######## block 1 ########
### Metal 1, block 1

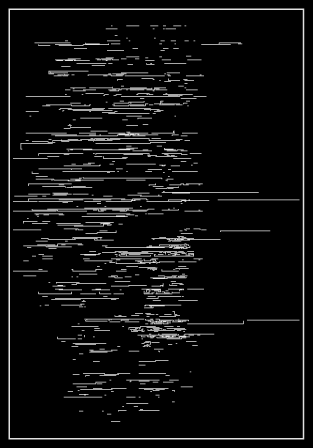
### Met2 routing, block 1

Bar = 20 um. Cells faint in the background.
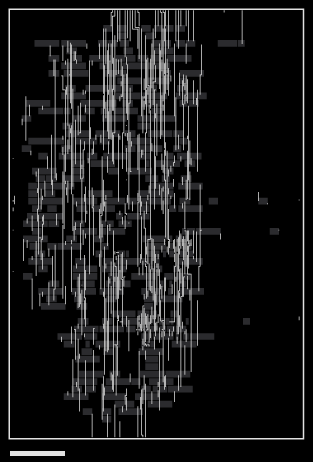
## src/rtl/spi_slave_regs_pkg.sv

```systemverilog
// Shared constants for the SPI brightness-register slave: field widths, chip-select
// polarity, opcodes and FSM state encodings.
package spi_slave_regs_pkg;

  localparam int DEF_CMD_BITS     = 8;
  localparam int DEF_ADDR_BITS    = 8;
  localparam int DEF_PAYLOAD_BITS = 8;
  localparam int BRIGHTNESS_WIDTH = 8;
  localparam int DEF_NUM_REGS     = 4;

  localparam logic CS_ASSERT   = 1'b0;
  localparam logic CS_DEASSERT = 1'b1;

  localparam logic [7:0] DEF_CMD_WRITE = 8'h02;
  localparam logic [7:0] DEF_CMD_READ  = 8'h03;

  localparam logic [2:0] ST_IDLE    = 3'd0;
  localparam logic [2:0] ST_COMMAND = 3'd1;
  localparam logic [2:0] ST_ADDRESS = 3'd2;
  localparam logic [2:0] ST_PAYLOAD = 3'd3;
  localparam logic [2:0] ST_DONE    = 3'd4;
  localparam logic [2:0] ST_IGNORE  = 3'd5;

  function automatic int max3(input int a, input int b, input int c);
    int m;
    m = (a > b) ? a : b;
    return (m > c) ? m : c;
  endfunction

endpackage

```

## src/rtl/spi_slave_regs_sync_edge.sv

```systemverilog
// spi_sync_edge: 2-FF synchronizer for an asynchronous level with registered
// single-cycle rise/fall pulses (3 sysclk from pin to pulse).
module spi_sync_edge (
  input  logic clk,
  input  logic rst_n,
  input  logic din,
  output logic rise,
  output logic fall
);

  logic s1, s2, s3;

  always_ff @(posedge clk or negedge rst_n) begin
    if (!rst_n) begin
      s1   <= 1'b0;
      s2   <= 1'b0;
      s3   <= 1'b0;
      rise <= 1'b0;
      fall <= 1'b0;
    end else begin
      s1   <= din;
      s2   <= s1;
      s3   <= s2;
      rise <= s2 & ~s3;
      fall <= ~s2 & s3;
    end
  end

endmodule

```

## src/rtl/spi_slave_regs.sv

```systemverilog
// SPI Mode 0 slave exposing a small brightness register bank (cmd, addr, payload; MSB first).
// Optional error counter output o_err_cnt is enabled by defining SPI_SLAVE_ERR_CNT_EN.
module spi_slave_regs
  import spi_slave_regs_pkg::*;
#(
  parameter int CMD_BITS     = DEF_CMD_BITS,
  parameter int ADDR_BITS    = DEF_ADDR_BITS,
  parameter int PAYLOAD_BITS = DEF_PAYLOAD_BITS,
  parameter int NUM_REGS     = DEF_NUM_REGS,
  parameter logic [CMD_BITS-1:0] CMD_WRITE = DEF_CMD_WRITE,
  parameter logic [CMD_BITS-1:0] CMD_READ  = DEF_CMD_READ
) (
  input  logic                             sysclk,
  input  logic                             rst_n,
  input  logic                             sclk,
  input  logic                             cs,
  input  logic                             mosi,
  output logic                             miso,
  output logic [NUM_REGS*PAYLOAD_BITS-1:0] o_regs,
  output logic                             o_wr_strobe,
  output logic [ADDR_BITS-1:0]             o_wr_addr,
`ifdef SPI_SLAVE_ERR_CNT_EN
  output logic [7:0]                       o_err_cnt,
`endif
  output logic                             o_busy
);

  localparam int MAX_BITS = max3(CMD_BITS, ADDR_BITS, PAYLOAD_BITS);
  localparam int CNT_W    = $clog2(MAX_BITS) + 1;
  localparam int IDX_W    = (NUM_REGS > 1) ? $clog2(NUM_REGS) : 1;

  logic cs_m, cs_s, mosi_m, mosi_s;
  logic sclk_rise, sclk_fall;
  logic cs_active, rise_g, fall_g, armed;

  logic [2:0]              state;
  logic [CNT_W-1:0]        cnt;
  logic [MAX_BITS-2:0]     shreg;
  logic [MAX_BITS-1:0]     next_shift;
  logic [ADDR_BITS-1:0]    addr;
  logic                    addr_ok, is_read;
  logic [PAYLOAD_BITS-1:0] tx;
  logic [PAYLOAD_BITS-1:0] regs [NUM_REGS];

  logic cmd_last, addr_last, pay_last, cmd_ok, addr_in;

  // cs resets to the asserted level so a frame already in flight at reset is not picked up
  always_ff @(posedge sysclk or negedge rst_n) begin
    if (!rst_n) begin
      cs_m   <= CS_ASSERT;
      cs_s   <= CS_ASSERT;
      mosi_m <= 1'b0;
      mosi_s <= 1'b0;
    end else begin
      cs_m   <= cs;
      cs_s   <= cs_m;
      mosi_m <= mosi;
      mosi_s <= mosi_m;
    end
  end

  spi_sync_edge u_sclk_sync (
    .clk   (sysclk),
    .rst_n (rst_n),
    .din   (sclk),
    .rise  (sclk_rise),
    .fall  (sclk_fall)
  );

  assign cs_active  = (cs_s == CS_ASSERT);
  assign rise_g     = sclk_rise & cs_active;
  assign fall_g     = sclk_fall & cs_active;
  assign next_shift = {shreg, mosi_s};
  assign cmd_last   = (cnt == CNT_W'(CMD_BITS - 1));
  assign addr_last  = (cnt == CNT_W'(ADDR_BITS - 1));
  assign pay_last   = (cnt == CNT_W'(PAYLOAD_BITS - 1));
  assign cmd_ok     = (next_shift[CMD_BITS-1:0] == CMD_WRITE) ||
                      (next_shift[CMD_BITS-1:0] == CMD_READ);
  assign addr_in    = (next_shift[ADDR_BITS-1:0] < ADDR_BITS'(NUM_REGS));
  assign o_busy     = (state != ST_IDLE);

  always_ff @(posedge sysclk or negedge rst_n) begin
    if (!rst_n) begin
      state       <= ST_IDLE;
      cnt         <= '0;
      shreg       <= '0;
      addr        <= '0;
      addr_ok     <= 1'b0;
      is_read     <= 1'b0;
      tx          <= '0;
      miso        <= 1'b0;
      armed       <= 1'b0;
      o_wr_strobe <= 1'b0;
      o_wr_addr   <= '0;
      for (int i = 0; i < NUM_REGS; i++) regs[i] <= '0;
    end else begin
      o_wr_strobe <= 1'b0;
      armed       <= armed | ~cs_active;
      if (state != ST_IDLE && !cs_active) begin
        state <= ST_IDLE;
        cnt   <= '0;
        miso  <= 1'b0;
      end else begin
        case (state)
          ST_IDLE: begin
            miso <= 1'b0;
            cnt  <= '0;
            if (cs_active && armed) state <= ST_COMMAND;
          end
          ST_COMMAND: if (rise_g) begin
            shreg <= next_shift[MAX_BITS-2:0];
            if (cmd_last) begin
              cnt     <= '0;
              is_read <= (next_shift[CMD_BITS-1:0] == CMD_READ);
              state   <= cmd_ok ? ST_ADDRESS : ST_IGNORE;
            end else begin
              cnt <= cnt + 1'b1;
            end
          end
          ST_ADDRESS: if (rise_g) begin
            shreg <= next_shift[MAX_BITS-2:0];
            if (addr_last) begin
              cnt     <= '0;
              addr    <= next_shift[ADDR_BITS-1:0];
              addr_ok <= addr_in;
              tx      <= addr_in ? regs[next_shift[IDX_W-1:0]] : '0;
              state   <= ST_PAYLOAD;
            end else begin
              cnt <= cnt + 1'b1;
            end
          end
          ST_PAYLOAD: begin
            if (fall_g && is_read) begin
              miso <= tx[PAYLOAD_BITS-1];
              tx   <= {tx[PAYLOAD_BITS-2:0], 1'b0};
            end
            if (rise_g) begin
              shreg <= next_shift[MAX_BITS-2:0];
              if (pay_last) begin
                cnt   <= '0;
                miso  <= 1'b0;
                state <= ST_DONE;
                if (!is_read && addr_ok) begin
                  regs[addr[IDX_W-1:0]] <= next_shift[PAYLOAD_BITS-1:0];
                  o_wr_addr             <= addr;
                  o_wr_strobe           <= 1'b1;
                end
              end else begin
                cnt <= cnt + 1'b1;
              end
            end
          end
          ST_DONE, ST_IGNORE: miso <= 1'b0;
          default: state <= ST_IDLE;
        endcase
      end
    end
  end

  for (genvar g = 0; g < NUM_REGS; g++) begin : g_out
    assign o_regs[g*PAYLOAD_BITS +: PAYLOAD_BITS] = regs[g];
  end

`ifdef SPI_SLAVE_ERR_CNT_EN
  logic err_abort, err_cmd, err_addr;

  function automatic logic [7:0] sat_inc8(input logic [7:0] v);
    return (v == 8'hFF) ? v : v + 8'd1;
  endfunction

  // An abort only counts while the frame is still undecided; IGNORE was already counted
  assign err_abort = !cs_active && (state == ST_COMMAND || state == ST_ADDRESS ||
                                    state == ST_PAYLOAD);
  assign err_cmd   = cs_active && rise_g && (state == ST_COMMAND) && cmd_last && !cmd_ok;
  assign err_addr  = cs_active && rise_g && (state == ST_ADDRESS) && addr_last && !addr_in;

  always_ff @(posedge sysclk or negedge rst_n) begin
    if (!rst_n) o_err_cnt <= 8'h00;
    else if (err_abort || err_cmd || err_addr) o_err_cnt <= sat_inc8(o_err_cnt);
  end
`endif

endmodule

```

## config.mk

```make
export PLATFORM = sky130hd
export DESIGN_NAME = spi_slave_regs
export DESIGN_NICKNAME = d
export VERILOG_FILES = /design/src/rtl/spi_slave_regs_pkg.sv /design/src/rtl/spi_slave_regs_sync_edge.sv /design/src/rtl/spi_slave_regs.sv
export SDC_FILE = /design/constraint.sdc
export NUM_CORES = 1
export LEC_CHECK = 0
export ABC_CLOCK_PERIOD_IN_PS = 2700
export CAP_MARGIN = 20
export CORE_ASPECT_RATIO = 1.5
export CORE_MARGIN = 4
export CORE_UTILIZATION = 25
export CTS_BUF_LIST = sky130_fd_sc_hd__clkbuf_8
export CTS_CLUSTER_DIAMETER = 200
export DETAILED_ROUTE_END_ITERATION = 6
export PLACE_DENSITY = 0.52
export SYNTH_ARGS = -nofsm -noshare
export SYNTH_HDL_FRONTEND = slang
export SYNTH_HIERARCHICAL = 1
export SYNTH_SLANG_ARGS = --single-unit
```

## constraint.sdc

```tcl
create_clock -name sysclk -period 2.7 [get_ports sysclk]
set_input_delay 0.54 -clock sysclk [delete_from_list [all_inputs] [get_ports sysclk]]
set_output_delay 0.54 -clock sysclk [all_outputs]
set_load 0.05 [all_outputs]
```

==> notes.org <==
#+TITLE: Flow metrics

** Outcome
- The flow ran to the end, and the final reports show no timing, DRC or antenna violations.

** Power and ir drop
- Total power of the final layout :: roughly 2.7 mW
- Sequential power share :: 53.3%

** Clock tree
- For this design, the CTS-stage hold fixing added 0 buffers.
- Count of cells resized by post-cts repair :: 0

** Global route
- The initial antenna violation count was 0.
- GR met3 Demand/Resource :: under 10%

** Die
- In this run the horizontal extent of the chip is 105.9 um.
- In this run the standard cell core region covers 0.01406 mm^2.
- FP Core Util :: 25.57%

** Synth
- FA/HA/MAJ Cells, Area Fraction :: 0.3481%

** Setup path
- Buffer and inverter count on the worst path :: 1
- The setup check on the worst reg-to-reg path leaves a slack of 0.39 ns.
- STA lists the endpoint of the worst register-to-register path as o_regs[9]$_DFFE_PN0P_.

** Finish
- The count of cells in the finished layout, fillers not included, comes to 496.

** Placed design
- HPWL after DPL :: 5699 um

** Detailed routing
- Per the detail_route report, routed wire per instance is 16.27 um.

** STA
- Counting pins that exceed their max-slew limit in the final report gives 0.
- Derived from the worst setup path, the maximum achievable clock frequency is 0.4328 GHz.
## Picture notes: 'Metal 1' of block 1
The wires run mostly horizontal. 279 nets have wire on it. The longest straight run is 35.0 um. The layer carries 3370 um of wire.

## Picture notes: 'Met2 routing' of block 1
The layer carries 4300 um of wire. The layer holds 53% of the routed length. The longest straight run is 77.2 um. The wires run mostly vertical. 283 nets have wire on it.
total vias in the final route: 2177
WL final: 8069 um
met2 GRT Util: 18.19%


######## block 2 ########
[config.mk]
export PLATFORM = sky130hd
export DESIGN_NAME = node_mem_arbiter
export DESIGN_NICKNAME = d
export VERILOG_FILES = /design/src/rtl/node_mem_arbiter.sv
export SDC_FILE = /design/constraint.sdc
export NUM_CORES = 1
export LEC_CHECK = 0
export ABC_AREA = 1
export CORE_ASPECT_RATIO = 0.9
export CORE_MARGIN = 2
export CORE_UTILIZATION = 42
export CTS_CLUSTER_SIZE = 40
export DETAILED_ROUTE_END_ITERATION = 16
export PLACE_DENSITY_LB_ADDON = 0.05
export SLEW_MARGIN = 20
export SYNTH_ARGS = -nofsm -noshare
export SYNTH_HDL_FRONTEND = slang
export SYNTH_SLANG_ARGS = --single-unit
[constraint.sdc]
create_clock -name clk -period 1.7 [get_ports clk]
set_clock_uncertainty 0.15 [all_clocks]
set_input_delay 0.34 -clock clk [delete_from_list [all_inputs] [get_ports clk]]
set_output_delay 0.34 -clock clk [all_outputs]
set_load 0.02 [all_outputs]
[src/rtl/node_mem_arbiter.sv]
// node_mem_arbiter: round-robin arbiter that shares the single read/write
//   port of the 32 x 12-bit node memory between the tree builder (req0)
//   and the tree walker (req1).
// Latency: req sampled in IDLE at cycle N, memory accessed in N+1, ack in
//   N+2; one transaction per 3 cycles.
// Backpressure: req/ack handshake; a requester holds req and its operands
//   until ack, and a losing requester simply waits in IDLE for its turn.
//
// Ports:
//   clk, reset            clock and synchronous active-high reset
//   reqN/weN/addrN/wdataN requester N transaction (N = 0, 1)
//   ackN/rdataN           one-cycle completion pulse and prior node contents
//   mem_*                 memory port; read data is combinational, write
//                         commits at the clock edge ending the ACCESS cycle
//
// Optional build macro NODE_MEM_ARB_LOCK_EN adds lock0/lock1 inputs. A grant
// taken with its lock high pins arbitration to that requester until one of
// its transactions is granted with lock low (or reset).

module node_mem_arbiter #(
  parameter int NODE_W = 12,
  parameter int ADDR_W = 5
) (
  input  logic              clk,
  input  logic              reset,
  input  logic              req0,
  input  logic              we0,
  input  logic [ADDR_W-1:0] addr0,
  input  logic [NODE_W-1:0] wdata0,
  output logic              ack0,
  output logic [NODE_W-1:0] rdata0,
  input  logic              req1,
  input  logic              we1,
  input  logic [ADDR_W-1:0] addr1,
  input  logic [NODE_W-1:0] wdata1,
  output logic              ack1,
  output logic [NODE_W-1:0] rdata1,
`ifdef NODE_MEM_ARB_LOCK_EN
  input  logic              lock0,
  input  logic              lock1,
`endif
  output logic [ADDR_W-1:0] mem_read_addr,
  input  logic [NODE_W-1:0] mem_read_node,
  output logic [ADDR_W-1:0] mem_write_addr,
  output logic [NODE_W-1:0] mem_write_node,
  output logic              mem_write
);

  typedef enum logic [1:0] {
    ST_IDLE   = 2'd0,
    ST_ACCESS = 2'd1,
    ST_RESP   = 2'd2
  } state_t;

  state_t              state_q;
  logic                gnt_q;         // requester owning the current transaction
  logic                last_grant_q;  // requester granted most recently
  logic                we_q;
  logic [ADDR_W-1:0]   addr_q;
  logic [NODE_W-1:0]   wdata_q;
  logic                ack0_q;
  logic                ack1_q;
  logic [NODE_W-1:0]   rdata0_q;
  logic [NODE_W-1:0]   rdata1_q;

  // Arbitration result and operands of the winner, valid in IDLE.
  logic                grant_vld_d;
  logic                grant_id_d;
  logic                we_d;
  logic [ADDR_W-1:0]   addr_d;
  logic [NODE_W-1:0]   wdata_d;

`ifdef NODE_MEM_ARB_LOCK_EN
  logic                locked_q;
  logic                lock_owner_q;
  logic                lock_d;
`endif

  always_comb begin
    grant_vld_d = req0 | req1;
    // Under contention the requester that did not win last time goes next.
    grant_id_d  = (req0 & req1) ? ~last_grant_q : req1;
`ifdef NODE_MEM_ARB_LOCK_EN
    // While locked only the owner can be granted; the other side waits.
    if (locked_q) begin
      grant_vld_d = lock_owner_q ? req1 : req0;
      grant_id_d  = lock_owner_q;
    end
    lock_d = grant_id_d ? lock1 : lock0;
`endif
    we_d    = grant_id_d ? we1    : we0;
    addr_d  = grant_id_d ? addr1  : addr0;
    wdata_d = grant_id_d ? wdata1 : wdata0;
  end

  always_ff @(posedge clk) begin
    if (reset) begin
      state_q      <= ST_IDLE;
      gnt_q        <= 1'b0;
      last_grant_q <= 1'b1;
      we_q         <= 1'b0;
      addr_q       <= '0;
      wdata_q      <= '0;
      ack0_q       <= 1'b0;
      ack1_q       <= 1'b0;
      rdata0_q     <= '0;
      rdata1_q     <= '0;
`ifdef NODE_MEM_ARB_LOCK_EN
      locked_q     <= 1'b0;
      lock_owner_q <= 1'b0;
`endif
    end else begin
      ack0_q <= 1'b0;
      ack1_q <= 1'b0;
      case (state_q)
        ST_IDLE: begin
          if (grant_vld_d) begin
            gnt_q        <= grant_id_d;
            last_grant_q <= grant_id_d;
            we_q         <= we_d;
            addr_q       <= addr_d;
            wdata_q      <= wdata_d;
`ifdef NODE_MEM_ARB_LOCK_EN
            // Lock state only matters at the next IDLE grant, so updating it
            // here behaves the same as updating it after RESP. A grant while
            // locked always belongs to the owner, so lock low releases it.
            if (lock_d) begin
              locked_q     <= 1'b1;
              lock_owner_q <= grant_id_d;
            end else begin
              locked_q     <= 1'b0;
            end
`endif
            state_q      <= ST_ACCESS;
          end
        end
        ST_ACCESS: begin
          // Read data is sampled at the same edge that commits the write,
          // so the requester always sees the node's prior contents.
          if (gnt_q) begin
            rdata1_q <= mem_read_node;
            ack1_q   <= 1'b1;
          end else begin
            rdata0_q <= mem_read_node;
            ack0_q   <= 1'b1;
          end
          state_q <= ST_RESP;
        end
        ST_RESP: begin
          state_q <= ST_IDLE;
        end
        default: begin
          state_q <= ST_IDLE;
        end
      endcase
    end
  end

  assign ack0   = ack0_q;
  assign ack1   = ack1_q;
  assign rdata0 = rdata0_q;
  assign rdata1 = rdata1_q;

  assign mem_read_addr  = addr_q;
  assign mem_write_addr = addr_q;
  assign mem_write_node = wdata_q;
  // Gated by reset so a transaction aborted in its ACCESS cycle never writes.
  assign mem_write      = (state_q == ST_ACCESS) & we_q & ~reset;

endmodule

### Metal 1, block 2

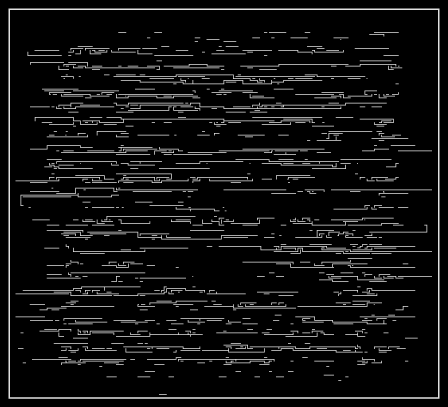
The layer carries 2770 um of wire. 422 nets have wire on it. The wires run mostly horizontal. The longest straight run is 22.5 um.

==> notes.org <==
#+TITLE: Flow metrics

** Synth
- Yosys Warn Count :: 0
- Xor-xnor portion of the synthesized cell area :: 0%
- Of the combinational cells, the family taking the most area is simple AND/OR/NAND/NOR gates.
- Number of enable flip-flop cells :: 0
- Mux cell area share :: 0%
- The top cell type by area accounts for approximately 41% of the synthesized area.
- Cells taking the most area after synthesis :: sky130_fd_sc_hd__dfxtp_1, sky130_fd_sc_hd__nand2_1, sky130_fd_sc_hd__nor2_1, sky130_fd_sc_hd__inv_1, sky130_fd_sc_hd__a21boi_0
- Of the synthesized area, sequential elements account for 41.36%.
- Post-synthesis cell type with the largest combined area :: sky130_fd_sc_hd__dfxtp_1
- Ys flops :: 48
- Cells after synthesis :: 341
- Share of async-settable or async-resettable flops after synthesis :: 0%
- Top cells by count :: sky130_fd_sc_hd__nand2_1, sky130_fd_sc_hd__nor2_1, sky130_fd_sc_hd__dfxtp_1

** Finish
- Clock network contribution to total cell area :: about 3.1%
- Leading cell type in the layout, fill and taps excluded :: sky130_fd_sc_hd__nand2_1
- The layout has 6 clock buffers.
- Gate Area :: approximately 0.0011 mm^2
- The layout report gives the multi-input gate share of total cell area as 30.66%.
- Bufs w/o clock :: roughly 120

** Min path
- Worst hold path endpoint :: rdata1[9]$_SDFFE_PP0P_
- In this run the most critical hold path is launched from rdata1[9]$_SDFFE_PP0P_.
- STA reports the tightest min-delay check as being of type flop to flop.

** STA
- Final Worst Setup Slack :: ~0.18 ns
- Tightest Pin Transition :: about 0.51 ns
- Share of the clock period used by the worst path :: 89.57%
- The tightest hold path in the finished design has a slack of 0.3155 ns.
- For reference, the final report shows the max-slew violation count at 0.

** Outcome
- The run finished with clean final reports.

** Detailed routing
- The routed design uses 325 um of met3 wire.
- After detailed routing, the number of remaining DRC violations is 0.
- Count of antenna-violating nets left after detailed routing :: 0
- The routed wirelength on the met1 layer is recorded as around 2800 um.
- Average vias per placed instance :: approximately 4.6

** Power and ir drop
- Summed over all combinational cells, the power is 0.818 mW.
- The analysis reports a worst IR drop on VDD of 0.5680 mV.
- Leak :: about 1.7 nW
- Proportion of power drawn by combinational gates :: 28.2%

** Global route
- GR met3 Demand/Resource :: 4.612%
- Entering global routing, the biggest net connects 33 pins.
- For this run, the total global-route usage over all layers was measured as 19.66%.
- The global route stage reports its total congestion overflow as 0.

** Placed design
- Placer congestion estimate :: 0.7338
- Counting tap cells, the placed design contains a total of 497 instances.

** Setup path
- Family of cells with the greatest summed delay on the critical path :: simple AND/OR/NAND/NOR gates
- Critical path depth in cells :: 4
- Required arrival time at the worst endpoint :: 1.74 ns
- Slowest cell delay on critical path :: 0.42 ns
- Endpoint of the worst setup timing path :: rdata1[3]$_SDFFE_PP0P_

** Die
- At the floorplan stage, the core utilization is reported as 43.95%.
- Die extent in x :: 82.40 um
- Total die area :: 0.006144 mm^2

** Clock tree
- TritonCTS created 5 clock buffers.
- Counting along the longest clock path gives a buffer depth of 2.
- Clock-pin slew on the worst setup and hold paths :: 0.09 ns

######## block 3 ########
### src/rtl/rda_subtractor32.sv
// Pipelined add/subtract unit using KPG-encoded recursive-doubling carry resolution.
// Three stages: operand capture, KPG + early prefix levels, late prefix levels + sum/flags.
module rda_subtractor32 #(
    parameter int unsigned WIDTH  = 32,
    parameter int unsigned LVL_S2 = 3
) (
    input  logic             clock,
    input  logic             reset,
    input  logic             in_valid,
    output logic             in_ready,
    input  logic             sub,
    input  logic [WIDTH-1:0] a,
    input  logic [WIDTH-1:0] b,
    output logic             out_valid,
    input  logic             out_ready,
    output logic [WIDTH-1:0] result,
    output logic             carry_out,
    output logic             borrow,
    output logic             overflow,
    output logic             zero
);

    localparam int unsigned LEVELS = $clog2(WIDTH);
    localparam int unsigned IW     = (LEVELS > 0) ? LEVELS : 1;

    localparam logic [1:0] KPG_K = 2'b00;
    localparam logic [1:0] KPG_P = 2'b10;
    localparam logic [1:0] KPG_G = 2'b11;

    typedef logic [WIDTH-1:0][1:0] codes_t;

    function automatic logic [1:0] kpg_combine(input logic [1:0] hi, input logic [1:0] lo);
        return (hi == KPG_P) ? lo : hi;
    endfunction

    // Applies prefix levels [first, last) of the recursive-doubling network.
    function automatic codes_t prefix_range(input codes_t x, input int unsigned first,
                                            input int unsigned last);
        codes_t cur;
        codes_t nxt;
        cur = x;
        for (int unsigned j = 0; j < LEVELS; j++) begin
            if (j >= first && j < last) begin
                nxt = cur;
                for (int unsigned i = 0; i < WIDTH; i++) begin
                    if (i >= (32'd1 << j)) begin
                        nxt[IW'(i)] = kpg_combine(cur[IW'(i)], cur[IW'(i - (32'd1 << j))]);
                    end
                end
                cur = nxt;
            end
        end
        return cur;
    endfunction

    logic             advance;
    logic             s1_v;
    logic             s1_sub;
    logic [WIDTH-1:0] s1_a;
    logic [WIDTH-1:0] s1_bp;
    logic             s2_v;
    logic             s2_sub;
    logic [WIDTH-1:0] s2_a;
    logic [WIDTH-1:0] s2_bp;
    codes_t           s2_codes;

    codes_t           s1_kpg;
    codes_t           s1_pfx;
    codes_t           s2_pfx;
    logic [WIDTH-1:0] carry_vec;
    logic [WIDTH-1:0] sum_vec;
    logic             carry_msb;

    assign advance  = ~out_valid | out_ready;
    assign in_ready = ~reset | advance;

    // Stage 2: slot 0 carries the carry-in, slot i holds the KPG of bit i-1.
    always_comb begin
        s1_kpg    = '0;
        s1_kpg[0] = s1_sub ? KPG_G : KPG_K;
        for (int unsigned i = 1; i < WIDTH; i++) begin
            s1_kpg[IW'(i)] = {s1_a[IW'(i - 1)] | s1_bp[IW'(i - 1)],
                              s1_a[IW'(i - 1)] & s1_bp[IW'(i - 1)]};
        end
        s1_pfx = prefix_range(s1_kpg, 32'd0, LVL_S2);
    end

    // Stage 3: finish the prefix tree; slot i now resolves to the carry into bit i.
    always_comb begin
        s2_pfx    = prefix_range(s2_codes, LVL_S2, LEVELS);
        carry_vec = '0;
        for (int unsigned i = 0; i < WIDTH; i++) begin
            carry_vec[IW'(i)] = &s2_pfx[IW'(i)];
        end
        sum_vec   = s2_a ^ s2_bp ^ carry_vec;
        carry_msb = (s2_a[WIDTH-1] & s2_bp[WIDTH-1]) |
                    ((s2_a[WIDTH-1] ^ s2_bp[WIDTH-1]) & carry_vec[WIDTH-1]);
    end

    always_ff @(posedge clock) begin
        if (!reset) begin
            s1_v      <= 1'b0;
            s1_sub    <= 1'b0;
            s1_a      <= '0;
            s1_bp     <= '0;
            s2_v      <= 1'b0;
            s2_sub    <= 1'b0;
            s2_a      <= '0;
            s2_bp     <= '0;
            s2_codes  <= '0;
            out_valid <= 1'b0;
            result    <= '0;
            carry_out <= 1'b0;
            borrow    <= 1'b0;
            overflow  <= 1'b0;
            zero      <= 1'b0;
        end else if (advance) begin
            s1_v      <= in_valid;
            s2_v      <= s1_v;
            out_valid <= s2_v;
            if (in_valid) begin
                s1_a   <= a;
                s1_bp  <= sub ? ~b : b;
                s1_sub <= sub;
            end
            if (s1_v) begin
                s2_a     <= s1_a;
                s2_bp    <= s1_bp;
                s2_sub   <= s1_sub;
                s2_codes <= s1_pfx;
            end
            if (s2_v) begin
                result    <= sum_vec;
                carry_out <= carry_msb;
                borrow    <= s2_sub & ~carry_msb;
                overflow  <= carry_msb ^ carry_vec[WIDTH-1];
                zero      <= (sum_vec == '0);
            end
        end
    end

endmodule

### config.mk
export PLATFORM = sky130hd
export DESIGN_NAME = rda_subtractor32
export DESIGN_NICKNAME = d
export VERILOG_FILES = /design/src/rtl/rda_subtractor32.sv
export SDC_FILE = /design/constraint.sdc
export NUM_CORES = 1
export LEC_CHECK = 0
export ABC_AREA = 1
export CAP_MARGIN = 5
export CORE_MARGIN = 1.5
export CORE_UTILIZATION = 46
export DETAILED_ROUTE_END_ITERATION = 12
export PLACE_DENSITY = 0.72
export SKIP_CTS_REPAIR_TIMING = 1
export SLEW_MARGIN = 20
export SYNTH_ARGS = -nofsm -noshare
export SYNTH_HDL_FRONTEND = slang
export SYNTH_SLANG_ARGS = --single-unit
### constraint.sdc
create_clock -name clock -period 2.7 [get_ports clock]
set_input_delay 0.27 -clock clock [delete_from_list [all_inputs] [get_ports clock]]
set_output_delay 0.27 -clock clock [all_outputs]
set_load 0.01 [all_outputs]
==> notes.org <==
#+TITLE: Flow metrics

** Synth
- After synthesis, the largest area contributor takes up 38.89% of total cell area.
- For reference, the top cells by area after synthesis are sky130_fd_sc_hd__dfxtp_1, sky130_fd_sc_hd__o21ai_0, sky130_fd_sc_hd__nand2_1, sky130_fd_sc_hd__a21oi_1, sky130_fd_sc_hd__inv_1.
- In this run, distinct cell masters in the synthesized netlist total 35.
- Counting flops with an async set or reset pin after synthesis yields a share of 0%.
- Post-synthesis cell type with the largest combined area :: sky130_fd_sc_hd__dfxtp_1
- Of the combinational cells, the family taking the most area is AND-OR/OR-AND gates.
- After synthesis, the most frequently instantiated cells are sky130_fd_sc_hd__nand2_1, sky130_fd_sc_hd__inv_1, sky130_fd_sc_hd__dfxtp_1.
- Post-synthesis, Yosys gives the total cell area as 0.01189 mm^2.
- In the synthesized netlist, mux cells make up 0.4314% of the area.
- The cell-mix breakdown from Yosys lists the XOR/XNOR area share as 4.567%.

** Die
- FP Rows :: a little under 60
- FP Core Util :: 47.08%

** Finish
- Share of the final layout cell area in multi-input gates :: 42.89%
- The number of multi-input combinational cells in the layout is 1103.
- Area of all sequential standard cells :: 0.004624 mm^2
- Counting the clock-network buffers in the layout gives approximately 40.
- At the end of the flow, the number of nets in the layout was 1857.

** STA
- Final Worst Setup Slack :: 0.5344 ns
- In the final timing run, aggregate negative setup slack is 0 ns.
- Tightest Pin Transition :: 0.6228 ns
- Headroom to the max-slew limit :: between 50% and 60%
- Final-report max-slew violation count :: 0

** Detailed routing
- TritonRoute output was used to compute an average wire per cell of 14.21 um.
- Number of optimization iterations in the first detailed-route pass :: 5
- Number of remaining DRC errors :: 0

** Setup path
- Critical path depth in cells :: 18
- Among cell families on the critical path, the largest total delay comes from simple AND/OR/NAND/NOR gates.
- Classification of the worst setup path :: flop to flop

** Power and ir drop
- Sequential power share :: 42.2%
- Switching fraction of total power :: 28.84%
- The clock network accounts for just under 40% of the total power.

** Global route
- First-pass GRT wire length :: 47310 um
- Global routing consumed, on the met1 layer, between 30 and 40% of the routing resources.
- Met2 GRT Util :: 33.16%

** Placed design
- Placer congestion estimate :: 0.8691

** Outcome
- Outcome :: completed
### M4 wires, block 3

Cells faint in the background.
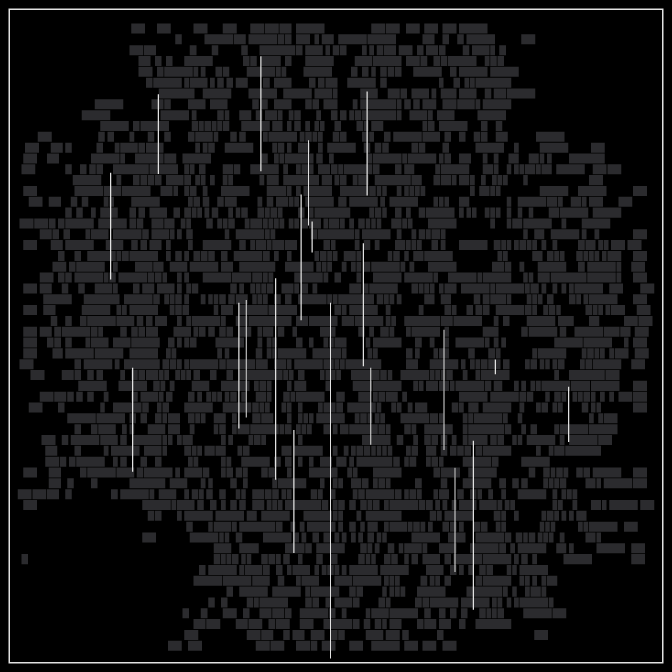
13 nets have wire on it. The wires run mostly vertical. The longest straight run is 89.1 um. The layer holds 2.0% of the routed length. The layer carries 581 um of wire.

### The metal 3 layer, block 3

Bar = 50 um.
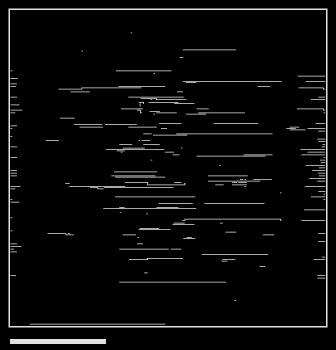
The longest straight run is 70.2 um. 140 nets have wire on it.


######## block 4 ########
`src/rtl/pwm_pkg.sv`:
```
// rtl/pwm_pkg.sv - shared types and sizing helpers for the PWM RGB driver
package pwm_pkg;

   typedef enum logic [1:0] {
      IDLE  = 2'd0,
      RUN   = 2'd1,
      DRAIN = 2'd2
   } pwm_state_t;

   // Width of a counter that must hold 0..interval-1; never narrower than one bit.
   function automatic int cnt_width(input int interval);
      return (interval > 1) ? $clog2(interval) : 1;
   endfunction

endpackage

```
`src/rtl/pwm_channel.sv`:
```
// rtl/pwm_channel.sv - one PWM channel: duty clamp, counter compare, registered pin drive
module pwm_channel #(
   parameter int PWM_INTERVAL = 1000,
   parameter int DUTY_W       = $clog2(PWM_INTERVAL),
   parameter bit ACTIVE_LOW   = 1'b1
) (
   input  logic            clk,
   input  logic            reset,
   input  logic            run,
   input  logic [DUTY_W:0] cnt,
   input  logic [DUTY_W-1:0] duty,
   output logic            pwm
);

   localparam logic [DUTY_W:0] FULL = (DUTY_W + 1)'(PWM_INTERVAL);

   logic [DUTY_W:0] duty_ext;
   logic [DUTY_W:0] duty_clamped;
   logic            on;

   // Duties beyond the period saturate to "on all period" instead of wrapping.
   assign duty_ext     = {1'b0, duty};
   assign duty_clamped = (duty_ext >= FULL) ? FULL : duty_ext;
   assign on           = (cnt < duty_clamped);

   always_ff @(posedge clk) begin
      if (reset) begin
         pwm <= ACTIVE_LOW;
      end else if (run) begin
         pwm <= on ^ ACTIVE_LOW;
      end else begin
         pwm <= ACTIVE_LOW;
      end
   end

endmodule

```
`src/rtl/pwm_rgb_driver.sv`:
```
// rtl/pwm_rgb_driver.sv - multi-channel PWM with shadowed duty updates and clean start/stop
module pwm_rgb_driver
   import pwm_pkg::*;
#(
   parameter int PWM_INTERVAL = 1000,
   parameter int N_CH         = 3,
   parameter bit ACTIVE_LOW   = 1'b1,
   parameter int DUTY_W       = $clog2(PWM_INTERVAL)
) (
   input  logic                     clk,
   input  logic                     reset,
   input  logic                     en,
   input  logic [N_CH*DUTY_W-1:0]   duty_in,
   input  logic                     duty_valid,
   output logic                     duty_ready,
   output logic [N_CH-1:0]          pwm_out,
   output logic                     period_start
);

   localparam int              CNT_W   = cnt_width(PWM_INTERVAL);
   localparam int              CMP_W   = DUTY_W + 1;
   localparam logic [CNT_W-1:0] CNT_MAX = CNT_W'(PWM_INTERVAL - 1);

   pwm_state_t               state, state_nxt;
   logic [CNT_W-1:0]         cnt;
   logic [CMP_W-1:0]         cnt_ext;
   logic [N_CH*DUTY_W-1:0]   shadow;
   logic [N_CH*DUTY_W-1:0]   active;
   logic                     pending;
   logic                     counting;
   logic                     wrap;
   logic                     commit;

   always_ff @(posedge clk) begin
      if (reset) begin
         state <= IDLE;
      end else begin
         state <= state_nxt;
      end
   end

   always_comb begin
      state_nxt = state;
      case (state)
         IDLE:    if (en) state_nxt = RUN;
         RUN:     if (!en) state_nxt = DRAIN;
         DRAIN: begin
            if (en) state_nxt = RUN;
            else if (cnt == CNT_MAX) state_nxt = IDLE;
         end
         default: state_nxt = IDLE;
      endcase
   end

   // Commit happens only when the counter lands on 0 and the next period is a RUN period.
   always_comb begin
      counting = (state != IDLE);
      wrap     = counting && (cnt == CNT_MAX);
      commit   = (state_nxt == RUN) && ((state == IDLE) || wrap);
   end

   always_ff @(posedge clk) begin
      if (reset || !counting || wrap) begin
         cnt <= '0;
      end else begin
         cnt <= cnt + 1'b1;
      end
   end

   // A transfer needs pending clear and a commit needs it set, so the two never collide.
   always_ff @(posedge clk) begin
      if (reset) begin
         shadow  <= '0;
         active  <= '0;
         pending <= 1'b0;
      end else if (duty_valid && !pending) begin
         shadow  <= duty_in;
         pending <= 1'b1;
      end else if (commit && pending) begin
         active  <= shadow;
         pending <= 1'b0;
      end
   end

   assign duty_ready = !pending;

   always_ff @(posedge clk) begin
      if (reset) begin
         period_start <= 1'b0;
      end else begin
         period_start <= counting && (cnt == '0);
      end
   end

   assign cnt_ext = CMP_W'(cnt);

   for (genvar i = 0; i < N_CH; i++) begin : g_ch
      pwm_channel #(
         .PWM_INTERVAL (PWM_INTERVAL),
         .DUTY_W       (DUTY_W),
         .ACTIVE_LOW   (ACTIVE_LOW)
      ) u_ch (
         .clk   (clk),
         .reset (reset),
         .run   (counting),
         .cnt   (cnt_ext),
         .duty  (active[i*DUTY_W +: DUTY_W]),
         .pwm   (pwm_out[i])
      );
   end

endmodule

```
`config.mk`:
```
export PLATFORM = sky130hd
export DESIGN_NAME = pwm_rgb_driver
export DESIGN_NICKNAME = d
export VERILOG_FILES = /design/src/rtl/pwm_pkg.sv /design/src/rtl/pwm_channel.sv /design/src/rtl/pwm_rgb_driver.sv
export SDC_FILE = /design/constraint.sdc
export NUM_CORES = 1
export LEC_CHECK = 0
export ABC_AREA = 1
export CAP_MARGIN = 20
export CORE_UTILIZATION = 40
export DETAILED_ROUTE_END_ITERATION = 8
export PLACE_DENSITY = 0.68
export RECOVER_POWER = 50
export SLEW_MARGIN = 10
export SYNTH_ARGS = -nofsm -noshare
export SYNTH_HDL_FRONTEND = slang
export SYNTH_SLANG_ARGS = --single-unit
export TNS_END_PERCENT = 10
```
`constraint.sdc`:
```
create_clock -name clk -period 3.1 [get_ports clk]
set_input_delay 0.93 -clock clk [delete_from_list [all_inputs] [get_ports clk]]
set_output_delay 0.93 -clock clk [all_outputs]
set_load 0.05 [all_outputs]
```
==> notes.org <==
#+TITLE: Flow metrics

** Outcome
- Outcome :: completed

** Finish
- In the final layout, the multi-input gates occupy approximately 0.0019 mm^2.
- Non-clock inverter count :: 71
- The registers reported with the highest flop counts are active x30, shadow x30, cnt x10.
- After the flow finishes, the layout carries non-filler instances totaling 687.
- Area of all sequential standard cells :: 0.001541 mm^2
- Post-layout nets :: 617

** Power and ir drop
- Proportion of power drawn by the clock network :: 36.6%
- Proportion of power drawn by combinational gates :: 14.1%
- Cell internal power was estimated by the tool at 1.630 mW.
- Power density of the placed cells :: 490.5 mW/mm^2

** Setup path
- Kind of start point of the critical path :: flop
- Path depth of the worst reg2reg path :: 8
- The launch point of the worst register-to-register path is recorded as cnt[0]$_SDFF_PP0_.
- Buffer and inverter count on the worst path :: 2

** Clock tree
- Number of buffers created by CTS :: 9
- Post-CTS setup buffer count :: 0

** Global route
- The number of global-route vias before repair came to 3004.
- The total overflow left after global routing is 0.

** Synth
- Yosys reports that the most numerous cell types are sky130_fd_sc_hd__nand2_1, sky130_fd_sc_hd__a21oi_1, sky130_fd_sc_hd__dfxtp_1.
- Yosys cell count :: 530

** STA
- Maximum clock skew at final layout :: 0.009340 ns
- Final-layout worst hold slack :: 0.4546 ns

** Job
- The run reported a max-capacitance violation count of 0.

** Die
- Total die area :: 0.01003 mm^2

** Detailed routing
- DR top layer :: met4
- Met3 Wirelength :: 204 um
### Metal 1, block 4

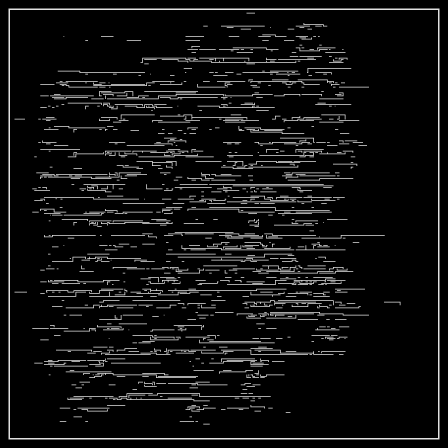
The longest straight run is 26.7 um. 573 nets have wire on it. The layer carries 3540 um of wire. The wires run mostly horizontal.

### Met2 routing, block 4

Bar = 20 um. Cells faint in the background.
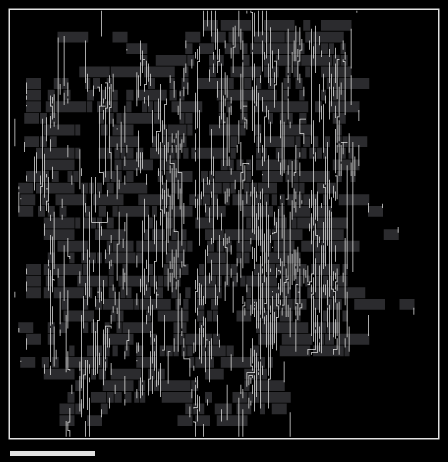
The layer carries 3660 um of wire. 461 nets have wire on it. The longest straight run is 37.7 um.


######## block 5 ########
==> src/rtl/bcd_pkg.sv <==
// bcd_pkg: shared constants and FSM state type for the sequential
// binary-to-BCD converter feeding the seven-segment scan display.
//   DIGITS      - BCD digits in the display word
//   BCD_W       - packed BCD width (4 bits per digit)
//   BCD_MAX     - largest value representable in DIGITS decimal digits
//   OVF_PATTERN - word shown when the input does not fit ('E' per digit)
package bcd_pkg;

    // 10^digits - 1, used to derive the overflow threshold for any width.
    function automatic longint bcd_max(input int digits);
        longint v;
        v = 1;
        for (int i = 0; i < digits; i++) v = v * 10;
        return v - 1;
    endfunction

    localparam int                 DIGITS      = 8;
    localparam int                 BCD_W       = 4 * DIGITS;
    localparam longint             BCD_MAX     = bcd_max(DIGITS);
    localparam logic [BCD_W-1:0]   OVF_PATTERN = {DIGITS{4'hE}};

    typedef enum logic [1:0] {
        IDLE  = 2'd0,
        SHIFT = 2'd1,
        DONE  = 2'd2
    } state_e;

endpackage

==> src/rtl/bcd_add3.sv <==
// bcd_add3: single-digit correction step of shift-and-add-3.
//   din  - current BCD nibble
//   dout - din + 3 when din >= 5, else din (4-bit, no carry out)
module bcd_add3 (
    input  logic [3:0] din,
    output logic [3:0] dout
);

    assign dout = (din >= 4'd5) ? din + 4'd3 : din;

endmodule

==> src/rtl/bin2bcd_seq.sv <==
// bin2bcd_seq: iterative binary-to-BCD converter, one bit per clock.
// The last completed result is held on bcd_out so the display never
// sees a partial conversion.
//   clk, rst_n - clock, asynchronous active-low reset
//   start      - conversion request (ignored while shifting)
//   bin_in     - unsigned binary value, captured on accepted start
//   busy       - high in SHIFT and DONE
//   done       - one-cycle pulse when bcd_out/ovf update
//   bcd_out    - packed BCD, most significant digit in the top nibble
//   ovf        - input exceeded 10^DIGITS-1; bcd_out shows all 'E'
module bin2bcd_seq
    import bcd_pkg::*;
#(
    parameter int BIN_W  = 27,
    parameter int DIGITS = bcd_pkg::DIGITS
) (
    input  logic                  clk,
    input  logic                  rst_n,
    input  logic                  start,
    input  logic [BIN_W-1:0]      bin_in,
    output logic                  busy,
    output logic                  done,
    output logic [4*DIGITS-1:0]   bcd_out,
    output logic                  ovf
);

    localparam int     OUT_W   = 4 * DIGITS;
    localparam int     SR_W    = OUT_W + BIN_W;
    localparam int     CNT_W   = $clog2(BIN_W + 1);
    localparam longint MAX_VAL = bcd_max(DIGITS);

    state_e                    state_q, state_d;
    logic [SR_W-1:0]           sr_q, sr_d;
    logic [CNT_W-1:0]          cnt_q, cnt_d;
    logic                      flag_q, flag_d;
    logic                      busy_q, busy_d;
    logic                      done_q, done_d;
    logic [OUT_W-1:0]          bcd_out_q, bcd_out_d;
    logic                      ovf_q, ovf_d;

    logic [DIGITS-1:0][3:0]    bcd_nib, bcd_adj;
    logic [SR_W-1:0]           sr_pre;

    // Per-digit correction on the accumulator half of the shift register.
    assign bcd_nib = sr_q[BIN_W +: OUT_W];

    for (genvar g = 0; g < DIGITS; g++) begin : g_add3
        bcd_add3 u_add3 (
            .din  (bcd_nib[g]),
            .dout (bcd_adj[g])
        );
    end

    // Corrected accumulator joined with the remaining binary bits; shifted
    // left by one in SHIFT.
    assign sr_pre = {bcd_adj, sr_q[BIN_W-1:0]};

    always_comb begin
        state_d   = state_q;
        sr_d      = sr_q;
        cnt_d     = cnt_q;
        flag_d    = flag_q;
        done_d    = 1'b0;
        bcd_out_d = bcd_out_q;
        ovf_d     = ovf_q;

        unique case (state_q)
            IDLE: begin
                if (start) begin
                    state_d = SHIFT;
                    sr_d    = {{OUT_W{1'b0}}, bin_in};
                    cnt_d   = CNT_W'(BIN_W);
                    flag_d  = longint'(bin_in) > MAX_VAL;
                end
            end
            SHIFT: begin
                sr_d  = sr_pre << 1;
                cnt_d = cnt_q - CNT_W'(1);
                if (cnt_q == CNT_W'(1)) state_d = DONE;
            end
            DONE: begin
                // Results publish on the edge leaving DONE, the same edge
                // that may capture a back-to-back request.
                bcd_out_d = flag_q ? {DIGITS{4'hE}} : sr_q[BIN_W +: OUT_W];
                ovf_d     = flag_q;
                done_d    = 1'b1;
                if (start) begin
                    state_d = SHIFT;
                    sr_d    = {{OUT_W{1'b0}}, bin_in};
                    cnt_d   = CNT_W'(BIN_W);
                    flag_d  = longint'(bin_in) > MAX_VAL;
                end else begin
                    state_d = IDLE;
                end
            end
            default: state_d = IDLE;
        endcase

        busy_d = (state_d != IDLE);
    end

    always_ff @(posedge clk or negedge rst_n) begin
        if (!rst_n) begin
            state_q   <= IDLE;
            sr_q      <= '0;
            cnt_q     <= '0;
            flag_q    <= 1'b0;
            busy_q    <= 1'b0;
            done_q    <= 1'b0;
            bcd_out_q <= '0;
            ovf_q     <= 1'b0;
        end else begin
            state_q   <= state_d;
            sr_q      <= sr_d;
            cnt_q     <= cnt_d;
            flag_q    <= flag_d;
            busy_q    <= busy_d;
            done_q    <= done_d;
            bcd_out_q <= bcd_out_d;
            ovf_q     <= ovf_d;
        end
    end

    assign busy    = busy_q;
    assign done    = done_q;
    assign bcd_out = bcd_out_q;
    assign ovf     = ovf_q;

endmodule

==> config.mk <==
export PLATFORM = sky130hd
export DESIGN_NAME = bin2bcd_seq
export DESIGN_NICKNAME = d
export VERILOG_FILES = /design/src/rtl/bcd_pkg.sv /design/src/rtl/bcd_add3.sv /design/src/rtl/bin2bcd_seq.sv
export SDC_FILE = /design/constraint.sdc
export NUM_CORES = 1
export LEC_CHECK = 0
export ABC_CLOCK_PERIOD_IN_PS = 1300
export CAP_MARGIN = 20
export CORE_MARGIN = 2
export CORE_UTILIZATION = 40
export CTS_CLUSTER_DIAMETER = 30
export DETAILED_ROUTE_END_ITERATION = 6
export PLACE_DENSITY_LB_ADDON = 0.12
export SLEW_MARGIN = 5
export SYNTH_ARGS = -nofsm -noshare
export SYNTH_HDL_FRONTEND = slang
export SYNTH_HIERARCHICAL = 1
export SYNTH_SLANG_ARGS = --single-unit
==> constraint.sdc <==
create_clock -name clk -period 1.3 [get_ports clk]
set_input_delay 0.13 -clock clk [delete_from_list [all_inputs] [get_ports clk]]
set_output_delay 0.13 -clock clk [all_outputs]
set_load 0.02 [all_outputs]
### Metal 1, block 5

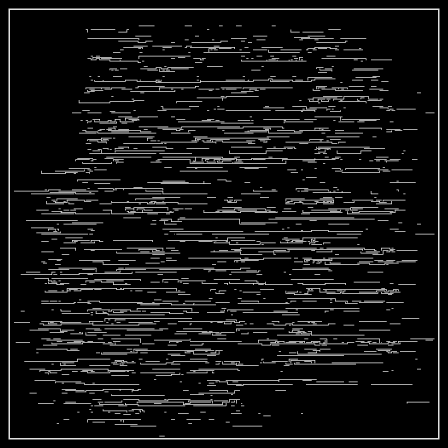
The longest straight run is 28.5 um. The layer holds 48% of the routed length.
met1 routing resource usage after global routing: 23.08%
total vias in the final route: 3817
WL final: 11150 um

==> notes.org <==
#+TITLE: Flow metrics

** STA
- Across all setup checks in the final design, the least slack found is -0.04914 ns.
- Highest attainable clock frequency :: 0.7412 GHz
- Final-report max-slew violation count :: 0
- The transition time recorded at the tightest slew-check pin is 0.4913 ns.
- Subtracting the final worst setup slack from the clock period gives 1.349 ns.
- The final timing report counts setup violations totalling 26.

** Die
- According to the floorplan report, the die width is 115.3 um.
- FP Rows :: about 40
- # IOs :: roughly 65
- Area of the core :: 0.01206 mm^2

** Power and ir drop
- The script extracted a net switching power of between 6 and 7 mW.
- Worst voltage drop across the vdd grid :: 1.267 mV
- Power density of the placed cells :: 2590 mW/mm^2
- Total power of the final layout :: between 15 and 20 mW
- The combinational power reported by the tool is between 9 and 10 mW.
- In the power breakdown, the internal column shows 11.47 mW.

** Job
- Summing over the stages, the warning tally comes to 38.

** Clock tree
- On the reported timing paths, the clock transition at the registers reads 0.07 ns.
- Hold bufs inserted after CTS :: 1
- Number of clock sinks :: between 100 and 150
- Skew-Pair Late Insertion Delay :: 0.35 ns

** Finish
- Share of the final layout cell area in multi-input gates :: between 30% and 40%
- The layout report gives the register share of total cell area as 35.91%.
- Final design instance area without fill :: between 0.007 and 0.008 mm^2
- Summing all multi-input logic gate instances after layout gives 0.002594 mm^2.
- The register with the most flip-flops in the layout has 59 of them.
- The class occupying the most area after layout is reported as multi-input combinational cells.
- The most common logic cells in the final layout are sky130_fd_sc_hd__dfrtp_1, sky130_fd_sc_hd__nand2_1, sky130_fd_sc_hd__buf_4, sky130_fd_sc_hd__o21ai_0.
- From synthesis to final layout, the design area changed by 43.74%.
- Final Core Density :: between 50% and 60%
- For this run, the post-layout net count is 663.

** Setup path
- Classification of the worst setup path :: flop to flop
- For the worst setup path, the data arrival time is between 1.5 and 2 ns.
- In this run the critical register-to-register path is captured at sr_q[24]$_DFFE_PN0P_.
- The critical path contains buffers and inverters numbering 3 combined.
- Required arrival time at the worst endpoint :: 1.58 ns
- For reference, the critical path is launched at state_q[0]$_DFF_PN0_.
- Per STA, the endpoint of the critical path is sr_q[24]$_DFFE_PN0P_.
- Critical path depth in cells :: 7

** Global route
- For this run, global-route usage on met3 was measured as 2.688%.
- The initial antenna violation count was 0.
- For this run the aggregate overflow at the end of global routing stands at 0.
- Number of global-route vias before repair :: 3780
- After global routing, the most crowded layer is met2.

** Outcome
- Outcome :: complete, but fails checks
- The final reports fail on setup timing.

** Detailed routing
- Signal routing reaches up to met4.
- Met2 Routed Length :: 5331 um

** Synth
- The average instance in the mapped netlist occupies about 9.9 um^2.
- Summing every instance area after synthesis gives 0.004955 mm^2.

** Placed design
- Detailed placement reports a standard cell area of 0.006212 mm^2.

######## block 6 ########
[config.mk]
export PLATFORM = sky130hd
export DESIGN_NAME = mult_seq_ctrl
export DESIGN_NICKNAME = d
export VERILOG_FILES = /design/src/rtl/mult_pkg.sv /design/src/rtl/multN.sv /design/src/rtl/mult_seq_ctrl.sv
export SDC_FILE = /design/constraint.sdc
export NUM_CORES = 1
export LEC_CHECK = 0
export ABC_AREA = 1
export CAP_MARGIN = 20
export CORE_MARGIN = 2
export CORE_UTILIZATION = 40
export DETAILED_ROUTE_END_ITERATION = 8
export GPL_TIMING_DRIVEN = 0
export PLACE_DENSITY = 0.54
export SYNTH_ARGS = -nofsm -noshare
export SYNTH_HDL_FRONTEND = slang
export SYNTH_SLANG_ARGS = --single-unit
[constraint.sdc]
create_clock -name clk -period 11.4 [get_ports clk]
set_input_delay 2.28 -clock clk [delete_from_list [all_inputs] [get_ports clk]]
set_output_delay 2.28 -clock clk [all_outputs]
set_load 0.1 [all_outputs]
[src/rtl/mult_pkg.sv]
// rtl/mult_pkg.sv - shared state type and partial-product constants for mult_seq_ctrl
package mult_pkg;

   localparam int MULT_W    = 32;
   localparam int HALF      = MULT_W / 2;
   localparam int SHIFT_MID = HALF;
   localparam int SHIFT_HI  = MULT_W;

   typedef enum logic [2:0] {
      IDLE,
      PP0,
      PP1,
      PP2,
      PP3,
      FIX
   } state_t;

endpackage

[src/rtl/multN.sv]
// rtl/multN.sv - unsigned (N/2)x(N/2) -> N combinational multiplier array
module multN #(
   parameter int N = 32
) (
   input  logic [N/2-1:0] a,
   input  logic [N/2-1:0] b,
   output logic [N-1:0]   p
);

   localparam int H = N / 2;

   assign p = {{H{1'b0}}, a} * {{H{1'b0}}, b};

endmodule

[src/rtl/mult_seq_ctrl.sv]
// rtl/mult_seq_ctrl.sv - MULT/MULTU sequencer over one shared half-width array; owns HI/LO
module mult_seq_ctrl
   import mult_pkg::*;
#(
   parameter int N = MULT_W
) (
   input  logic         clk,
   input  logic         rst_n,
   input  logic         start,
   input  logic         is_signed,
   input  logic [N-1:0] op_a,
   input  logic [N-1:0] op_b,
   input  logic         mt_en,
   input  logic         mt_sel,
   input  logic [N-1:0] mt_data,
   output logic         ready,
   output logic         busy,
   output logic         done,
   output logic [N-1:0] hi,
   output logic [N-1:0] lo
);

   localparam int H = N / 2;
   localparam logic [N-1:0]   ONE_N  = {{(N-1){1'b0}}, 1'b1};
   localparam logic [2*N-1:0] ONE_2N = {{(2*N-1){1'b0}}, 1'b1};

   state_t         state;
   logic [H-1:0]   a_hi, a_lo, b_hi, b_lo;
   logic           neg;
   logic [2*N-1:0] acc;
   logic [2*N-1:0] pp;
   logic [2*N-1:0] fixed;
   logic [H-1:0]   m_a, m_b;
   logic [N-1:0]   m_p;

   // -2^(N-1) maps to 2^(N-1), which still fits an unsigned N-bit value
   function automatic logic [N-1:0] mag(input logic [N-1:0] x, input logic sgn);
      return (sgn && x[N-1]) ? (~x + ONE_N) : x;
   endfunction

   always_comb begin
      m_a = '0;
      m_b = '0;
      case (state)
         PP0: begin m_a = a_lo; m_b = b_lo; end
         PP1: begin m_a = a_lo; m_b = b_hi; end
         PP2: begin m_a = a_hi; m_b = b_lo; end
         PP3: begin m_a = a_hi; m_b = b_hi; end
         default: ;
      endcase
   end

   multN #(.N(N)) u_mult (
      .a (m_a),
      .b (m_b),
      .p (m_p)
   );

   assign pp    = {{N{1'b0}}, m_p};
   assign fixed = neg ? (~acc + ONE_2N) : acc;
   assign busy  = ~ready;

   always_ff @(posedge clk or negedge rst_n) begin
      if (!rst_n) begin
         state <= IDLE;
         a_hi  <= '0;
         a_lo  <= '0;
         b_hi  <= '0;
         b_lo  <= '0;
         neg   <= 1'b0;
         acc   <= '0;
         hi    <= '0;
         lo    <= '0;
         done  <= 1'b0;
         ready <= 1'b1;
      end else begin
         done <= 1'b0;
         case (state)
            IDLE: begin
               // start has priority; a simultaneous mt write is dropped
               if (start) begin
                  {a_hi, a_lo} <= mag(op_a, is_signed);
                  {b_hi, b_lo} <= mag(op_b, is_signed);
                  neg          <= is_signed & (op_a[N-1] ^ op_b[N-1]);
                  acc          <= '0;
                  ready        <= 1'b0;
                  state        <= PP0;
               end else if (mt_en) begin
                  if (mt_sel) hi <= mt_data;
                  else        lo <= mt_data;
               end
            end
            PP0: begin
               acc   <= acc + pp;
               state <= PP1;
            end
            PP1: begin
               acc   <= acc + (pp << SHIFT_MID);
               state <= PP2;
            end
            PP2: begin
               acc   <= acc + (pp << SHIFT_MID);
               state <= PP3;
            end
            PP3: begin
               acc   <= acc + (pp << SHIFT_HI);
               state <= FIX;
            end
            FIX: begin
               hi    <= fixed[2*N-1:N];
               lo    <= fixed[N-1:0];
               done  <= 1'b1;
               ready <= 1'b1;
               state <= IDLE;
            end
            default: begin
               ready <= 1'b1;
               state <= IDLE;
            end
         endcase
      end
   end

endmodule

==> notes.org <==
#+TITLE: Flow metrics

** Outcome
- The run finished with clean final reports.

** Finish
- Leading registers by flop count :: acc x64, hi x32, lo x32
- Fraction of final layout cells with drive strength greater than 1 :: around 3.8%
- Post-layout nets :: 5229
- Across the whole layout, storage elements make up 15.08% of the cell area.
- Area growth from synthesis to layout :: 13.13%
- Final Core Density :: 45.81%

** Setup path
- Setup slack on the worst reg-to-reg path comes out at 0.46 ns.
- STA classifies the critical path startpoint as a flop.
- The script reports the combined buffer and inverter count of the critical path as 7.
- The cell family contributing the most delay on the critical path is adder cells.
- The report puts the cell count of the worst reg-to-reg path at 38.

** Synth
- Yosys simple share :: between 30% and 40%
- Number of enable flip-flop cells :: 0
- Post-synth cell types :: 53
- Share of async-settable or async-resettable flops after synthesis :: 100.0%
- Mux cell area share :: 0%

** Die
- The initial utilization of the core area, before any placement, comes to about two fifths.
- FP Rows :: 98

** Detailed routing
- Drt wl/cell :: 24.84 um
- The detailed router reports a met2 wire length of 65580 um.
- Average vias per placed instance :: 5.596

** STA
- Static timing analysis puts the maximum clock frequency at around 0.091 GHz.
- The final timing summary puts the cycle share of the worst path at 95.94%.

** Job
- Number of warning messages in the logs :: 30

** Clock tree
- Clock tree root driver cell :: sky130_fd_sc_hd__clkbuf_16
- No sink is reached through more buffers than the 2 on the longest clock path.

** Global route
- The first global-routing pass estimated 205700 um of wire.

** Placed design
- The congestion estimate from routability-driven global placement came to 1.045.

** Min path
- Class of the worst hold path :: flop to flop
### Metal 1, block 6

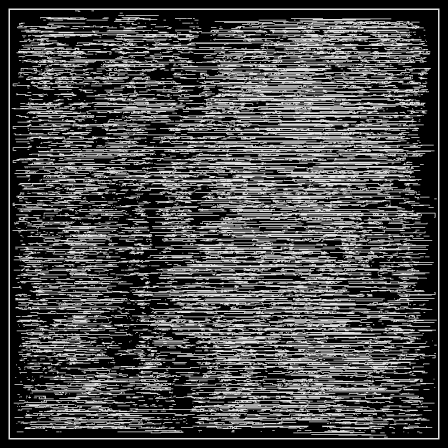
4971 nets have wire on it. The layer holds 41% of the routed length. The longest straight run is 127 um. The wires run mostly horizontal.
met1 routing resource usage after global routing: 48.21%
WL final: 141400 um
total vias in the final route: 31851

### Met2 routing, block 6

Bar = 100 um. Cells faint in the background.
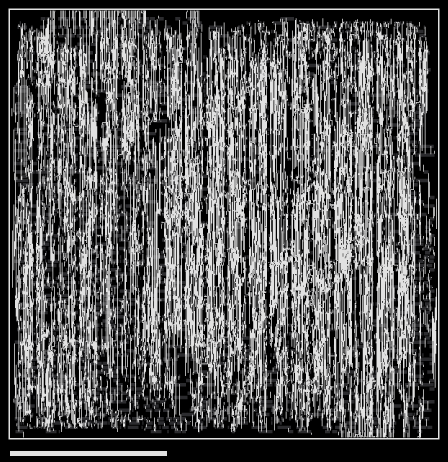
The wires run mostly vertical. The layer holds 46% of the routed length. The layer carries 65.6 mm of wire. 4171 nets have wire on it.


######## block 7 ########
### Metal 1, block 7

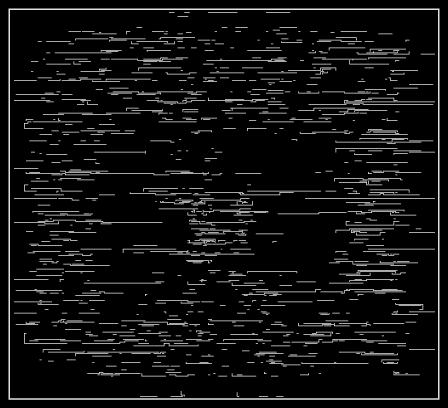
[src/rtl/ahb2apb_bridge.sv]
// AHB-Lite slave to APB3 master bridge: one APB SETUP+ACCESS transfer per AHB NONSEQ/SEQ transfer.
// Latency: read completes at T3 and write at T4 (T0 = address phase); each APB wait state adds one cycle.
// Backpressure: hreadyout is held low until the APB transfer completes. pready=0 holds the ACCESS phase.
//
// Ports:
//   hclk, hreset                     clock (rising edge) and asynchronous active-high reset
//   hsel/haddr/htrans/hwrite/hsize   AHB address phase (hsize ignored, always full word)
//   hwdata                           AHB write data (data phase)
//   hready                           bus-level ready; an address is sampled only when it is high
//   hreadyout/hresp/hrdata           AHB data-phase response (all registered)
//   psel/penable/pwrite/paddr/pwdata APB master request (all registered)
//   prdata/pready/pslverr            APB completer response
module ahb2apb_bridge #(
  parameter int ADDR_W = 32,
  parameter int DATA_W = 32
) (
  input  logic              hclk,
  input  logic              hreset,
  input  logic              hsel,
  input  logic [ADDR_W-1:0] haddr,
  input  logic [1:0]        htrans,
  input  logic              hwrite,
  input  logic [2:0]        hsize,
  input  logic [DATA_W-1:0] hwdata,
  input  logic              hready,
  output logic              hreadyout,
  output logic              hresp,
  output logic [DATA_W-1:0] hrdata,
  output logic              psel,
  output logic              penable,
  output logic              pwrite,
  output logic [ADDR_W-1:0] paddr,
  output logic [DATA_W-1:0] pwdata,
  input  logic [DATA_W-1:0] prdata,
  input  logic              pready,
  input  logic              pslverr
);

  typedef enum logic [2:0] {
    S_IDLE,
    S_WDATA,
    S_SETUP,
    S_ACCESS,
    S_DONE,
    S_ERR1,
    S_ERR2
  } state_e;

  state_e              state_q, state_d;
  logic                hreadyout_q, hreadyout_d;
  logic                hresp_q, hresp_d;
  logic [DATA_W-1:0]   hrdata_q, hrdata_d;
  logic                psel_q, psel_d;
  logic                penable_q, penable_d;
  logic                pwrite_q, pwrite_d;
  logic [ADDR_W-1:0]   paddr_q, paddr_d;
  logic [DATA_W-1:0]   pwdata_q, pwdata_d;

  logic accept;
  logic unused_ok;

  // Only NONSEQ/SEQ to this slave, qualified by the bus-level ready, start a transfer.
  assign accept    = hsel & htrans[1] & hready;
  // Transfer size and the NONSEQ/SEQ distinction do not affect the APB side.
  assign unused_ok = ^{hsize, htrans[0]};

  always_comb begin
    state_d     = state_q;
    hreadyout_d = hreadyout_q;
    hresp_d     = hresp_q;
    hrdata_d    = hrdata_q;
    psel_d      = psel_q;
    penable_d   = penable_q;
    pwrite_d    = pwrite_q;
    paddr_d     = paddr_q;
    pwdata_d    = pwdata_q;

    case (state_q)
      // DONE and ERR2 end a data phase with hreadyout=1, so a pipelined
      // address can be accepted in the same cycle, exactly as from IDLE.
      S_IDLE, S_DONE, S_ERR2: begin
        penable_d = 1'b0;
        hresp_d   = 1'b0;
        if (accept) begin
          paddr_d     = haddr;
          pwrite_d    = hwrite;
          hreadyout_d = 1'b0;
          if (hwrite) begin
            // Write data only arrives in the next (data-phase) cycle.
            state_d = S_WDATA;
            psel_d  = 1'b0;
          end else begin
            state_d = S_SETUP;
            psel_d  = 1'b1;
          end
        end else begin
          state_d     = S_IDLE;
          hreadyout_d = 1'b1;
          psel_d      = 1'b0;
        end
      end

      S_WDATA: begin
        pwdata_d    = hwdata;
        state_d     = S_SETUP;
        psel_d      = 1'b1;
        penable_d   = 1'b0;
        hreadyout_d = 1'b0;
      end

      S_SETUP: begin
        state_d   = S_ACCESS;
        penable_d = 1'b1;
      end

      S_ACCESS: begin
        if (pready) begin
          psel_d    = 1'b0;
          penable_d = 1'b0;
          if (pslverr) begin
            // Two-cycle ERROR response: first cycle with hreadyout low.
            state_d     = S_ERR1;
            hresp_d     = 1'b1;
            hreadyout_d = 1'b0;
          end else begin
            state_d     = S_DONE;
            hresp_d     = 1'b0;
            hreadyout_d = 1'b1;
            if (!pwrite_q) begin
              hrdata_d = prdata;
            end
          end
        end
      end

      S_ERR1: begin
        state_d     = S_ERR2;
        hresp_d     = 1'b1;
        hreadyout_d = 1'b1;
      end

      default: begin
        state_d     = S_IDLE;
        hreadyout_d = 1'b1;
        hresp_d     = 1'b0;
        psel_d      = 1'b0;
        penable_d   = 1'b0;
      end
    endcase
  end

  always_ff @(posedge hclk or posedge hreset) begin
    if (hreset) begin
      state_q     <= S_IDLE;
      hreadyout_q <= 1'b1;
      hresp_q     <= 1'b0;
      hrdata_q    <= '0;
      psel_q      <= 1'b0;
      penable_q   <= 1'b0;
      pwrite_q    <= 1'b0;
      paddr_q     <= '0;
      pwdata_q    <= '0;
    end else begin
      state_q     <= state_d;
      hreadyout_q <= hreadyout_d;
      hresp_q     <= hresp_d;
      hrdata_q    <= hrdata_d;
      psel_q      <= psel_d;
      penable_q   <= penable_d;
      pwrite_q    <= pwrite_d;
      paddr_q     <= paddr_d;
      pwdata_q    <= pwdata_d;
    end
  end

  assign hreadyout = hreadyout_q;
  assign hresp     = hresp_q;
  assign hrdata    = hrdata_q;
  assign psel      = psel_q;
  assign penable   = penable_q;
  assign pwrite    = pwrite_q;
  assign paddr     = paddr_q;
  assign pwdata    = pwdata_q;

endmodule

[config.mk]
export PLATFORM = sky130hd
export DESIGN_NAME = ahb2apb_bridge
export DESIGN_NICKNAME = d
export VERILOG_FILES = /design/src/rtl/ahb2apb_bridge.sv
export SDC_FILE = /design/constraint.sdc
export NUM_CORES = 1
export LEC_CHECK = 0
export CAP_MARGIN = 20
export CORE_ASPECT_RATIO = 0.9
export CORE_MARGIN = 4
export CORE_UTILIZATION = 40
export DETAILED_ROUTE_END_ITERATION = 10
export GPL_TIMING_DRIVEN = 0
export PLACE_DENSITY = 0.84
export RECOVER_POWER = 25
export SLEW_MARGIN = 20
export SYNTH_ARGS = -nofsm -noshare
export SYNTH_HDL_FRONTEND = slang
export SYNTH_SLANG_ARGS = --single-unit
[constraint.sdc]
create_clock -name hclk -period 5 [get_ports hclk]
set_clock_uncertainty 0.05 [all_clocks]
set_input_delay 1 -clock hclk [delete_from_list [all_inputs] [get_ports hclk]]
set_output_delay 1 -clock hclk [all_outputs]
set_load 0.05 [all_outputs]
==> notes.org <==
#+TITLE: Flow metrics

** Synth
- Most common flop cell mapped by yosys :: sky130_fd_sc_hd__dfrtp_1
- Number of nets in the synthesized netlist :: 356
- Of the total synthesized cell area, the portion taken by XOR and XNOR cells is 0%.
- Per the synthesis report, the number of distinct cell types is 32.
- Fraction of the mapped netlist area in compound gates :: 2.369%
- Top cells by count :: sky130_fd_sc_hd__dfrtp_1, sky130_fd_sc_hd__mux2_2, sky130_fd_sc_hd__mux2_4
- Post-Syn Area per Cell :: between 15 and 20 um^2
- In the synthesis report, Yosys lists the chip area as about 0.0042 mm^2.
- The cell-mix breakdown from Yosys lists the adder-cell area share as 0%.
- Mux cell area share :: 29.12%
- Yosys Warn Count :: 0

** Clock tree
- Post-CTS repair changed the size of 0 cells.
- Hold bufs inserted after CTS :: 0
- Skew-Pair Late Insertion Delay :: 0.33 ns
- Number of clock sinks :: approximately 100
- CTS added clock buffers totalling 9.
- Clock-pin slew on the worst setup and hold paths :: 0.06 ns
- Per the repair_timing log after CTS, setup buffers inserted total 0.
- CTS placed an instance of sky130_fd_sc_hd__clkbuf_16 at the clock tree root.

** Power and ir drop
- Combinational cells account for about 59% of the total power.
- Sequential power share :: 27.3%
- Total power of the final layout :: 5.421 mW

** Finish
- The final report lists a non-filler cell total of 597.
- The area taken by sequential standard cells is reported as between 0.002 and 0.003 mm^2.
- Most common logic cells in the final layout :: sky130_fd_sc_hd__clkdlybuf4s50_1, sky130_fd_sc_hd__dfrtp_1, sky130_fd_sc_hd__mux2_2, sky130_fd_sc_hd__mux2_4, sky130_fd_sc_hd__clkbuf_16
- Per the final report, the share of cell area in clock cells is around 4.8%.
- Fillcell total :: 751
- For this run, the script counts the antenna cells in the layout as 0.
- The area growth from synthesis to layout is 60.99%.
- Post-layout nets :: 572
- Buffer share of cell area :: between 30% and 40%

** Detailed routing
- Starting DRC count in detailed routing :: 109
- The routed layout reports a DRC error count of 0.
- Nets still carrying antenna violations after routing amount to 0.
- DR top layer :: met4
- Detailed routing placed a total of roughly 990 um of wire on met3.

** Setup path
- Required arrival time at the worst endpoint :: around 4.0 ns
- By startpoint and endpoint, the worst setup path is classified as flop to output port.
- The data arrival time reported for the critical path is 1.69 ns.
- Traced cell by cell, the critical path runs through clkdlybuf4s50_1.
- The timing report gives the biggest stage delay along the critical path as between 0.8 and 0.9 ns.
- Critical path depth in cells :: 1
- Startpoint of the most critical setup path :: hreadyout$_DFFE_PP1P_

** Min path
- The endpoint of the worst hold path is reported as paddr[30]$_DFFE_PP0P_.

** Global route
- Number of global-route vias before repair :: 3183
- Remaining global-route overflow :: 0

** Die
- After floorplanning, the core was divided into 35 placement rows.
- 209 I/O pins were placed.
- FP Core Util :: 40.90%

** STA
- The final report lists the setup-violating endpoint count as 0.
- Static timing analysis puts the maximum clock frequency at 0.3650 GHz.
- Setup repair after global routing missed its margin :: false
- Final hold analysis gives a worst-case slack of 0.4561 ns.
- After layout, the worst path uses 54.79% of the clock period.
- Counting pins that exceed their max-slew limit in the final report gives 35.

** Outcome
- Outcome :: complete, but fails checks
- The final reports fail on capacitance limit, slew limit.

** Job
- The run reported a max-capacitance violation count of 1.

** Placed design
- Summing all placed instances gives a cell area of 0.006409 mm^2.
- Placer congestion estimate :: 0.6927
## Picture notes: 'Metal 1' of block 7
491 nets have wire on it. The layer holds 37% of the routed length. The layer carries 3840 um of wire.
total vias in the final route: 2846
WL final: 10340 um
met1 routing resource usage after global routing: 19.90%


######## block 8 ########
### Metal 1, block 8

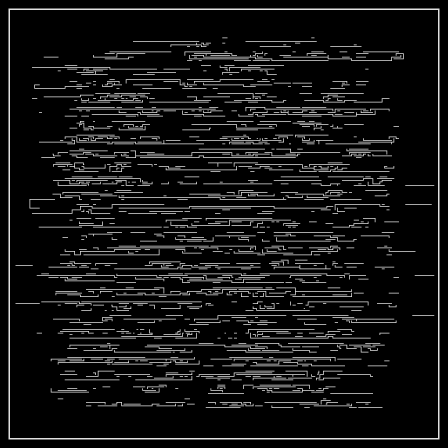
### Met2 routing, block 8

Bar = 20 um. Cells faint in the background.
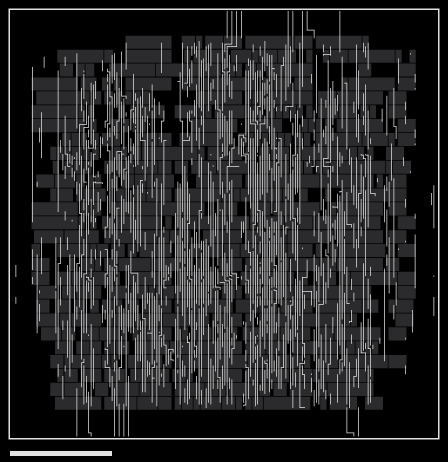
## src/rtl/mic_volume_meter.sv

```systemverilog
// rtl/mic_volume_meter.sv - windowed mic peak meter driving a 16-step volume bar
// Optional level decay across windows is enabled by defining MIC_VOLUME_METER_DECAY_EN.
module mic_volume_meter #(
  parameter int SAMPLE_W = 12,
  parameter int MIDSCALE = 2048,
  parameter int WINDOW   = 4000
) (
  input  logic                clk,
  input  logic                rst,
  input  logic                sample_valid,
  input  logic [SAMPLE_W-1:0] mic_in,
  output logic [3:0]          level,
  output logic [15:0]         bar_mask,
  output logic [SAMPLE_W-2:0] peak,
  output logic                level_valid
);

  localparam int A_W   = SAMPLE_W - 1;
  localparam int CNT_W = $clog2(WINDOW + 1);
  localparam logic [SAMPLE_W-1:0] MID   = SAMPLE_W'(MIDSCALE);
  localparam logic [SAMPLE_W-1:0] A_MAX = SAMPLE_W'((1 << A_W) - 1);
  localparam logic [CNT_W-1:0]    LAST  = CNT_W'(WINDOW - 1);

  logic [CNT_W-1:0]    count;
  logic [A_W-1:0]      run_max;
  logic [SAMPLE_W-1:0] diff;
  logic [A_W-1:0]      amp;
  logic [A_W-1:0]      candidate;
  logic [3:0]          new_level;
  logic [3:0]          next_level;
  logic [15:0]         next_mask;
  logic                window_end;

  // The full-scale negative swing (mic_in=0) is one code larger than the positive one, so clamp it.
  always_comb begin
    diff       = (mic_in >= MID) ? (mic_in - MID) : (MID - mic_in);
    amp        = (diff > A_MAX) ? A_MAX[A_W-1:0] : diff[A_W-1:0];
    candidate  = (amp > run_max) ? amp : run_max;
    new_level  = candidate[A_W-1 -: 4];
    window_end = sample_valid && (count == LAST);
  end

  always_comb begin
`ifdef MIC_VOLUME_METER_DECAY_EN
    next_level = (new_level >= level) ? new_level : level - 4'd1;
`else
    next_level = new_level;
`endif
    next_mask = '0;
    for (int i = 0; i < 16; i++) begin
      next_mask[i] = (4'(i) <= next_level);
    end
  end

  always_ff @(posedge clk or posedge rst) begin
    if (rst) begin
      level       <= '0;
      bar_mask    <= 16'h0001;
      peak        <= '0;
      level_valid <= 1'b0;
      count       <= '0;
      run_max     <= '0;
    end else begin
      level_valid <= 1'b0;
      if (window_end) begin
        peak        <= candidate;
        level       <= next_level;
        bar_mask    <= next_mask;
        level_valid <= 1'b1;
        run_max     <= '0;
        count       <= '0;
      end else if (sample_valid) begin
        run_max <= candidate;
        count   <= count + CNT_W'(1);
      end
    end
  end

endmodule

```

## config.mk

```make
export PLATFORM = sky130hd
export DESIGN_NAME = mic_volume_meter
export DESIGN_NICKNAME = d
export VERILOG_FILES = /design/src/rtl/mic_volume_meter.sv
export SDC_FILE = /design/constraint.sdc
export NUM_CORES = 1
export LEC_CHECK = 0
export ABC_AREA = 1
export CORE_MARGIN = 4
export CORE_UTILIZATION = 55
export DETAILED_ROUTE_END_ITERATION = 8
export HOLD_SLACK_MARGIN = 0.02
export PLACE_DENSITY_LB_ADDON = 0.1
export SYNTH_ARGS = -nofsm -noshare
export SYNTH_HDL_FRONTEND = slang
export SYNTH_SLANG_ARGS = --single-unit
```

## constraint.sdc

```tcl
create_clock -name clk -period 2.5 [get_ports clk]
set_input_delay 0.5 -clock clk [delete_from_list [all_inputs] [get_ports clk]]
set_output_delay 0.5 -clock clk [all_outputs]
set_load 0.01 [all_outputs]
```

==> notes.org <==
#+TITLE: Flow metrics

** Finish
- Leaving out the clock tree, the finished layout contains an inverter count of 54.
- The final layout report lists a clock buffer count of 5.
- Final Core Density :: 83.20%
- The repair_antennas step left the layout with diodes totalling 0.
- Of the total standard cell area in the layout, the sequential portion is 27.14%.
- Buffers outside the clock tree occupy between 15 and 20% of the routed design's cell area.
- 281 cells are multi-input combinational gates.
- The register with the most flip-flops in the layout has 15 of them.
- Clock cells make up ~2.5% of the layout cell area.
- Leading cell type in the layout, fill and taps excluded :: sky130_fd_sc_hd__nand2_1

** STA
- After layout, the worst setup slack is -0.1843 ns.
- Setup repair after global routing could not meet its margin everywhere.
- After layout, the setup clock skew is reported as 0.01376 ns.
- Summed over all failing endpoints, the final setup total negative slack is -2.892 ns.
- The final report lists the setup-violating endpoint count as 35.

** Synth
- The post-synth count of flops with an enable pin is 0.
- Yosys-reported design area after synthesis :: approximately 0.0032 mm^2
- Per Yosys stat, the portion of area used by sequential elements is about two fifths.
- Of all flip-flops after synthesis, the portion carrying an async set or reset was 100.0%.
- Summing the areas of all compound-gate instances in the mapped netlist gives approximately an eighth of the synthesized area.
- For this run, the leading register cell type out of synthesis is sky130_fd_sc_hd__dfrtp_1.
- Per the post-synthesis report, the number of cells in the design is approximately 400.
- After synthesis, the design contains 397 cells according to Yosys.
- By count the netlist is led by sky130_fd_sc_hd__nand2_1, sky130_fd_sc_hd__dfrtp_1, sky130_fd_sc_hd__inv_1.
- Summing all multiplexer cells gives an area fraction of 0.3163%.

** Detailed routing
- Met2 Routed Length :: 4668 um
- The highest layer touched by signal routing is met4.
- Average vias per placed instance :: 5.537

** Power and ir drop
- Proportion of power drawn by combinational gates :: a little under three fifths
- The script extracted a net switching power of 1.804 mW.
- The worst VDD IR drop from the latest analysis is 0.6170 mV.
- P_comb :: approximately 2.3 mW
- The power report lists cell-internal power as 2.197 mW.

** Setup path
- Worst-path cell with the longest stage delay :: sky130_fd_sc_hd__ha_1
- Family of cells with the greatest summed delay on the critical path :: simple AND/OR/NAND/NOR gates
- The setup path with the least slack is of type primary input to flop.
- Endpoint of the worst setup timing path :: bar_mask[1]$_DFFE_PP0P_
- The worst setup path is captured at a flop.
- Looking at the reg2reg group, the worst path starts from run_max[10]$_DFFE_PP0P_.
- For reference, the critical path is launched at mic_in[1].
- Required arrival time at the worst endpoint :: 2.70 ns
- The capture point of the worst register-to-register path is recorded as bar_mask[1]$_DFFE_PP0P_.

** Outcome
- Violated checks :: setup timing
- Outcome :: complete, but fails checks

** Global route
- Busiest metal layer after global routing :: met2
- First-pass GRT wire length :: 13780 um
- Antenna violations before repair :: 0
- The number of global-route vias before repair is 2952.
- Total global-route track usage over all layers is roughly a quarter.

** Clock tree
- Clock tree synthesis inserted a total of 5 buffers.
- Skew-Pair Late Insertion Delay :: 0.31 ns
- Count of cells resized by post-cts repair :: 84
- TritonCTS built the clock tree.
- Maximum clock insertion buffer count :: 2

** Job
- Max-cap violations in this run came to 0.

** Min path
- Class of the worst hold path :: flop to flop

** Placed design
- Placer congestion estimate :: a little under 0.9

** Die
- Well-tap cell count :: 72
About 'Metal 1' of block 8:
470 nets have wire on it. The layer holds 41% of the routed length.
total vias in the final route: 3123
met1 routing resource usage after global routing: 31.46%
WL final: 9182 um

About 'Met2 routing' of block 8:
The layer holds 51% of the routed length. The wires run mostly vertical. The layer carries 4670 um of wire.
met2 GRT Util: 41.65%


######## block 9 ########
`src/rtl/alu_muldiv.sv`:
```
// alu_muldiv: execute-stage ALU with single-cycle arithmetic, logic and compare
// ops, plus an iterative multiply/divide unit that writes HI/LO in the background.
// The pipeline controller holds ID/EX via stall while the unit is busy.
module alu_muldiv #(
   parameter int WIDTH = 32
) (
   input  logic             clk,
   input  logic             rst_n,
   input  logic             in_valid,
   input  logic [3:0]       aluctr,
   input  logic [WIDTH-1:0] a,
   input  logic [WIDTH-1:0] b,
   output logic [WIDTH-1:0] res,
   output logic             zero,
   output logic             wrctr,
   output logic             stall,
   output logic             busy,
   output logic             done,
   output logic [WIDTH-1:0] hi,
   output logic [WIDTH-1:0] lo
);

   localparam int SW = $clog2(WIDTH);
   localparam logic [SW-1:0] LAST = SW'(WIDTH - 1);

   localparam logic [3:0] OP_ADD   = 4'b0000;
   localparam logic [3:0] OP_SUB   = 4'b0001;
   localparam logic [3:0] OP_SLL   = 4'b0010;
   localparam logic [3:0] OP_OR    = 4'b0011;
   localparam logic [3:0] OP_AND   = 4'b0100;
   localparam logic [3:0] OP_ADDU  = 4'b0101;
   localparam logic [3:0] OP_SLT   = 4'b0110;
   localparam logic [3:0] OP_MOVN  = 4'b0111;
   localparam logic [3:0] OP_SLTU  = 4'b1000;
   localparam logic [3:0] OP_XOR   = 4'b1001;
   localparam logic [3:0] OP_MFHI  = 4'b1110;
   localparam logic [3:0] OP_MFLO  = 4'b1111;

   typedef enum logic [1:0] {IDLE, ITER, FIX} state_t;

   state_t               state;
   logic [SW-1:0]        cnt;
   logic [2*WIDTH-1:0]   work;      // mult: {partial product, multiplier}; div: {remainder, quotient}
   logic [WIDTH-1:0]     opb;       // multiplicand or divisor magnitude
   logic                 is_div;
   logic                 dz;        // divisor was zero
   logic                 neg_q;     // product / quotient must be negated
   logic                 neg_r;     // remainder takes the dividend's (negative) sign

   logic [WIDTH-1:0]     sum, dif;
   logic                 ovf_add, ovf_sub;
   logic                 is_muldiv, is_hilo_grp, sgn_op, accept;
   logic [WIDTH-1:0]     mag_a, mag_b;
   logic [WIDTH:0]       mul_sum, div_tmp, div_dif;
   logic [2*WIDTH-1:0]   mul_next, div_next, prod_fix;
   logic [WIDTH-1:0]     quo, rem, fix_hi, fix_lo;

   // Single-cycle arithmetic, overflow from the current-cycle sum/difference.
   assign sum     = a + b;
   assign dif     = a - b;
   assign ovf_add = (a[WIDTH-1] == b[WIDTH-1]) && (sum[WIDTH-1] != a[WIDTH-1]);
   assign ovf_sub = (a[WIDTH-1] != b[WIDTH-1]) && (dif[WIDTH-1] != a[WIDTH-1]);

   // Opcode groups: 1010-1101 start the unit, 1010-1111 must wait for it.
   assign is_muldiv   = aluctr[3] & (aluctr[2] ^ aluctr[1]);
   assign is_hilo_grp = aluctr[3] & (aluctr[2] | aluctr[1]);
   assign sgn_op      = ~aluctr[0];
   assign stall       = in_valid & busy & is_hilo_grp;
   assign accept      = in_valid & is_muldiv & ~stall & (state == IDLE);

   // Result mux for the single-cycle ops; mul/div issue returns zero.
   always_comb begin
      // NOTE: default assignment first so no path leaves res unassigned (no latch).
      res = '0;
      case (aluctr)
         OP_ADD, OP_ADDU: res = sum;
         OP_SUB:          res = dif;
         OP_SLL:          res = b << a[SW-1:0];
         OP_OR:           res = a | b;
         OP_AND:          res = a & b;
         OP_SLT:          res = {{(WIDTH-1){1'b0}}, $signed(a) < $signed(b)};
         OP_MOVN:         res = a;
         OP_SLTU:         res = {{(WIDTH-1){1'b0}}, a < b};
         OP_XOR:          res = a ^ b;
         OP_MFHI:         res = hi;
         OP_MFLO:         res = lo;
         default:         res = '0;
      endcase
   end

   assign zero  = (res == '0);
   assign wrctr = in_valid & ~stall & ~is_muldiv
                & ~((aluctr == OP_ADD) & ovf_add)
                & ~((aluctr == OP_SUB) & ovf_sub)
                & ~((aluctr == OP_MOVN) & (b == '0));

   // Operand magnitudes and per-step datapath of the iterative unit.
   always_comb begin
      mag_a    = (sgn_op && a[WIDTH-1]) ? -a : a;
      mag_b    = (sgn_op && b[WIDTH-1]) ? -b : b;
      mul_sum  = {1'b0, work[2*WIDTH-1:WIDTH]} + (work[0] ? {1'b0, opb} : '0);
      mul_next = {mul_sum, work[WIDTH-1:1]};
      div_tmp  = work[2*WIDTH-1:WIDTH-1];
      div_dif  = div_tmp - {1'b0, opb};
      div_next = div_dif[WIDTH] ? {div_tmp[WIDTH-1:0], work[WIDTH-2:0], 1'b0}
                                : {div_dif[WIDTH-1:0], work[WIDTH-2:0], 1'b1};
   end

   // Sign fix-up applied in FIX; divide by zero forces an all-ones quotient.
   always_comb begin
      prod_fix = neg_q ? -work : work;
      quo      = work[WIDTH-1:0];
      rem      = work[2*WIDTH-1:WIDTH];
      if (is_div) begin
         fix_lo = dz ? '1 : (neg_q ? -quo : quo);
         fix_hi = neg_r ? -rem : rem;
      end else begin
         fix_lo = prod_fix[WIDTH-1:0];
         fix_hi = prod_fix[2*WIDTH-1:WIDTH];
      end
   end

   // Mul/div sequencer: IDLE -> ITER (WIDTH steps) -> FIX -> IDLE.
   always_ff @(posedge clk) begin
      // NOTE: non-blocking assignments throughout so every register sees pre-edge values.
      if (!rst_n) begin
         state  <= IDLE;
         busy   <= 1'b0;
         done   <= 1'b0;
         hi     <= '0;
         lo     <= '0;
         cnt    <= '0;
         work   <= '0;
         opb    <= '0;
         is_div <= 1'b0;
         dz     <= 1'b0;
         neg_q  <= 1'b0;
         neg_r  <= 1'b0;
      end else begin
         done <= 1'b0;
         case (state)
            IDLE: begin
               if (accept) begin
                  state  <= ITER;
                  busy   <= 1'b1;
                  cnt    <= '0;
                  is_div <= aluctr[2];
                  dz     <= (b == '0);
                  opb    <= mag_b;
                  work   <= {{WIDTH{1'b0}}, mag_a};
                  neg_q  <= sgn_op & (a[WIDTH-1] ^ b[WIDTH-1]);
                  neg_r  <= sgn_op & a[WIDTH-1];
               end
            end
            ITER: begin
               work <= is_div ? div_next : mul_next;
               cnt  <= cnt + SW'(1);
               if (cnt == LAST) state <= FIX;
            end
            FIX: begin
               hi    <= fix_hi;
               lo    <= fix_lo;
               done  <= 1'b1;
               busy  <= 1'b0;
               state <= IDLE;
            end
            default: state <= IDLE;
         endcase
      end
   end

endmodule

```
`config.mk`:
```
export PLATFORM = sky130hd
export DESIGN_NAME = alu_muldiv
export DESIGN_NICKNAME = d
export VERILOG_FILES = /design/src/rtl/alu_muldiv.sv
export SDC_FILE = /design/constraint.sdc
export NUM_CORES = 1
export LEC_CHECK = 0
export ABC_AREA = 0
export CAP_MARGIN = 10
export CELL_PAD_IN_SITES_DETAIL_PLACEMENT = 1
export CELL_PAD_IN_SITES_GLOBAL_PLACEMENT = 2
export CORE_MARGIN = 2
export CORE_UTILIZATION = 39
export DETAILED_ROUTE_END_ITERATION = 8
export DONT_BUFFER_PORTS = 1
export PLACE_DENSITY_LB_ADDON = 0.1
export RECOVER_POWER = 100
export SLEW_MARGIN = 30
export SYNTH_ARGS = -nofsm -noshare
export SYNTH_HDL_FRONTEND = slang
export SYNTH_SLANG_ARGS = --single-unit
```
`constraint.sdc`:
```
create_clock -name clk -period 8.3 [get_ports clk]
set_input_delay 1.66 -clock clk [delete_from_list [all_inputs] [get_ports clk]]
set_output_delay 1.66 -clock clk [all_outputs]
set_load 0.02 [all_outputs]
```
### Metal 1, block 9

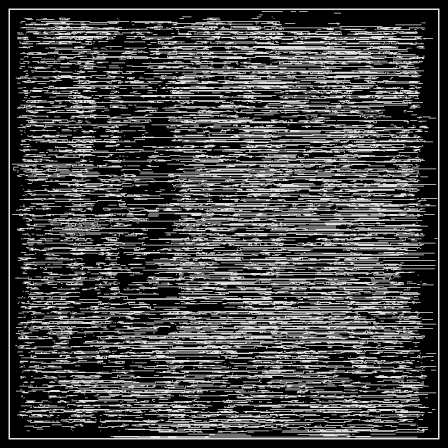
The wires run mostly horizontal. The longest straight run is 79.1 um.

==> notes.org <==
#+TITLE: Flow metrics

** Die
- Area of the core :: 0.05381 mm^2

** Synth
- Xor-xnor portion of the synthesized cell area :: 6.649%
- Summing the sequential cell areas from Yosys gives 16.33% of the chip area.
- For reference, full adder, half adder and majority cells occupy 10.23% of the area reported after synthesis.
- The largest total area in the synthesized netlist belongs to sky130_fd_sc_hd__dfxtp_1.
- After synthesis, the largest area contributor takes up between 10% and 20% of total cell area.
- The average instance in the mapped netlist occupies 7.303 um^2.

** Finish
- Per the run report, area growth between synthesis and finish was 5.351%.
- Clock network contribution to total cell area :: 2.542%
- For this run, the number of standard cells in the final layout without fillers is 3499.

** Job
- Per the run summary, max-cap violations total 7.

** Clock tree
- Number of levels in the clock H-tree :: 4

** STA
- For reference, the final report shows the max-slew violation count at between 300 and 400.
- From the final report, the count of setup violators was given as 0.

** Outcome
- The run finished, with violations left.
- The final reports fail on capacitance limit, slew limit.

** Power and ir drop
- Summing internal, switching and leakage power gives 2.869 mW.

######## block 10 ########
File: src/rtl/regfile_port_sequencer.sv
// Register-file port sequencer for the multi-cycle datapath. It runs a three-state operand-fetch FSM
// with write-bypass capture, and alongside it a registered single-pulse write-back path.
module regfile_port_sequencer #(
  parameter int DATA_W            = 32,
  parameter int ADDR_W            = 5,
  parameter bit ZERO_REG_WRITABLE = 1'b0
) (
  input  logic              clk,
  input  logic              rst_n,
  input  logic              rd_valid,
  output logic              rd_ready,
  input  logic [ADDR_W-1:0] rd_rs,
  input  logic [ADDR_W-1:0] rd_rt,
  output logic              op_valid,
  input  logic              op_ready,
  output logic [DATA_W-1:0] op_a,
  output logic [DATA_W-1:0] op_b,
  input  logic              wb_valid,
  output logic              wb_ready,
  input  logic [ADDR_W-1:0] wb_addr,
  input  logic [DATA_W-1:0] wb_data,
  output logic [ADDR_W-1:0] rf_r_addr_1,
  output logic [ADDR_W-1:0] rf_r_addr_2,
  input  logic [DATA_W-1:0] rf_data_1,
  input  logic [DATA_W-1:0] rf_data_2,
  output logic [ADDR_W-1:0] rf_w_addr,
  output logic [DATA_W-1:0] rf_data_in,
  output logic              rf_we,
  output logic              busy,
  output logic [1:0]        dbg_state
);

  // Handshakes: a transfer happens on a rising edge where valid and ready are both high.
  // A producer holds valid and its payload steady until that edge. The sequencer never
  // withdraws op_valid before op_ready is seen.

  typedef enum logic [1:0] {
    IDLE  = 2'd0,
    FETCH = 2'd1,
    HOLD  = 2'd2
  } state_t;

  state_t            state;
  logic [ADDR_W-1:0] rs_q;
  logic [ADDR_W-1:0] rt_q;
  logic [DATA_W-1:0] cap_a;
  logic [DATA_W-1:0] cap_b;
  logic              wb_kept;

  assign rd_ready    = (state == IDLE);
  assign busy        = (state != IDLE);
  assign dbg_state   = state;
  assign wb_ready    = rst_n;
  assign rf_r_addr_1 = rs_q;
  assign rf_r_addr_2 = rt_q;

  // The zero rule outranks the bypass, and the bypass outranks the regfile read.
  always_comb begin
    cap_a = rf_data_1;
    cap_b = rf_data_2;
    if (rf_we && (rf_w_addr == rs_q)) cap_a = rf_data_in;
    if (rf_we && (rf_w_addr == rt_q)) cap_b = rf_data_in;
    if (!ZERO_REG_WRITABLE && (rs_q == '0)) cap_a = '0;
    if (!ZERO_REG_WRITABLE && (rt_q == '0)) cap_b = '0;
  end

  always_ff @(posedge clk or negedge rst_n) begin
    if (!rst_n) begin
      state    <= IDLE;
      rs_q     <= '0;
      rt_q     <= '0;
      op_valid <= 1'b0;
      op_a     <= '0;
      op_b     <= '0;
    end else begin
      case (state)
        IDLE: begin
          if (rd_valid) begin
            rs_q  <= rd_rs;
            rt_q  <= rd_rt;
            state <= FETCH;
          end
        end
        FETCH: begin
          op_a     <= cap_a;
          op_b     <= cap_b;
          op_valid <= 1'b1;
          state    <= HOLD;
        end
        HOLD: begin
          if (op_ready) begin
            op_valid <= 1'b0;
            state    <= IDLE;
          end
        end
        default: state <= IDLE;
      endcase
    end
  end

  // A write to $zero is still accepted, but it never turns into a regfile write pulse.
  assign wb_kept = wb_valid && (ZERO_REG_WRITABLE || (wb_addr != '0));

  always_ff @(posedge clk or negedge rst_n) begin
    if (!rst_n) begin
      rf_we      <= 1'b0;
      rf_w_addr  <= '0;
      rf_data_in <= '0;
    end else begin
      rf_we <= wb_kept;
      if (wb_valid) begin
        rf_w_addr  <= wb_addr;
        rf_data_in <= wb_data;
      end
    end
  end

endmodule

File: config.mk
export PLATFORM = sky130hd
export DESIGN_NAME = regfile_port_sequencer
export DESIGN_NICKNAME = d
export VERILOG_FILES = /design/src/rtl/regfile_port_sequencer.sv
export SDC_FILE = /design/constraint.sdc
export NUM_CORES = 1
export LEC_CHECK = 0
export CORE_MARGIN = 5
export CORE_UTILIZATION = 43
export CTS_CLUSTER_DIAMETER = 100
export DETAILED_ROUTE_END_ITERATION = 8
export HOLD_SLACK_MARGIN = 0.03
export PLACE_DENSITY_LB_ADDON = 0.3
export SYNTH_ARGS = -nofsm -noshare
export SYNTH_HDL_FRONTEND = slang
export SYNTH_SLANG_ARGS = --single-unit
File: constraint.sdc
create_clock -name clk -period 2.2 [get_ports clk]
set_input_delay 0.44 -clock clk [delete_from_list [all_inputs] [get_ports clk]]
set_output_delay 0.44 -clock clk [all_outputs]
set_load 0.02 [all_outputs]
### Metal 1, block 10

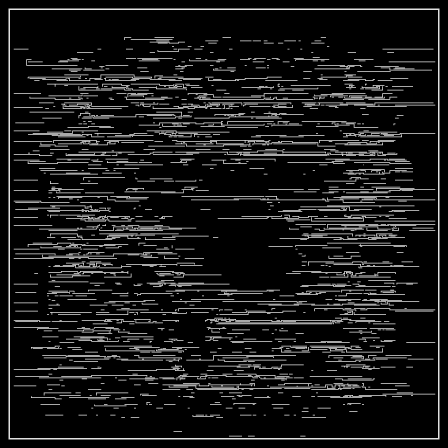
The layer carries 7350 um of wire. 723 nets have wire on it. The wires run mostly horizontal. The layer holds 40% of the routed length.

### Met2 routing, block 10

Bar = 20 um. Cells faint in the background.
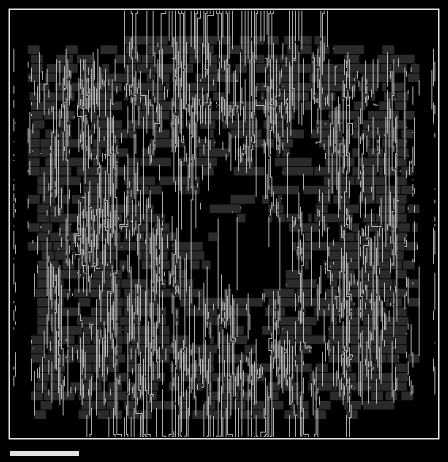
The wires run mostly vertical. The layer holds 49% of the routed length.
total vias in the final route: 5020
met2 GRT Util: 39.09%
WL final: 18280 um

==> notes.org <==
#+TITLE: Flow metrics

** Outcome
- Outcome :: completed

** Setup path
- Broken down by cell family, the worst path's largest delay share belongs to buffers and inverters.

** Power and ir drop
- Per the breakdown, switching nets consume 38.74% of all power.
- P_comb :: 5.36 mW
- Leak :: 3.627 nW
- Total power of the final layout :: 11.52 mW
- Int Pwr :: 7.056 mW

** Die
- The share of the core area taken by cells at floorplan is 44.24%.
- The floorplan step set the die height to 124.4 um.

** Clock tree
- Number of levels in the clock H-tree :: 4
- Looking at the clock tree report, the maximum root-to-sink buffer count equals 2.
- CTS tree :: done

** Global route
- Global routing used 8.791% of the available met3 tracks.
- Met1 routing resource usage after global routing :: 29.49%

** Finish
- Non-Filler Instances :: 906
- Counting plain and timing-repair buffers in the layout gives ~250.
- After layout, the clock buffer instance count stands at 25.
- Final design instance area without fill :: 0.008616 mm^2
- The top cell type in the final layout, fill and taps aside, is sky130_fd_sc_hd__clkdlybuf4s50_1.

** Min path
- The most critical min-delay path falls under primary input to asynchronous set/reset pin.

** Synth
- The mapped netlist covers ~0.0056 mm^2.
- Cells taking the most area after synthesis :: sky130_fd_sc_hd__dfrtp_1, sky130_fd_sc_hd__o211ai_2, sky130_fd_sc_hd__mux2_2, sky130_fd_sc_hd__nand2_1, sky130_fd_sc_hd__nand4_1
- The net count after synthesis is 616.

** STA
- Derived from the worst setup path, the maximum achievable clock frequency is 0.4869 GHz.

** Placed design
- Placer congestion estimate :: 0.8273

** Detailed routing
- Met2 Routed Length :: 8913 um

######## block 11 ########
## config.mk

```make
export PLATFORM = sky130hd
export DESIGN_NAME = id_scoreboard_flat
export DESIGN_NICKNAME = d
export VERILOG_FILES = /design/src/rtl/id_scoreboard_if.sv /design/src/rtl/id_scoreboard.sv /design/src/flat_wrapper.sv
export SDC_FILE = /design/constraint.sdc
export NUM_CORES = 1
export LEC_CHECK = 0
export ABC_AREA = 1
export CAP_MARGIN = 20
export CORE_ASPECT_RATIO = 0.9
export CORE_MARGIN = 2
export CORE_UTILIZATION = 40
export CTS_CLUSTER_DIAMETER = 150
export DETAILED_ROUTE_END_ITERATION = 7
export SLEW_MARGIN = 10
export SYNTH_ARGS = -nofsm -noshare
export SYNTH_HDL_FRONTEND = slang
export SYNTH_SLANG_ARGS = --single-unit
```

## constraint.sdc

```tcl
create_clock -name clk -period 8.6 [get_ports clk]
set_clock_uncertainty 0.05 [all_clocks]
set_input_delay 1.72 -clock clk [delete_from_list [all_inputs] [get_ports clk]]
set_output_delay 1.72 -clock clk [all_outputs]
set_load 0.02 [all_outputs]
```

## src/rtl/id_scoreboard_if.sv

```systemverilog
// Decode-side handshake bundle for the register scoreboard.
// The master modport is decode, and the slave modport is the scoreboard.
interface id_scoreboard_if #(
  parameter int REG_NUM = 32,
  parameter int ADDR_W  = 5,
  parameter int NRD     = 2,
  parameter int LAT_W   = 3
);
  logic [NRD-1:0]        rd_en_i;
  logic [NRD*ADDR_W-1:0] rd_addr_i;
  logic                  issue_i;
  logic                  issue_wreg_i;
  logic [ADDR_W-1:0]     issue_wd_i;
  logic [LAT_W-1:0]      issue_lat_i;
  logic                  flush_i;
  logic                  stall_o;
  logic [REG_NUM-1:0]    busy_o;
  logic [ADDR_W:0]       pend_cnt_o;
  logic [31:0]           stall_cnt_o;

  modport master (
    output rd_en_i, rd_addr_i, issue_i, issue_wreg_i, issue_wd_i, issue_lat_i, flush_i,
    input  stall_o, busy_o, pend_cnt_o, stall_cnt_o
  );

  modport slave (
    input  rd_en_i, rd_addr_i, issue_i, issue_wreg_i, issue_wd_i, issue_lat_i, flush_i,
    output stall_o, busy_o, pend_cnt_o, stall_cnt_o
  );
endinterface

```

## src/rtl/id_scoreboard.sv

```systemverilog
// Register scoreboard that sits beside decode.
// Each architectural register has one countdown of cycles until its in-flight result
// can be forwarded. Decode is stalled on RAW or WAW hazards that forwarding cannot cover.
// Optional macro SCB_STALL_CNT_EN enables a 32-bit stall performance counter.
module id_scoreboard #(
  parameter int REG_NUM = 32,
  parameter int ADDR_W  = 5,
  parameter int NRD     = 2,
  parameter int MAX_LAT = 7,
  parameter int LAT_W   = 3
) (
  input  logic           clk,
  input  logic           rst,
  id_scoreboard_if.slave sb
);

  // The counter table covers the full address space. Register 0 and any address at or
  // above REG_NUM are held at zero, so an out-of-range address never reads as busy.
  localparam int CNT_N = 2 ** ADDR_W;
  localparam logic [LAT_W-1:0] MAX_LAT_L = LAT_W'(MAX_LAT);
  localparam logic [LAT_W-1:0] ONE_L     = LAT_W'(1);

  logic [LAT_W-1:0]   cnt [CNT_N];
  logic [LAT_W-1:0]   eff_lat;
  logic               raw_hit;
  logic               waw_hit;
  logic               stall;
  logic               load;
  logic [REG_NUM-1:0] busy;
  logic [ADDR_W:0]    pend;

  // Saturate the requested latency to the largest value the counters can track.
  always_comb begin
    eff_lat = (sb.issue_lat_i > MAX_LAT_L) ? MAX_LAT_L : sb.issue_lat_i;
  end

  // RAW: a read of a register whose result is still more than one cycle away.
  // WAW: the new write would complete before the older write that is still in flight.
  always_comb begin
    logic [ADDR_W-1:0] rd_a;
    raw_hit = 1'b0;
    rd_a    = '0;
    for (int k = 0; k < NRD; k++) begin
      rd_a = sb.rd_addr_i[k*ADDR_W +: ADDR_W];
      if (sb.rd_en_i[k] && (cnt[rd_a] > ONE_L)) begin
        raw_hit = 1'b1;
      end
    end
    waw_hit = sb.issue_wreg_i && (cnt[sb.issue_wd_i] > eff_lat);
  end

  // Decode stall and tracked-issue qualification.
  always_comb begin
    stall = sb.issue_i & ~rst & ~sb.flush_i & (raw_hit | waw_hit);
    load  = sb.issue_i & ~stall & ~sb.flush_i & sb.issue_wreg_i &
            (sb.issue_wd_i != '0) & (eff_lat != '0);
  end

  assign sb.stall_o = stall;

  // Counter update. Reset or flush clears the table. A new issue reloads its
  // destination register. All other counters count down to zero.
  always_ff @(posedge clk) begin
    for (int r = 0; r < CNT_N; r++) begin
      if (rst || sb.flush_i || (r == 0) || (r >= REG_NUM)) begin
        cnt[r] <= '0;
      end else if (load && (int'(sb.issue_wd_i) == r)) begin
        cnt[r] <= eff_lat;
      end else if (cnt[r] != '0) begin
        cnt[r] <= cnt[r] - ONE_L;
      end
    end
  end

  // Busy map and population count, derived directly from the counter table.
  always_comb begin
    busy = '0;
    pend = '0;
    for (int r = 1; r < REG_NUM; r++) begin
      busy[r] = (cnt[r] != '0);
      pend    = pend + (ADDR_W + 1)'(busy[r]);
    end
  end

  assign sb.busy_o     = busy;
  assign sb.pend_cnt_o = pend;

`ifdef SCB_STALL_CNT_EN
  logic [31:0] stall_cnt;

  // Count stalled cycles. The counter wraps, and only reset clears it.
  always_ff @(posedge clk) begin
    if (rst) begin
      stall_cnt <= '0;
    end else if (stall) begin
      stall_cnt <= stall_cnt + 32'd1;
    end
  end

  assign sb.stall_cnt_o = stall_cnt;
`else
  assign sb.stall_cnt_o = '0;
`endif

endmodule

```

## src/flat_wrapper.sv

```systemverilog
// flat-port wrapper written by rule: the top's interface ports become plain ports
module id_scoreboard_flat 
#(
  parameter int REG_NUM = 32,
  parameter int ADDR_W  = 5,
  parameter int NRD     = 2,
  parameter int MAX_LAT = 7,
  parameter int LAT_W   = 3
)
  (clk, rst, sb_rd_en_i, sb_rd_addr_i, sb_issue_i, sb_issue_wreg_i, sb_issue_wd_i, sb_issue_lat_i, sb_flush_i, sb_stall_o, sb_busy_o, sb_pend_cnt_o, sb_stall_cnt_o);
  id_scoreboard_if #(.REG_NUM(REG_NUM), .ADDR_W(ADDR_W), .NRD(NRD), .LAT_W(LAT_W)) sb_i ();
  input  logic clk;
  input  logic rst;
  input wire logic [$bits(sb_i.rd_en_i)-1:0] sb_rd_en_i;
  input wire logic [$bits(sb_i.rd_addr_i)-1:0] sb_rd_addr_i;
  input wire logic [$bits(sb_i.issue_i)-1:0] sb_issue_i;
  input wire logic [$bits(sb_i.issue_wreg_i)-1:0] sb_issue_wreg_i;
  input wire logic [$bits(sb_i.issue_wd_i)-1:0] sb_issue_wd_i;
  input wire logic [$bits(sb_i.issue_lat_i)-1:0] sb_issue_lat_i;
  input wire logic [$bits(sb_i.flush_i)-1:0] sb_flush_i;
  output wire logic [$bits(sb_i.stall_o)-1:0] sb_stall_o;
  output wire logic [$bits(sb_i.busy_o)-1:0] sb_busy_o;
  output wire logic [$bits(sb_i.pend_cnt_o)-1:0] sb_pend_cnt_o;
  output wire logic [$bits(sb_i.stall_cnt_o)-1:0] sb_stall_cnt_o;
  assign sb_i.rd_en_i = sb_rd_en_i;
  assign sb_i.rd_addr_i = sb_rd_addr_i;
  assign sb_i.issue_i = sb_issue_i;
  assign sb_i.issue_wreg_i = sb_issue_wreg_i;
  assign sb_i.issue_wd_i = sb_issue_wd_i;
  assign sb_i.issue_lat_i = sb_issue_lat_i;
  assign sb_i.flush_i = sb_flush_i;
  assign sb_stall_o = sb_i.stall_o;
  assign sb_busy_o = sb_i.busy_o;
  assign sb_pend_cnt_o = sb_i.pend_cnt_o;
  assign sb_stall_cnt_o = sb_i.stall_cnt_o;
  id_scoreboard #(.REG_NUM(REG_NUM), .ADDR_W(ADDR_W), .NRD(NRD), .MAX_LAT(MAX_LAT), .LAT_W(LAT_W)) u_core (.clk(clk), .rst(rst), .sb(sb_i));
endmodule
```

### Metal 1, block 11

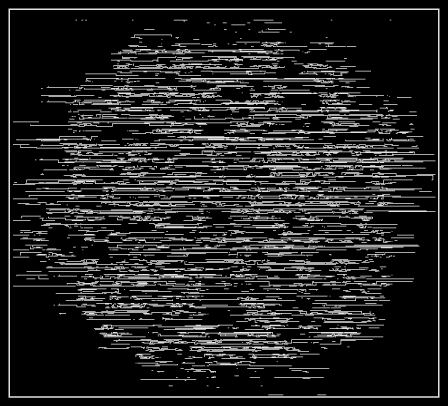
The layer carries 12700 um of wire. The wires run mostly horizontal. 1150 nets have wire on it.

==> notes.org <==
#+TITLE: Flow metrics

** Outcome
- Outcome :: completed

** Clock tree
- Number of buffers created by CTS :: 9
- After clock tree synthesis, the repair step resized 0 gates.
- In this run the number of H-tree levels came out at 3.
- CTS saw 93 sinks.

** Finish
- Post-layout nets :: ~1300
- Fraction of final layout cells with drive strength greater than 1 :: around 4.0%
- Antenna Diode Count :: 0
- Buffer share of cell area :: 8.019%
- There are around 93 flip-flops and latches.
- Area growth from synthesis to layout :: 11.96%

** STA
- Timing would allow up to 0.1226 GHz.
- The max-slew check reports its worst relative slack as 33.43%.
- Final-report max-slew violation count :: 0

** Die
- Row generation in the floorplan step produced between 50 and 60 rows.
- The die is 160.4 um wide.

** Synth
- The most frequently used library cell after synthesis is sky130_fd_sc_hd__inv_1.
- Post-Syn Area per Cell :: 7.927 um^2
- Ys flops :: ~93
- The top cell type by area accounts for 31.71% of the synthesized area.
- Post-synth cell types :: 38
- In this run, the synthesized area fraction spent on xor and xnor cells is recorded as 3.381%.

** Detailed routing
- Met1 layer wirelength in the final routing :: about 13000 um
- Drt wl/cell :: a little over 20 um
- Number of optimization iterations in the first detailed-route pass :: 6

** Setup path
- The endpoint identified for the worst register-to-register timing path is u_core.cnt[16][2]$_SDFFCE_PN0P_.
- Kind of capture point of the worst setup path :: output port
- Critical path depth in cells :: 19
- Data arrives at the worst endpoint at 6.39 ns.

** Global route
- Remaining global-route overflow :: 0
- GR met3 Demand/Resource :: 6.412%
- Met2 GRT Util :: 38.52%
- Number of global-route vias before repair :: 7859

** Placed design
- Worst slack, placed :: 0.8542 ns
- The count of buffers added on input and output ports is 62.

######## block 12 ########
### Metal 1, block 12

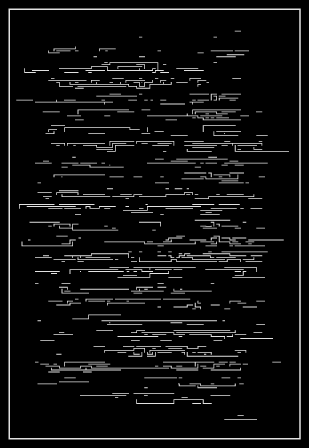
### Met2 routing, block 12

Bar = 10 um. Cells faint in the background.
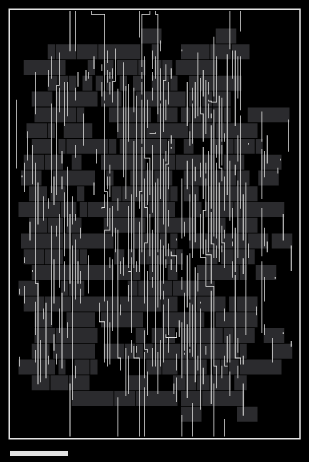
$ cat src/rtl/serial_adder.sv
// Digit-serial adder/subtractor: operands are latched through a valid/ready handshake,
// summed DIGIT bits per clock (LSB first), and the result is held until the consumer takes it.
module serial_adder #(
  parameter int unsigned WIDTH = 8,
  parameter int unsigned DIGIT = 1
) (
  input  logic             clk,
  input  logic             rst,
  input  logic             in_valid,
  output logic             in_ready,
  input  logic [WIDTH-1:0] a,
  input  logic [WIDTH-1:0] b,
  input  logic             carry_in,
  input  logic             sub,
  output logic             out_valid,
  input  logic             out_ready,
  output logic [WIDTH-1:0] sum,
  output logic             carry_out,
  output logic             overflow
);

  localparam int unsigned K  = WIDTH / DIGIT;
  localparam int unsigned CW = (K > 1) ? $clog2(K) : 1;

  generate
    if (WIDTH < 1 || DIGIT < 1 || (WIDTH % DIGIT) != 0) begin : g_bad_params
      $error("serial_adder: WIDTH must be a non-zero multiple of DIGIT");
    end
  endgenerate

  typedef enum logic [1:0] {IDLE, RUN, DONE} state_t;

  state_t           state;
  logic [WIDTH-1:0] a_q;
  logic [WIDTH-1:0] b_q;
  logic             c_q;
  logic [CW-1:0]    cnt;

  logic [DIGIT-1:0] da;
  logic [DIGIT-1:0] db;
  logic [DIGIT:0]   slice;
  logic             msb_cin;

  // One DIGIT-wide adder slice; the carry into its top bit feeds the overflow detect
  always_comb begin
    da      = a_q[cnt*DIGIT +: DIGIT];
    db      = b_q[cnt*DIGIT +: DIGIT];
    slice   = {1'b0, da} + {1'b0, db} + {{DIGIT{1'b0}}, c_q};
    msb_cin = da[DIGIT-1] ^ db[DIGIT-1] ^ slice[DIGIT-1];
  end

  always_ff @(posedge clk) begin
    if (rst) begin
      state     <= IDLE;
      in_ready  <= 1'b1;
      out_valid <= 1'b0;
      sum       <= '0;
      carry_out <= 1'b0;
      overflow  <= 1'b0;
      cnt       <= '0;
      a_q       <= '0;
      b_q       <= '0;
      c_q       <= 1'b0;
    end else begin
      case (state)
        IDLE: begin
          if (in_valid) begin
            // Subtraction is A + ~B + ~borrow, so carry_out=1 means no borrow
            a_q      <= a;
            b_q      <= sub ? ~b : b;
            c_q      <= sub ? ~carry_in : carry_in;
            cnt      <= '0;
            in_ready <= 1'b0;
            state    <= RUN;
          end
        end
        RUN: begin
          sum[cnt*DIGIT +: DIGIT] <= slice[DIGIT-1:0];
          c_q <= slice[DIGIT];
          cnt <= cnt + 1'b1;
          if (cnt == CW'(K - 1)) begin
            carry_out <= slice[DIGIT];
            overflow  <= msb_cin ^ slice[DIGIT];
            out_valid <= 1'b1;
            state     <= DONE;
          end
        end
        DONE: begin
          if (out_ready) begin
            out_valid <= 1'b0;
            in_ready  <= 1'b1;
            state     <= IDLE;
          end
        end
        default: begin
          state     <= IDLE;
          in_ready  <= 1'b1;
          out_valid <= 1'b0;
        end
      endcase
    end
  end

endmodule

$ cat config.mk
export PLATFORM = sky130hd
export DESIGN_NAME = serial_adder
export DESIGN_NICKNAME = d
export VERILOG_FILES = /design/src/rtl/serial_adder.sv
export SDC_FILE = /design/constraint.sdc
export NUM_CORES = 1
export LEC_CHECK = 0
export ABC_CLOCK_PERIOD_IN_PS = 2500
export CORE_ASPECT_RATIO = 1.5
export CORE_MARGIN = 1
export CORE_UTILIZATION = 49
export DETAILED_ROUTE_END_ITERATION = 16
export PLACE_DENSITY_LB_ADDON = 0.1
export SLEW_MARGIN = 40
export SYNTH_ARGS = -nofsm -noshare
export SYNTH_HDL_FRONTEND = slang
export SYNTH_SLANG_ARGS = --single-unit
$ cat constraint.sdc
create_clock -name clk -period 2.5 [get_ports clk]
set_input_delay 0.25 -clock clk [delete_from_list [all_inputs] [get_ports clk]]
set_output_delay 0.25 -clock clk [all_outputs]
set_load 0.02 [all_outputs]
==> notes.org <==
#+TITLE: Flow metrics

** Die
- Die span in y :: between 70 and 80 um
- # IOs :: 34

** Clock tree
- Clock tree synthesis inserted a total of 5 buffers.
- The CTS log lists the clock sinks for this run as 34.
- Per the repair_timing log after CTS, setup buffers inserted total 0.

** Finish
- The final layout report lists a non-clock buffer count of 37.
- Clock network contribution to total cell area :: 3.712%
- Non-Filler Instances :: between 200 and 300
- The area taken by multi-input combinational cells is reported as 929.6 um^2.
- Fraction of final layout cells with drive strength greater than 1 :: 10.05%
- Share of the final layout cell area in multi-input gates :: 43.78%
- Registers :: 34

** Synth
- Cells taking the most area after synthesis :: sky130_fd_sc_hd__dfxtp_1, sky130_fd_sc_hd__nand2_1, sky130_fd_sc_hd__a21oi_1, sky130_fd_sc_hd__mux4_2, sky130_fd_sc_hd__xnor2_1
- Counting flops with an async set or reset pin after synthesis yields a share of 0%.
- The post-synth register bit count is 34.
- The warning tally printed by Yosys for this design is 0.
- By area, the combinational part of the netlist is dominated by simple AND/OR/NAND/NOR gates.

** STA
- The routed design could run at a clock period as short as 2.320 ns.

** Setup path
- In this run the worst setup path terminates at sum[3]$_SDFFE_PP0P_.
- Classification of the worst setup path :: flop to flop
- Startpoint of the most critical setup path :: cnt[0]$_SDFFE_PP0P_

** Outcome
- Outcome :: completed

** Power and ir drop
- Net switching power of the design :: ~0.32 mW
- Int Pwr :: around 0.86 mW
- The flow reports power dissipated in the clock network as between 0.3 and 0.4 mW.

** Global route
- Busiest metal layer after global routing :: met2

** Job
- The tool warning count for the run is 28.

** Detailed routing
- Starting DRC count in detailed routing :: 18
- The first detailed-routing pass took 4 iterations.
Notes on 'Metal 1' of block 12 above:
The wires run mostly horizontal. 214 nets have wire on it.

Notes on 'Met2 routing' of block 12 above:
The wires run mostly vertical. 211 nets have wire on it.
total vias in the final route: 1414
WL final: 3547 um


######## block 13 ########
### Metal 1, block 13

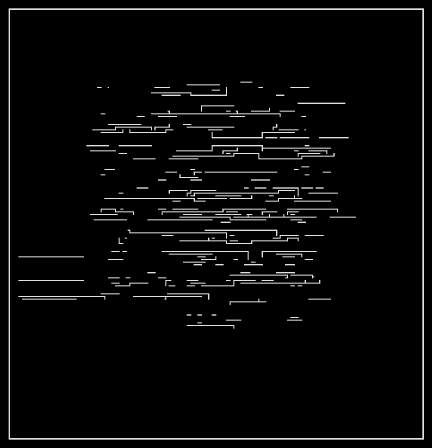
### Met2 routing, block 13

Bar = 20 um. Cells faint in the background.
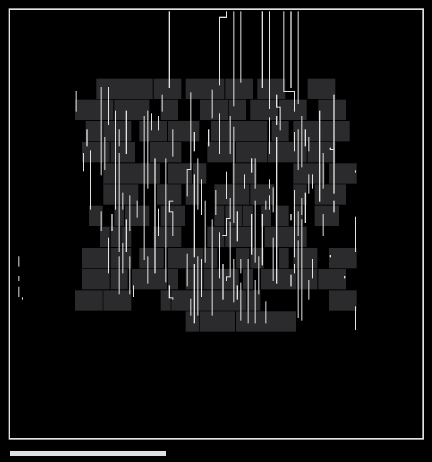
### The metal 3 layer, block 13

Bar = 20 um.
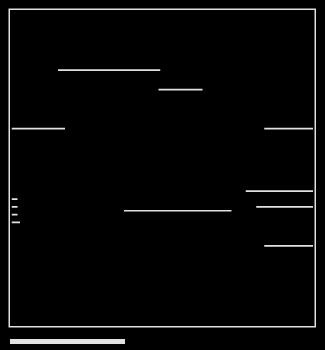
**src/rtl/mod_counter_pkg.sv**
```systemverilog
// Shared constants and helpers for the programmable modulo counter.
// Optional wrap-event counter is enabled by MOD_COUNTER_WRAPCNT_EN.
package mod_counter_pkg;

   localparam logic DIR_UP = 1'b1;
   localparam logic DIR_DN = 1'b0;

   localparam int MAX_BITS = 32;

   // Modulus 0 stands for the full 2^bits range
   function automatic logic [MAX_BITS:0] eff_mod(
      input logic [MAX_BITS-1:0] mod_val,
      input int                  bits
   );
      logic [MAX_BITS:0] m;
      m = {1'b0, mod_val};
      if (mod_val == '0) begin
         m = {{MAX_BITS{1'b0}}, 1'b1} << bits;
      end
      return m;
   endfunction

endpackage

```
**src/rtl/mod_counter_next.sv**
```systemverilog
// Combinational next-count and terminal-condition logic.
// Wraps at Meff-1 going up and at 0 going down.
module mod_counter_next
   import mod_counter_pkg::*;
#(
   parameter int BITS = 4
) (
   input  logic [BITS-1:0] q_i,
   input  logic [BITS:0]   meff_i,
   input  logic            up_dn_i,
   output logic [BITS-1:0] q_next_o,
   output logic            term_o
);

   logic [BITS:0] q_x;
   logic [BITS:0] top_x;

   assign q_x   = {1'b0, q_i};
   assign top_x = meff_i - {{BITS{1'b0}}, 1'b1};

   always_comb begin
      q_next_o = q_i;
      term_o   = 1'b0;
      unique case (up_dn_i)
         DIR_UP: begin
            if (q_x >= top_x) begin
               q_next_o = '0;
               term_o   = 1'b1;
            end else begin
               q_next_o = q_i + 1'b1;
            end
         end
         DIR_DN: begin
            // Out-of-range values re-enter at the top without a wrap event
            if (q_i == '0) begin
               q_next_o = top_x[BITS-1:0];
               term_o   = 1'b1;
            end else if (q_x > top_x) begin
               q_next_o = top_x[BITS-1:0];
            end else begin
               q_next_o = q_i - 1'b1;
            end
         end
      endcase
   end

endmodule

```
**src/rtl/mod_counter_prog.sv**
```systemverilog
// Runtime-programmable up/down modulo counter with load and cascade tc.
// Define MOD_COUNTER_WRAPCNT_EN to add the saturating wrap_cnt output.
module mod_counter_prog
   import mod_counter_pkg::*;
#(
   parameter int BITS = 4
`ifdef MOD_COUNTER_WRAPCNT_EN
   ,
   parameter int WRAP_BITS = 8
`endif
) (
   input  logic                 clk,
   input  logic                 reset_n,
   input  logic                 enable,
   input  logic                 up_dn,
   input  logic                 load,
   input  logic [BITS-1:0]      load_val,
   input  logic [BITS-1:0]      mod_val,
   output logic [BITS-1:0]      Q,
   output logic                 tc
`ifdef MOD_COUNTER_WRAPCNT_EN
   ,
   output logic [WRAP_BITS-1:0] wrap_cnt
`endif
);

   logic [BITS-1:0] q_q;
   logic [BITS-1:0] q_d;
   logic [BITS-1:0] q_next;
   logic [BITS:0]   meff;
   logic            term;

   assign meff = (BITS+1)'(eff_mod(32'(mod_val), BITS));

   mod_counter_next #(
      .BITS(BITS)
   ) u_next (
      .q_i     (q_q),
      .meff_i  (meff),
      .up_dn_i (up_dn),
      .q_next_o(q_next),
      .term_o  (term)
   );

   // Unregistered so a downstream digit can use it as its enable
   assign tc = enable & ~load & reset_n & term;

   always_comb begin
      q_d = q_q;
      if (load) begin
         q_d = load_val;
      end else if (enable) begin
         q_d = q_next;
      end
   end

   always_ff @(posedge clk) begin
      if (!reset_n) begin
         q_q <= '0;
      end else begin
         q_q <= q_d;
      end
   end

   assign Q = q_q;

`ifdef MOD_COUNTER_WRAPCNT_EN
   logic [WRAP_BITS-1:0] wrap_q;
   logic [WRAP_BITS-1:0] wrap_d;

   always_comb begin
      wrap_d = wrap_q;
      if (load) begin
         wrap_d = '0;
      end else if (tc && (wrap_q != {WRAP_BITS{1'b1}})) begin
         wrap_d = wrap_q + 1'b1;
      end
   end

   always_ff @(posedge clk) begin
      if (!reset_n) begin
         wrap_q <= '0;
      end else begin
         wrap_q <= wrap_d;
      end
   end

   assign wrap_cnt = wrap_q;
`endif

endmodule

```
**config.mk**
```make
export PLATFORM = sky130hd
export DESIGN_NAME = mod_counter_prog
export DESIGN_NICKNAME = d
export VERILOG_FILES = /design/src/rtl/mod_counter_pkg.sv /design/src/rtl/mod_counter_next.sv /design/src/rtl/mod_counter_prog.sv
export SDC_FILE = /design/constraint.sdc
export NUM_CORES = 1
export LEC_CHECK = 0
export CORE_AREA = 8 8 45 47
export CTS_BUF_LIST = sky130_fd_sc_hd__clkbuf_8
export DETAILED_ROUTE_END_ITERATION = 10
export DIE_AREA = 0 0 53 55
export GPL_TIMING_DRIVEN = 0
export PLACE_DENSITY = 0.78
export SYNTH_ARGS = -nofsm -noshare
export SYNTH_HDL_FRONTEND = slang
export SYNTH_HIERARCHICAL = 1
export SYNTH_SLANG_ARGS = --single-unit
```
**constraint.sdc**
```tcl
create_clock -name clk -period 7.8 [get_ports clk]
set_input_delay 1.95 -clock clk [delete_from_list [all_inputs] [get_ports clk]]
set_output_delay 1.95 -clock clk [all_outputs]
set_load 0.05 [all_outputs]
```
==> notes.org <==
#+TITLE: Flow metrics

** Finish
- The post-route utilization of the core is recorded as 60.58%.
- Count of multi-input combinational gates :: 53
- Leaving out fill and tap cells, the most frequent cell in the layout is sky130_fd_sc_hd__clkdlybuf4s50_1.
- The area taken by sequential standard cells is reported as 80.08 um^2.
- Clock cells make up 4.925% of the layout cell area.

** Detailed routing
- Dividing the detail-routed via count by the number of cells gives 5.324.
- In the detailed route, the total length drawn on met3 is 92 um.
- Number of remaining DRC errors :: 0

** Power and ir drop
- Looking at the power breakdown, combinational cells take 48.8% of the total.
- In this run, the clock network consumes 31.8% of the power.
- P_comb :: around 0.066 mW
- Largest power group :: combinational cells
- Switching fraction of total power :: 34.82%
- P_clk :: between 0.04 and 0.05 mW
- The worst VDD IR drop from the latest analysis is around 0.16 mV.
- For this design the total switching power over the nets is 0.04717 mW.
- Leak :: 0.3694 nW

** STA
- Final setup violating endpoints :: 0
- Final Hold Violating Endpoints :: 0
- Highest attainable clock frequency :: about 0.14 GHz
- Maximum clock skew at final layout :: 0.001650 ns
- The pin closest to its max-slew limit shows a slew of 0.5045 ns.
- The worst path uses about nine tenths of the clock period.
- Tmin final :: between 7 and 8 ns
- The worst-case max-slew headroom was logged as 66.26%.
- Setup repair after global routing missed its margin :: false

** Setup path
- Critical path peak fanout :: 3
- Startpoint of the most critical setup path :: mod_val[0]
- Worst-path cell with the longest stage delay :: sky130_fd_sc_hd__clkdlybuf4s50_1
- Endpoint of the worst setup timing path :: tc

** Global route
- The number of global-route vias before repair was 545.
- Entering global routing, the biggest net connects 10 pins.
- For this run, global-route usage on met2 was measured as 16.60%.

** Clock tree
- The later pin in the worst-skew pair is clocked with a latency of ~0.22 ns.
- Number of levels in the clock H-tree :: 1
- Clock tree root driver cell :: sky130_fd_sc_hd__clkbuf_8
- The number of clock buffers added by TritonCTS is 3.

** Outcome
- Outcome :: completed

** Synth
- Post-synthesis cell type with the largest combined area :: sky130_fd_sc_hd__ha_1
- In this run the mean area of a mapped cell was between 8 and 9 um^2.
- Mux cell area share :: 13.20%
- FA/HA/MAJ Cells, Area Fraction :: 14.43%
- Cells taking the most area after synthesis :: sky130_fd_sc_hd__ha_1, sky130_fd_sc_hd__dfxtp_1, sky130_fd_sc_hd__xnor2_1, sky130_fd_sc_hd__mux2_1, sky130_fd_sc_hd__o211a_1
- For this run, the number of Yosys warnings is 6.
- Sequential share of the synthesized area :: 13.20%
- The number of nets in the synthesized netlist is 89.
- Post-synthesis, Yosys gives the total cell area as a little over 600 um^2.
- Per the synth stats, the proportion of register bits with asynchronous set or reset is 0%.

** Die
- Well-tap cell count :: 16
- Die extent in x :: between 50 and 60 um
- The die covers 0.002915 mm^2.

** Min path
- The tightest min-delay check is of the flop to flop type.
- Worst hold path endpoint :: Q[0]$_SDFFE_PN0P_

** Placed design
- Number of cells after detailed placement :: 102
- HPWL after DPL :: 1166 um
- As logged by OpenROAD, the buffers inserted on ports number 17.
- The pre-CTS setup check shows a worst slack of 0.6884 ns.
## Picture notes: 'Metal 1' of block 13
The longest straight run is 16.6 um. The layer carries 595 um of wire. The wires run mostly horizontal. The layer holds 45% of the routed length. 100 nets have wire on it.
WL final: 1333 um
total vias in the final route: 559
met1 routing resource usage after global routing: 12.59%

## Picture notes: 'Met2 routing' of block 13
The longest straight run is 18.7 um. 95 nets have wire on it. The layer holds 48% of the routed length. The wires run mostly vertical. The layer carries 646 um of wire.

## Picture notes: 'The metal 3 layer' of block 13
The wires run mostly horizontal. 11 nets have wire on it. The layer carries 92.9 um of wire.



==> layout pictures side by side <==
Routing congestion.
picture 1
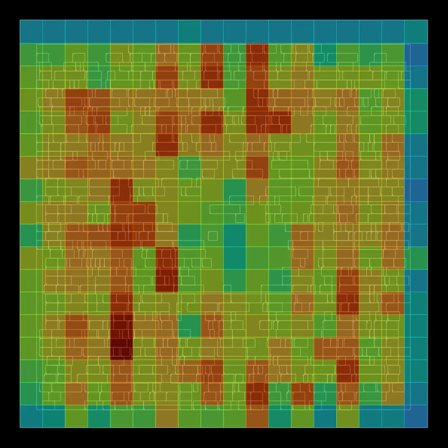
picture 2
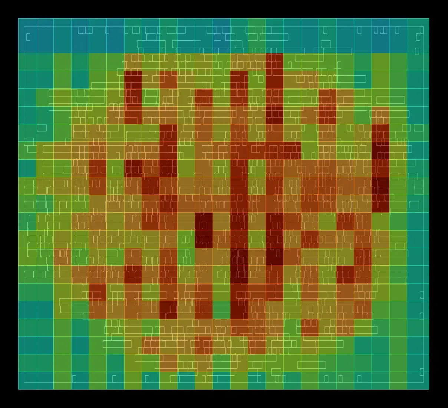
picture 3
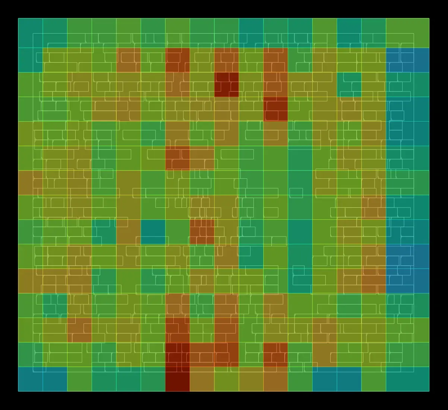
picture 4
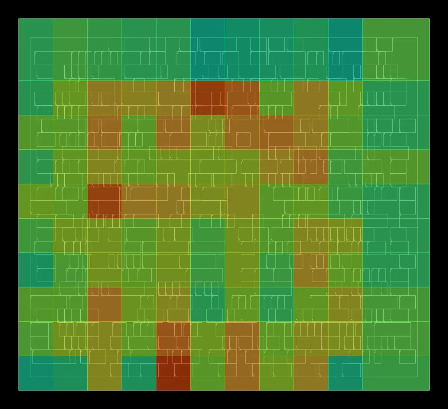
picture 5
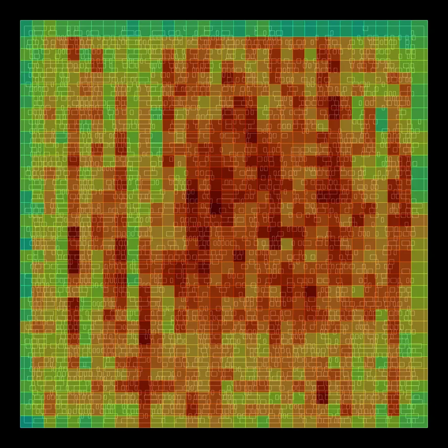
picture 6
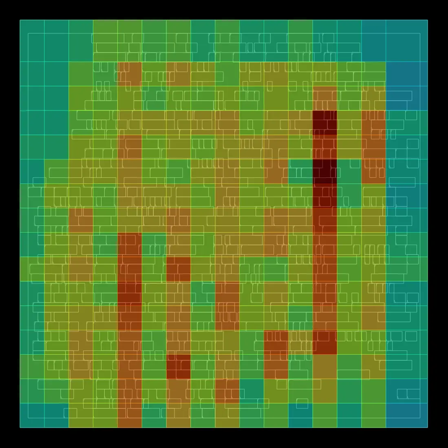
- picture 1 = block 10
- picture 6 = block 5
- picture 3 = block 7
- picture 4 = block 2
- picture 2 = block 11
- picture 5 = block 9
Of these, highest track usage: picture 5
Of these, least wire per cell: picture 4


==> gallery <==
M4 wires.
Cells faint in the background.
image #1
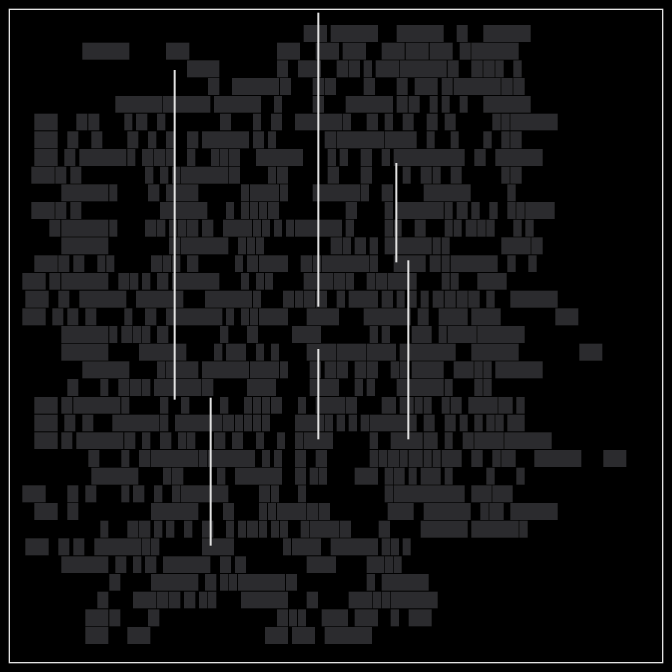
image #2
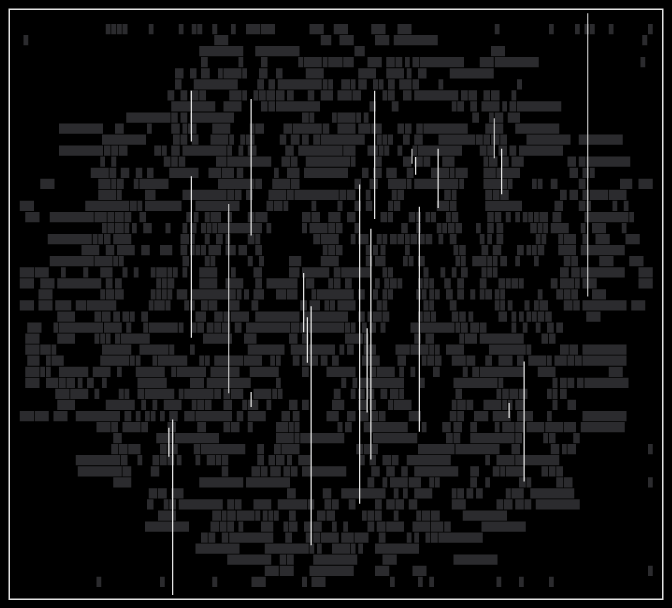
image #3
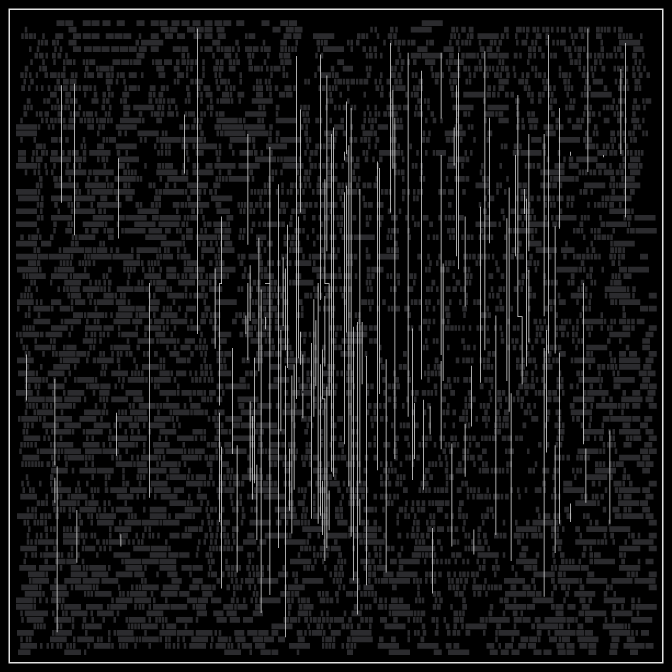
image #4
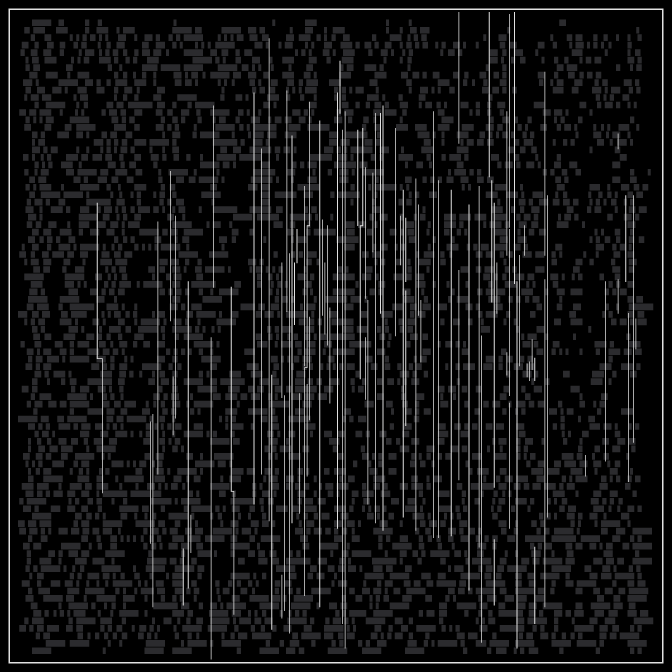
image #5
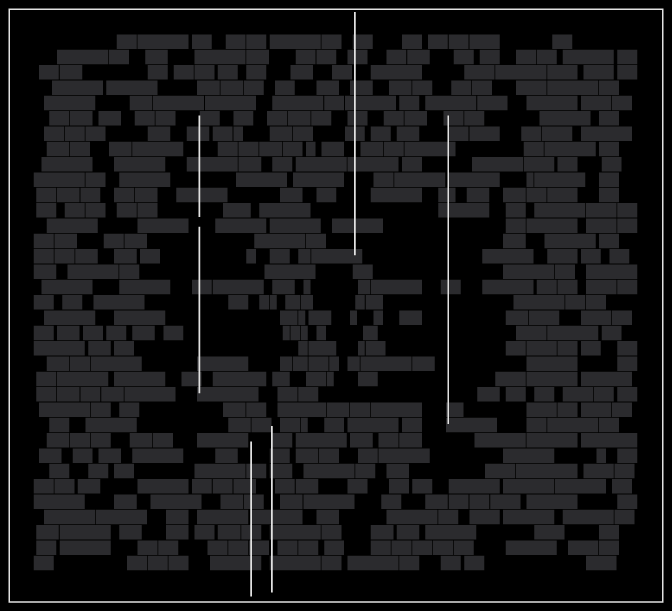
image #6
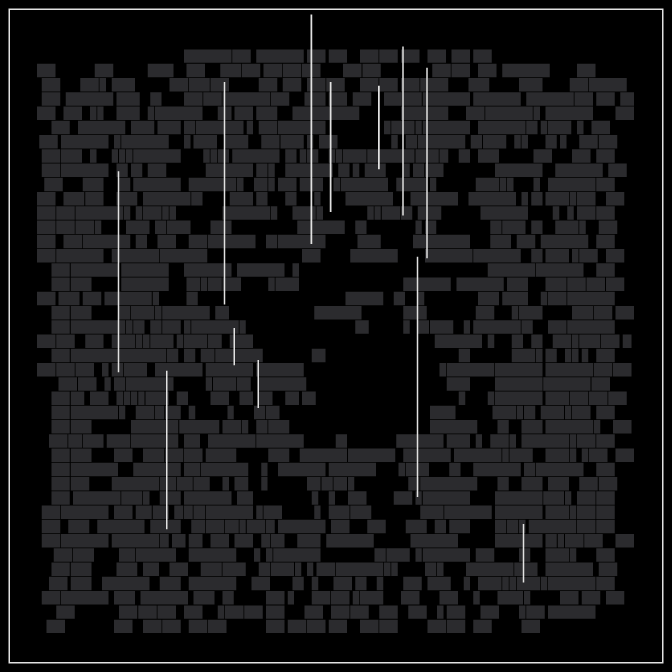
- image #6 = block 10
- image #5 = block 7
- image #1 = block 4
- image #3 = block 6
- image #2 = block 11
- image #4 = block 9

Key to image #3:
The layer carries 7780 um of wire. 108 nets have wire on it.

Power is estimated from default activity; no workload was simulated.
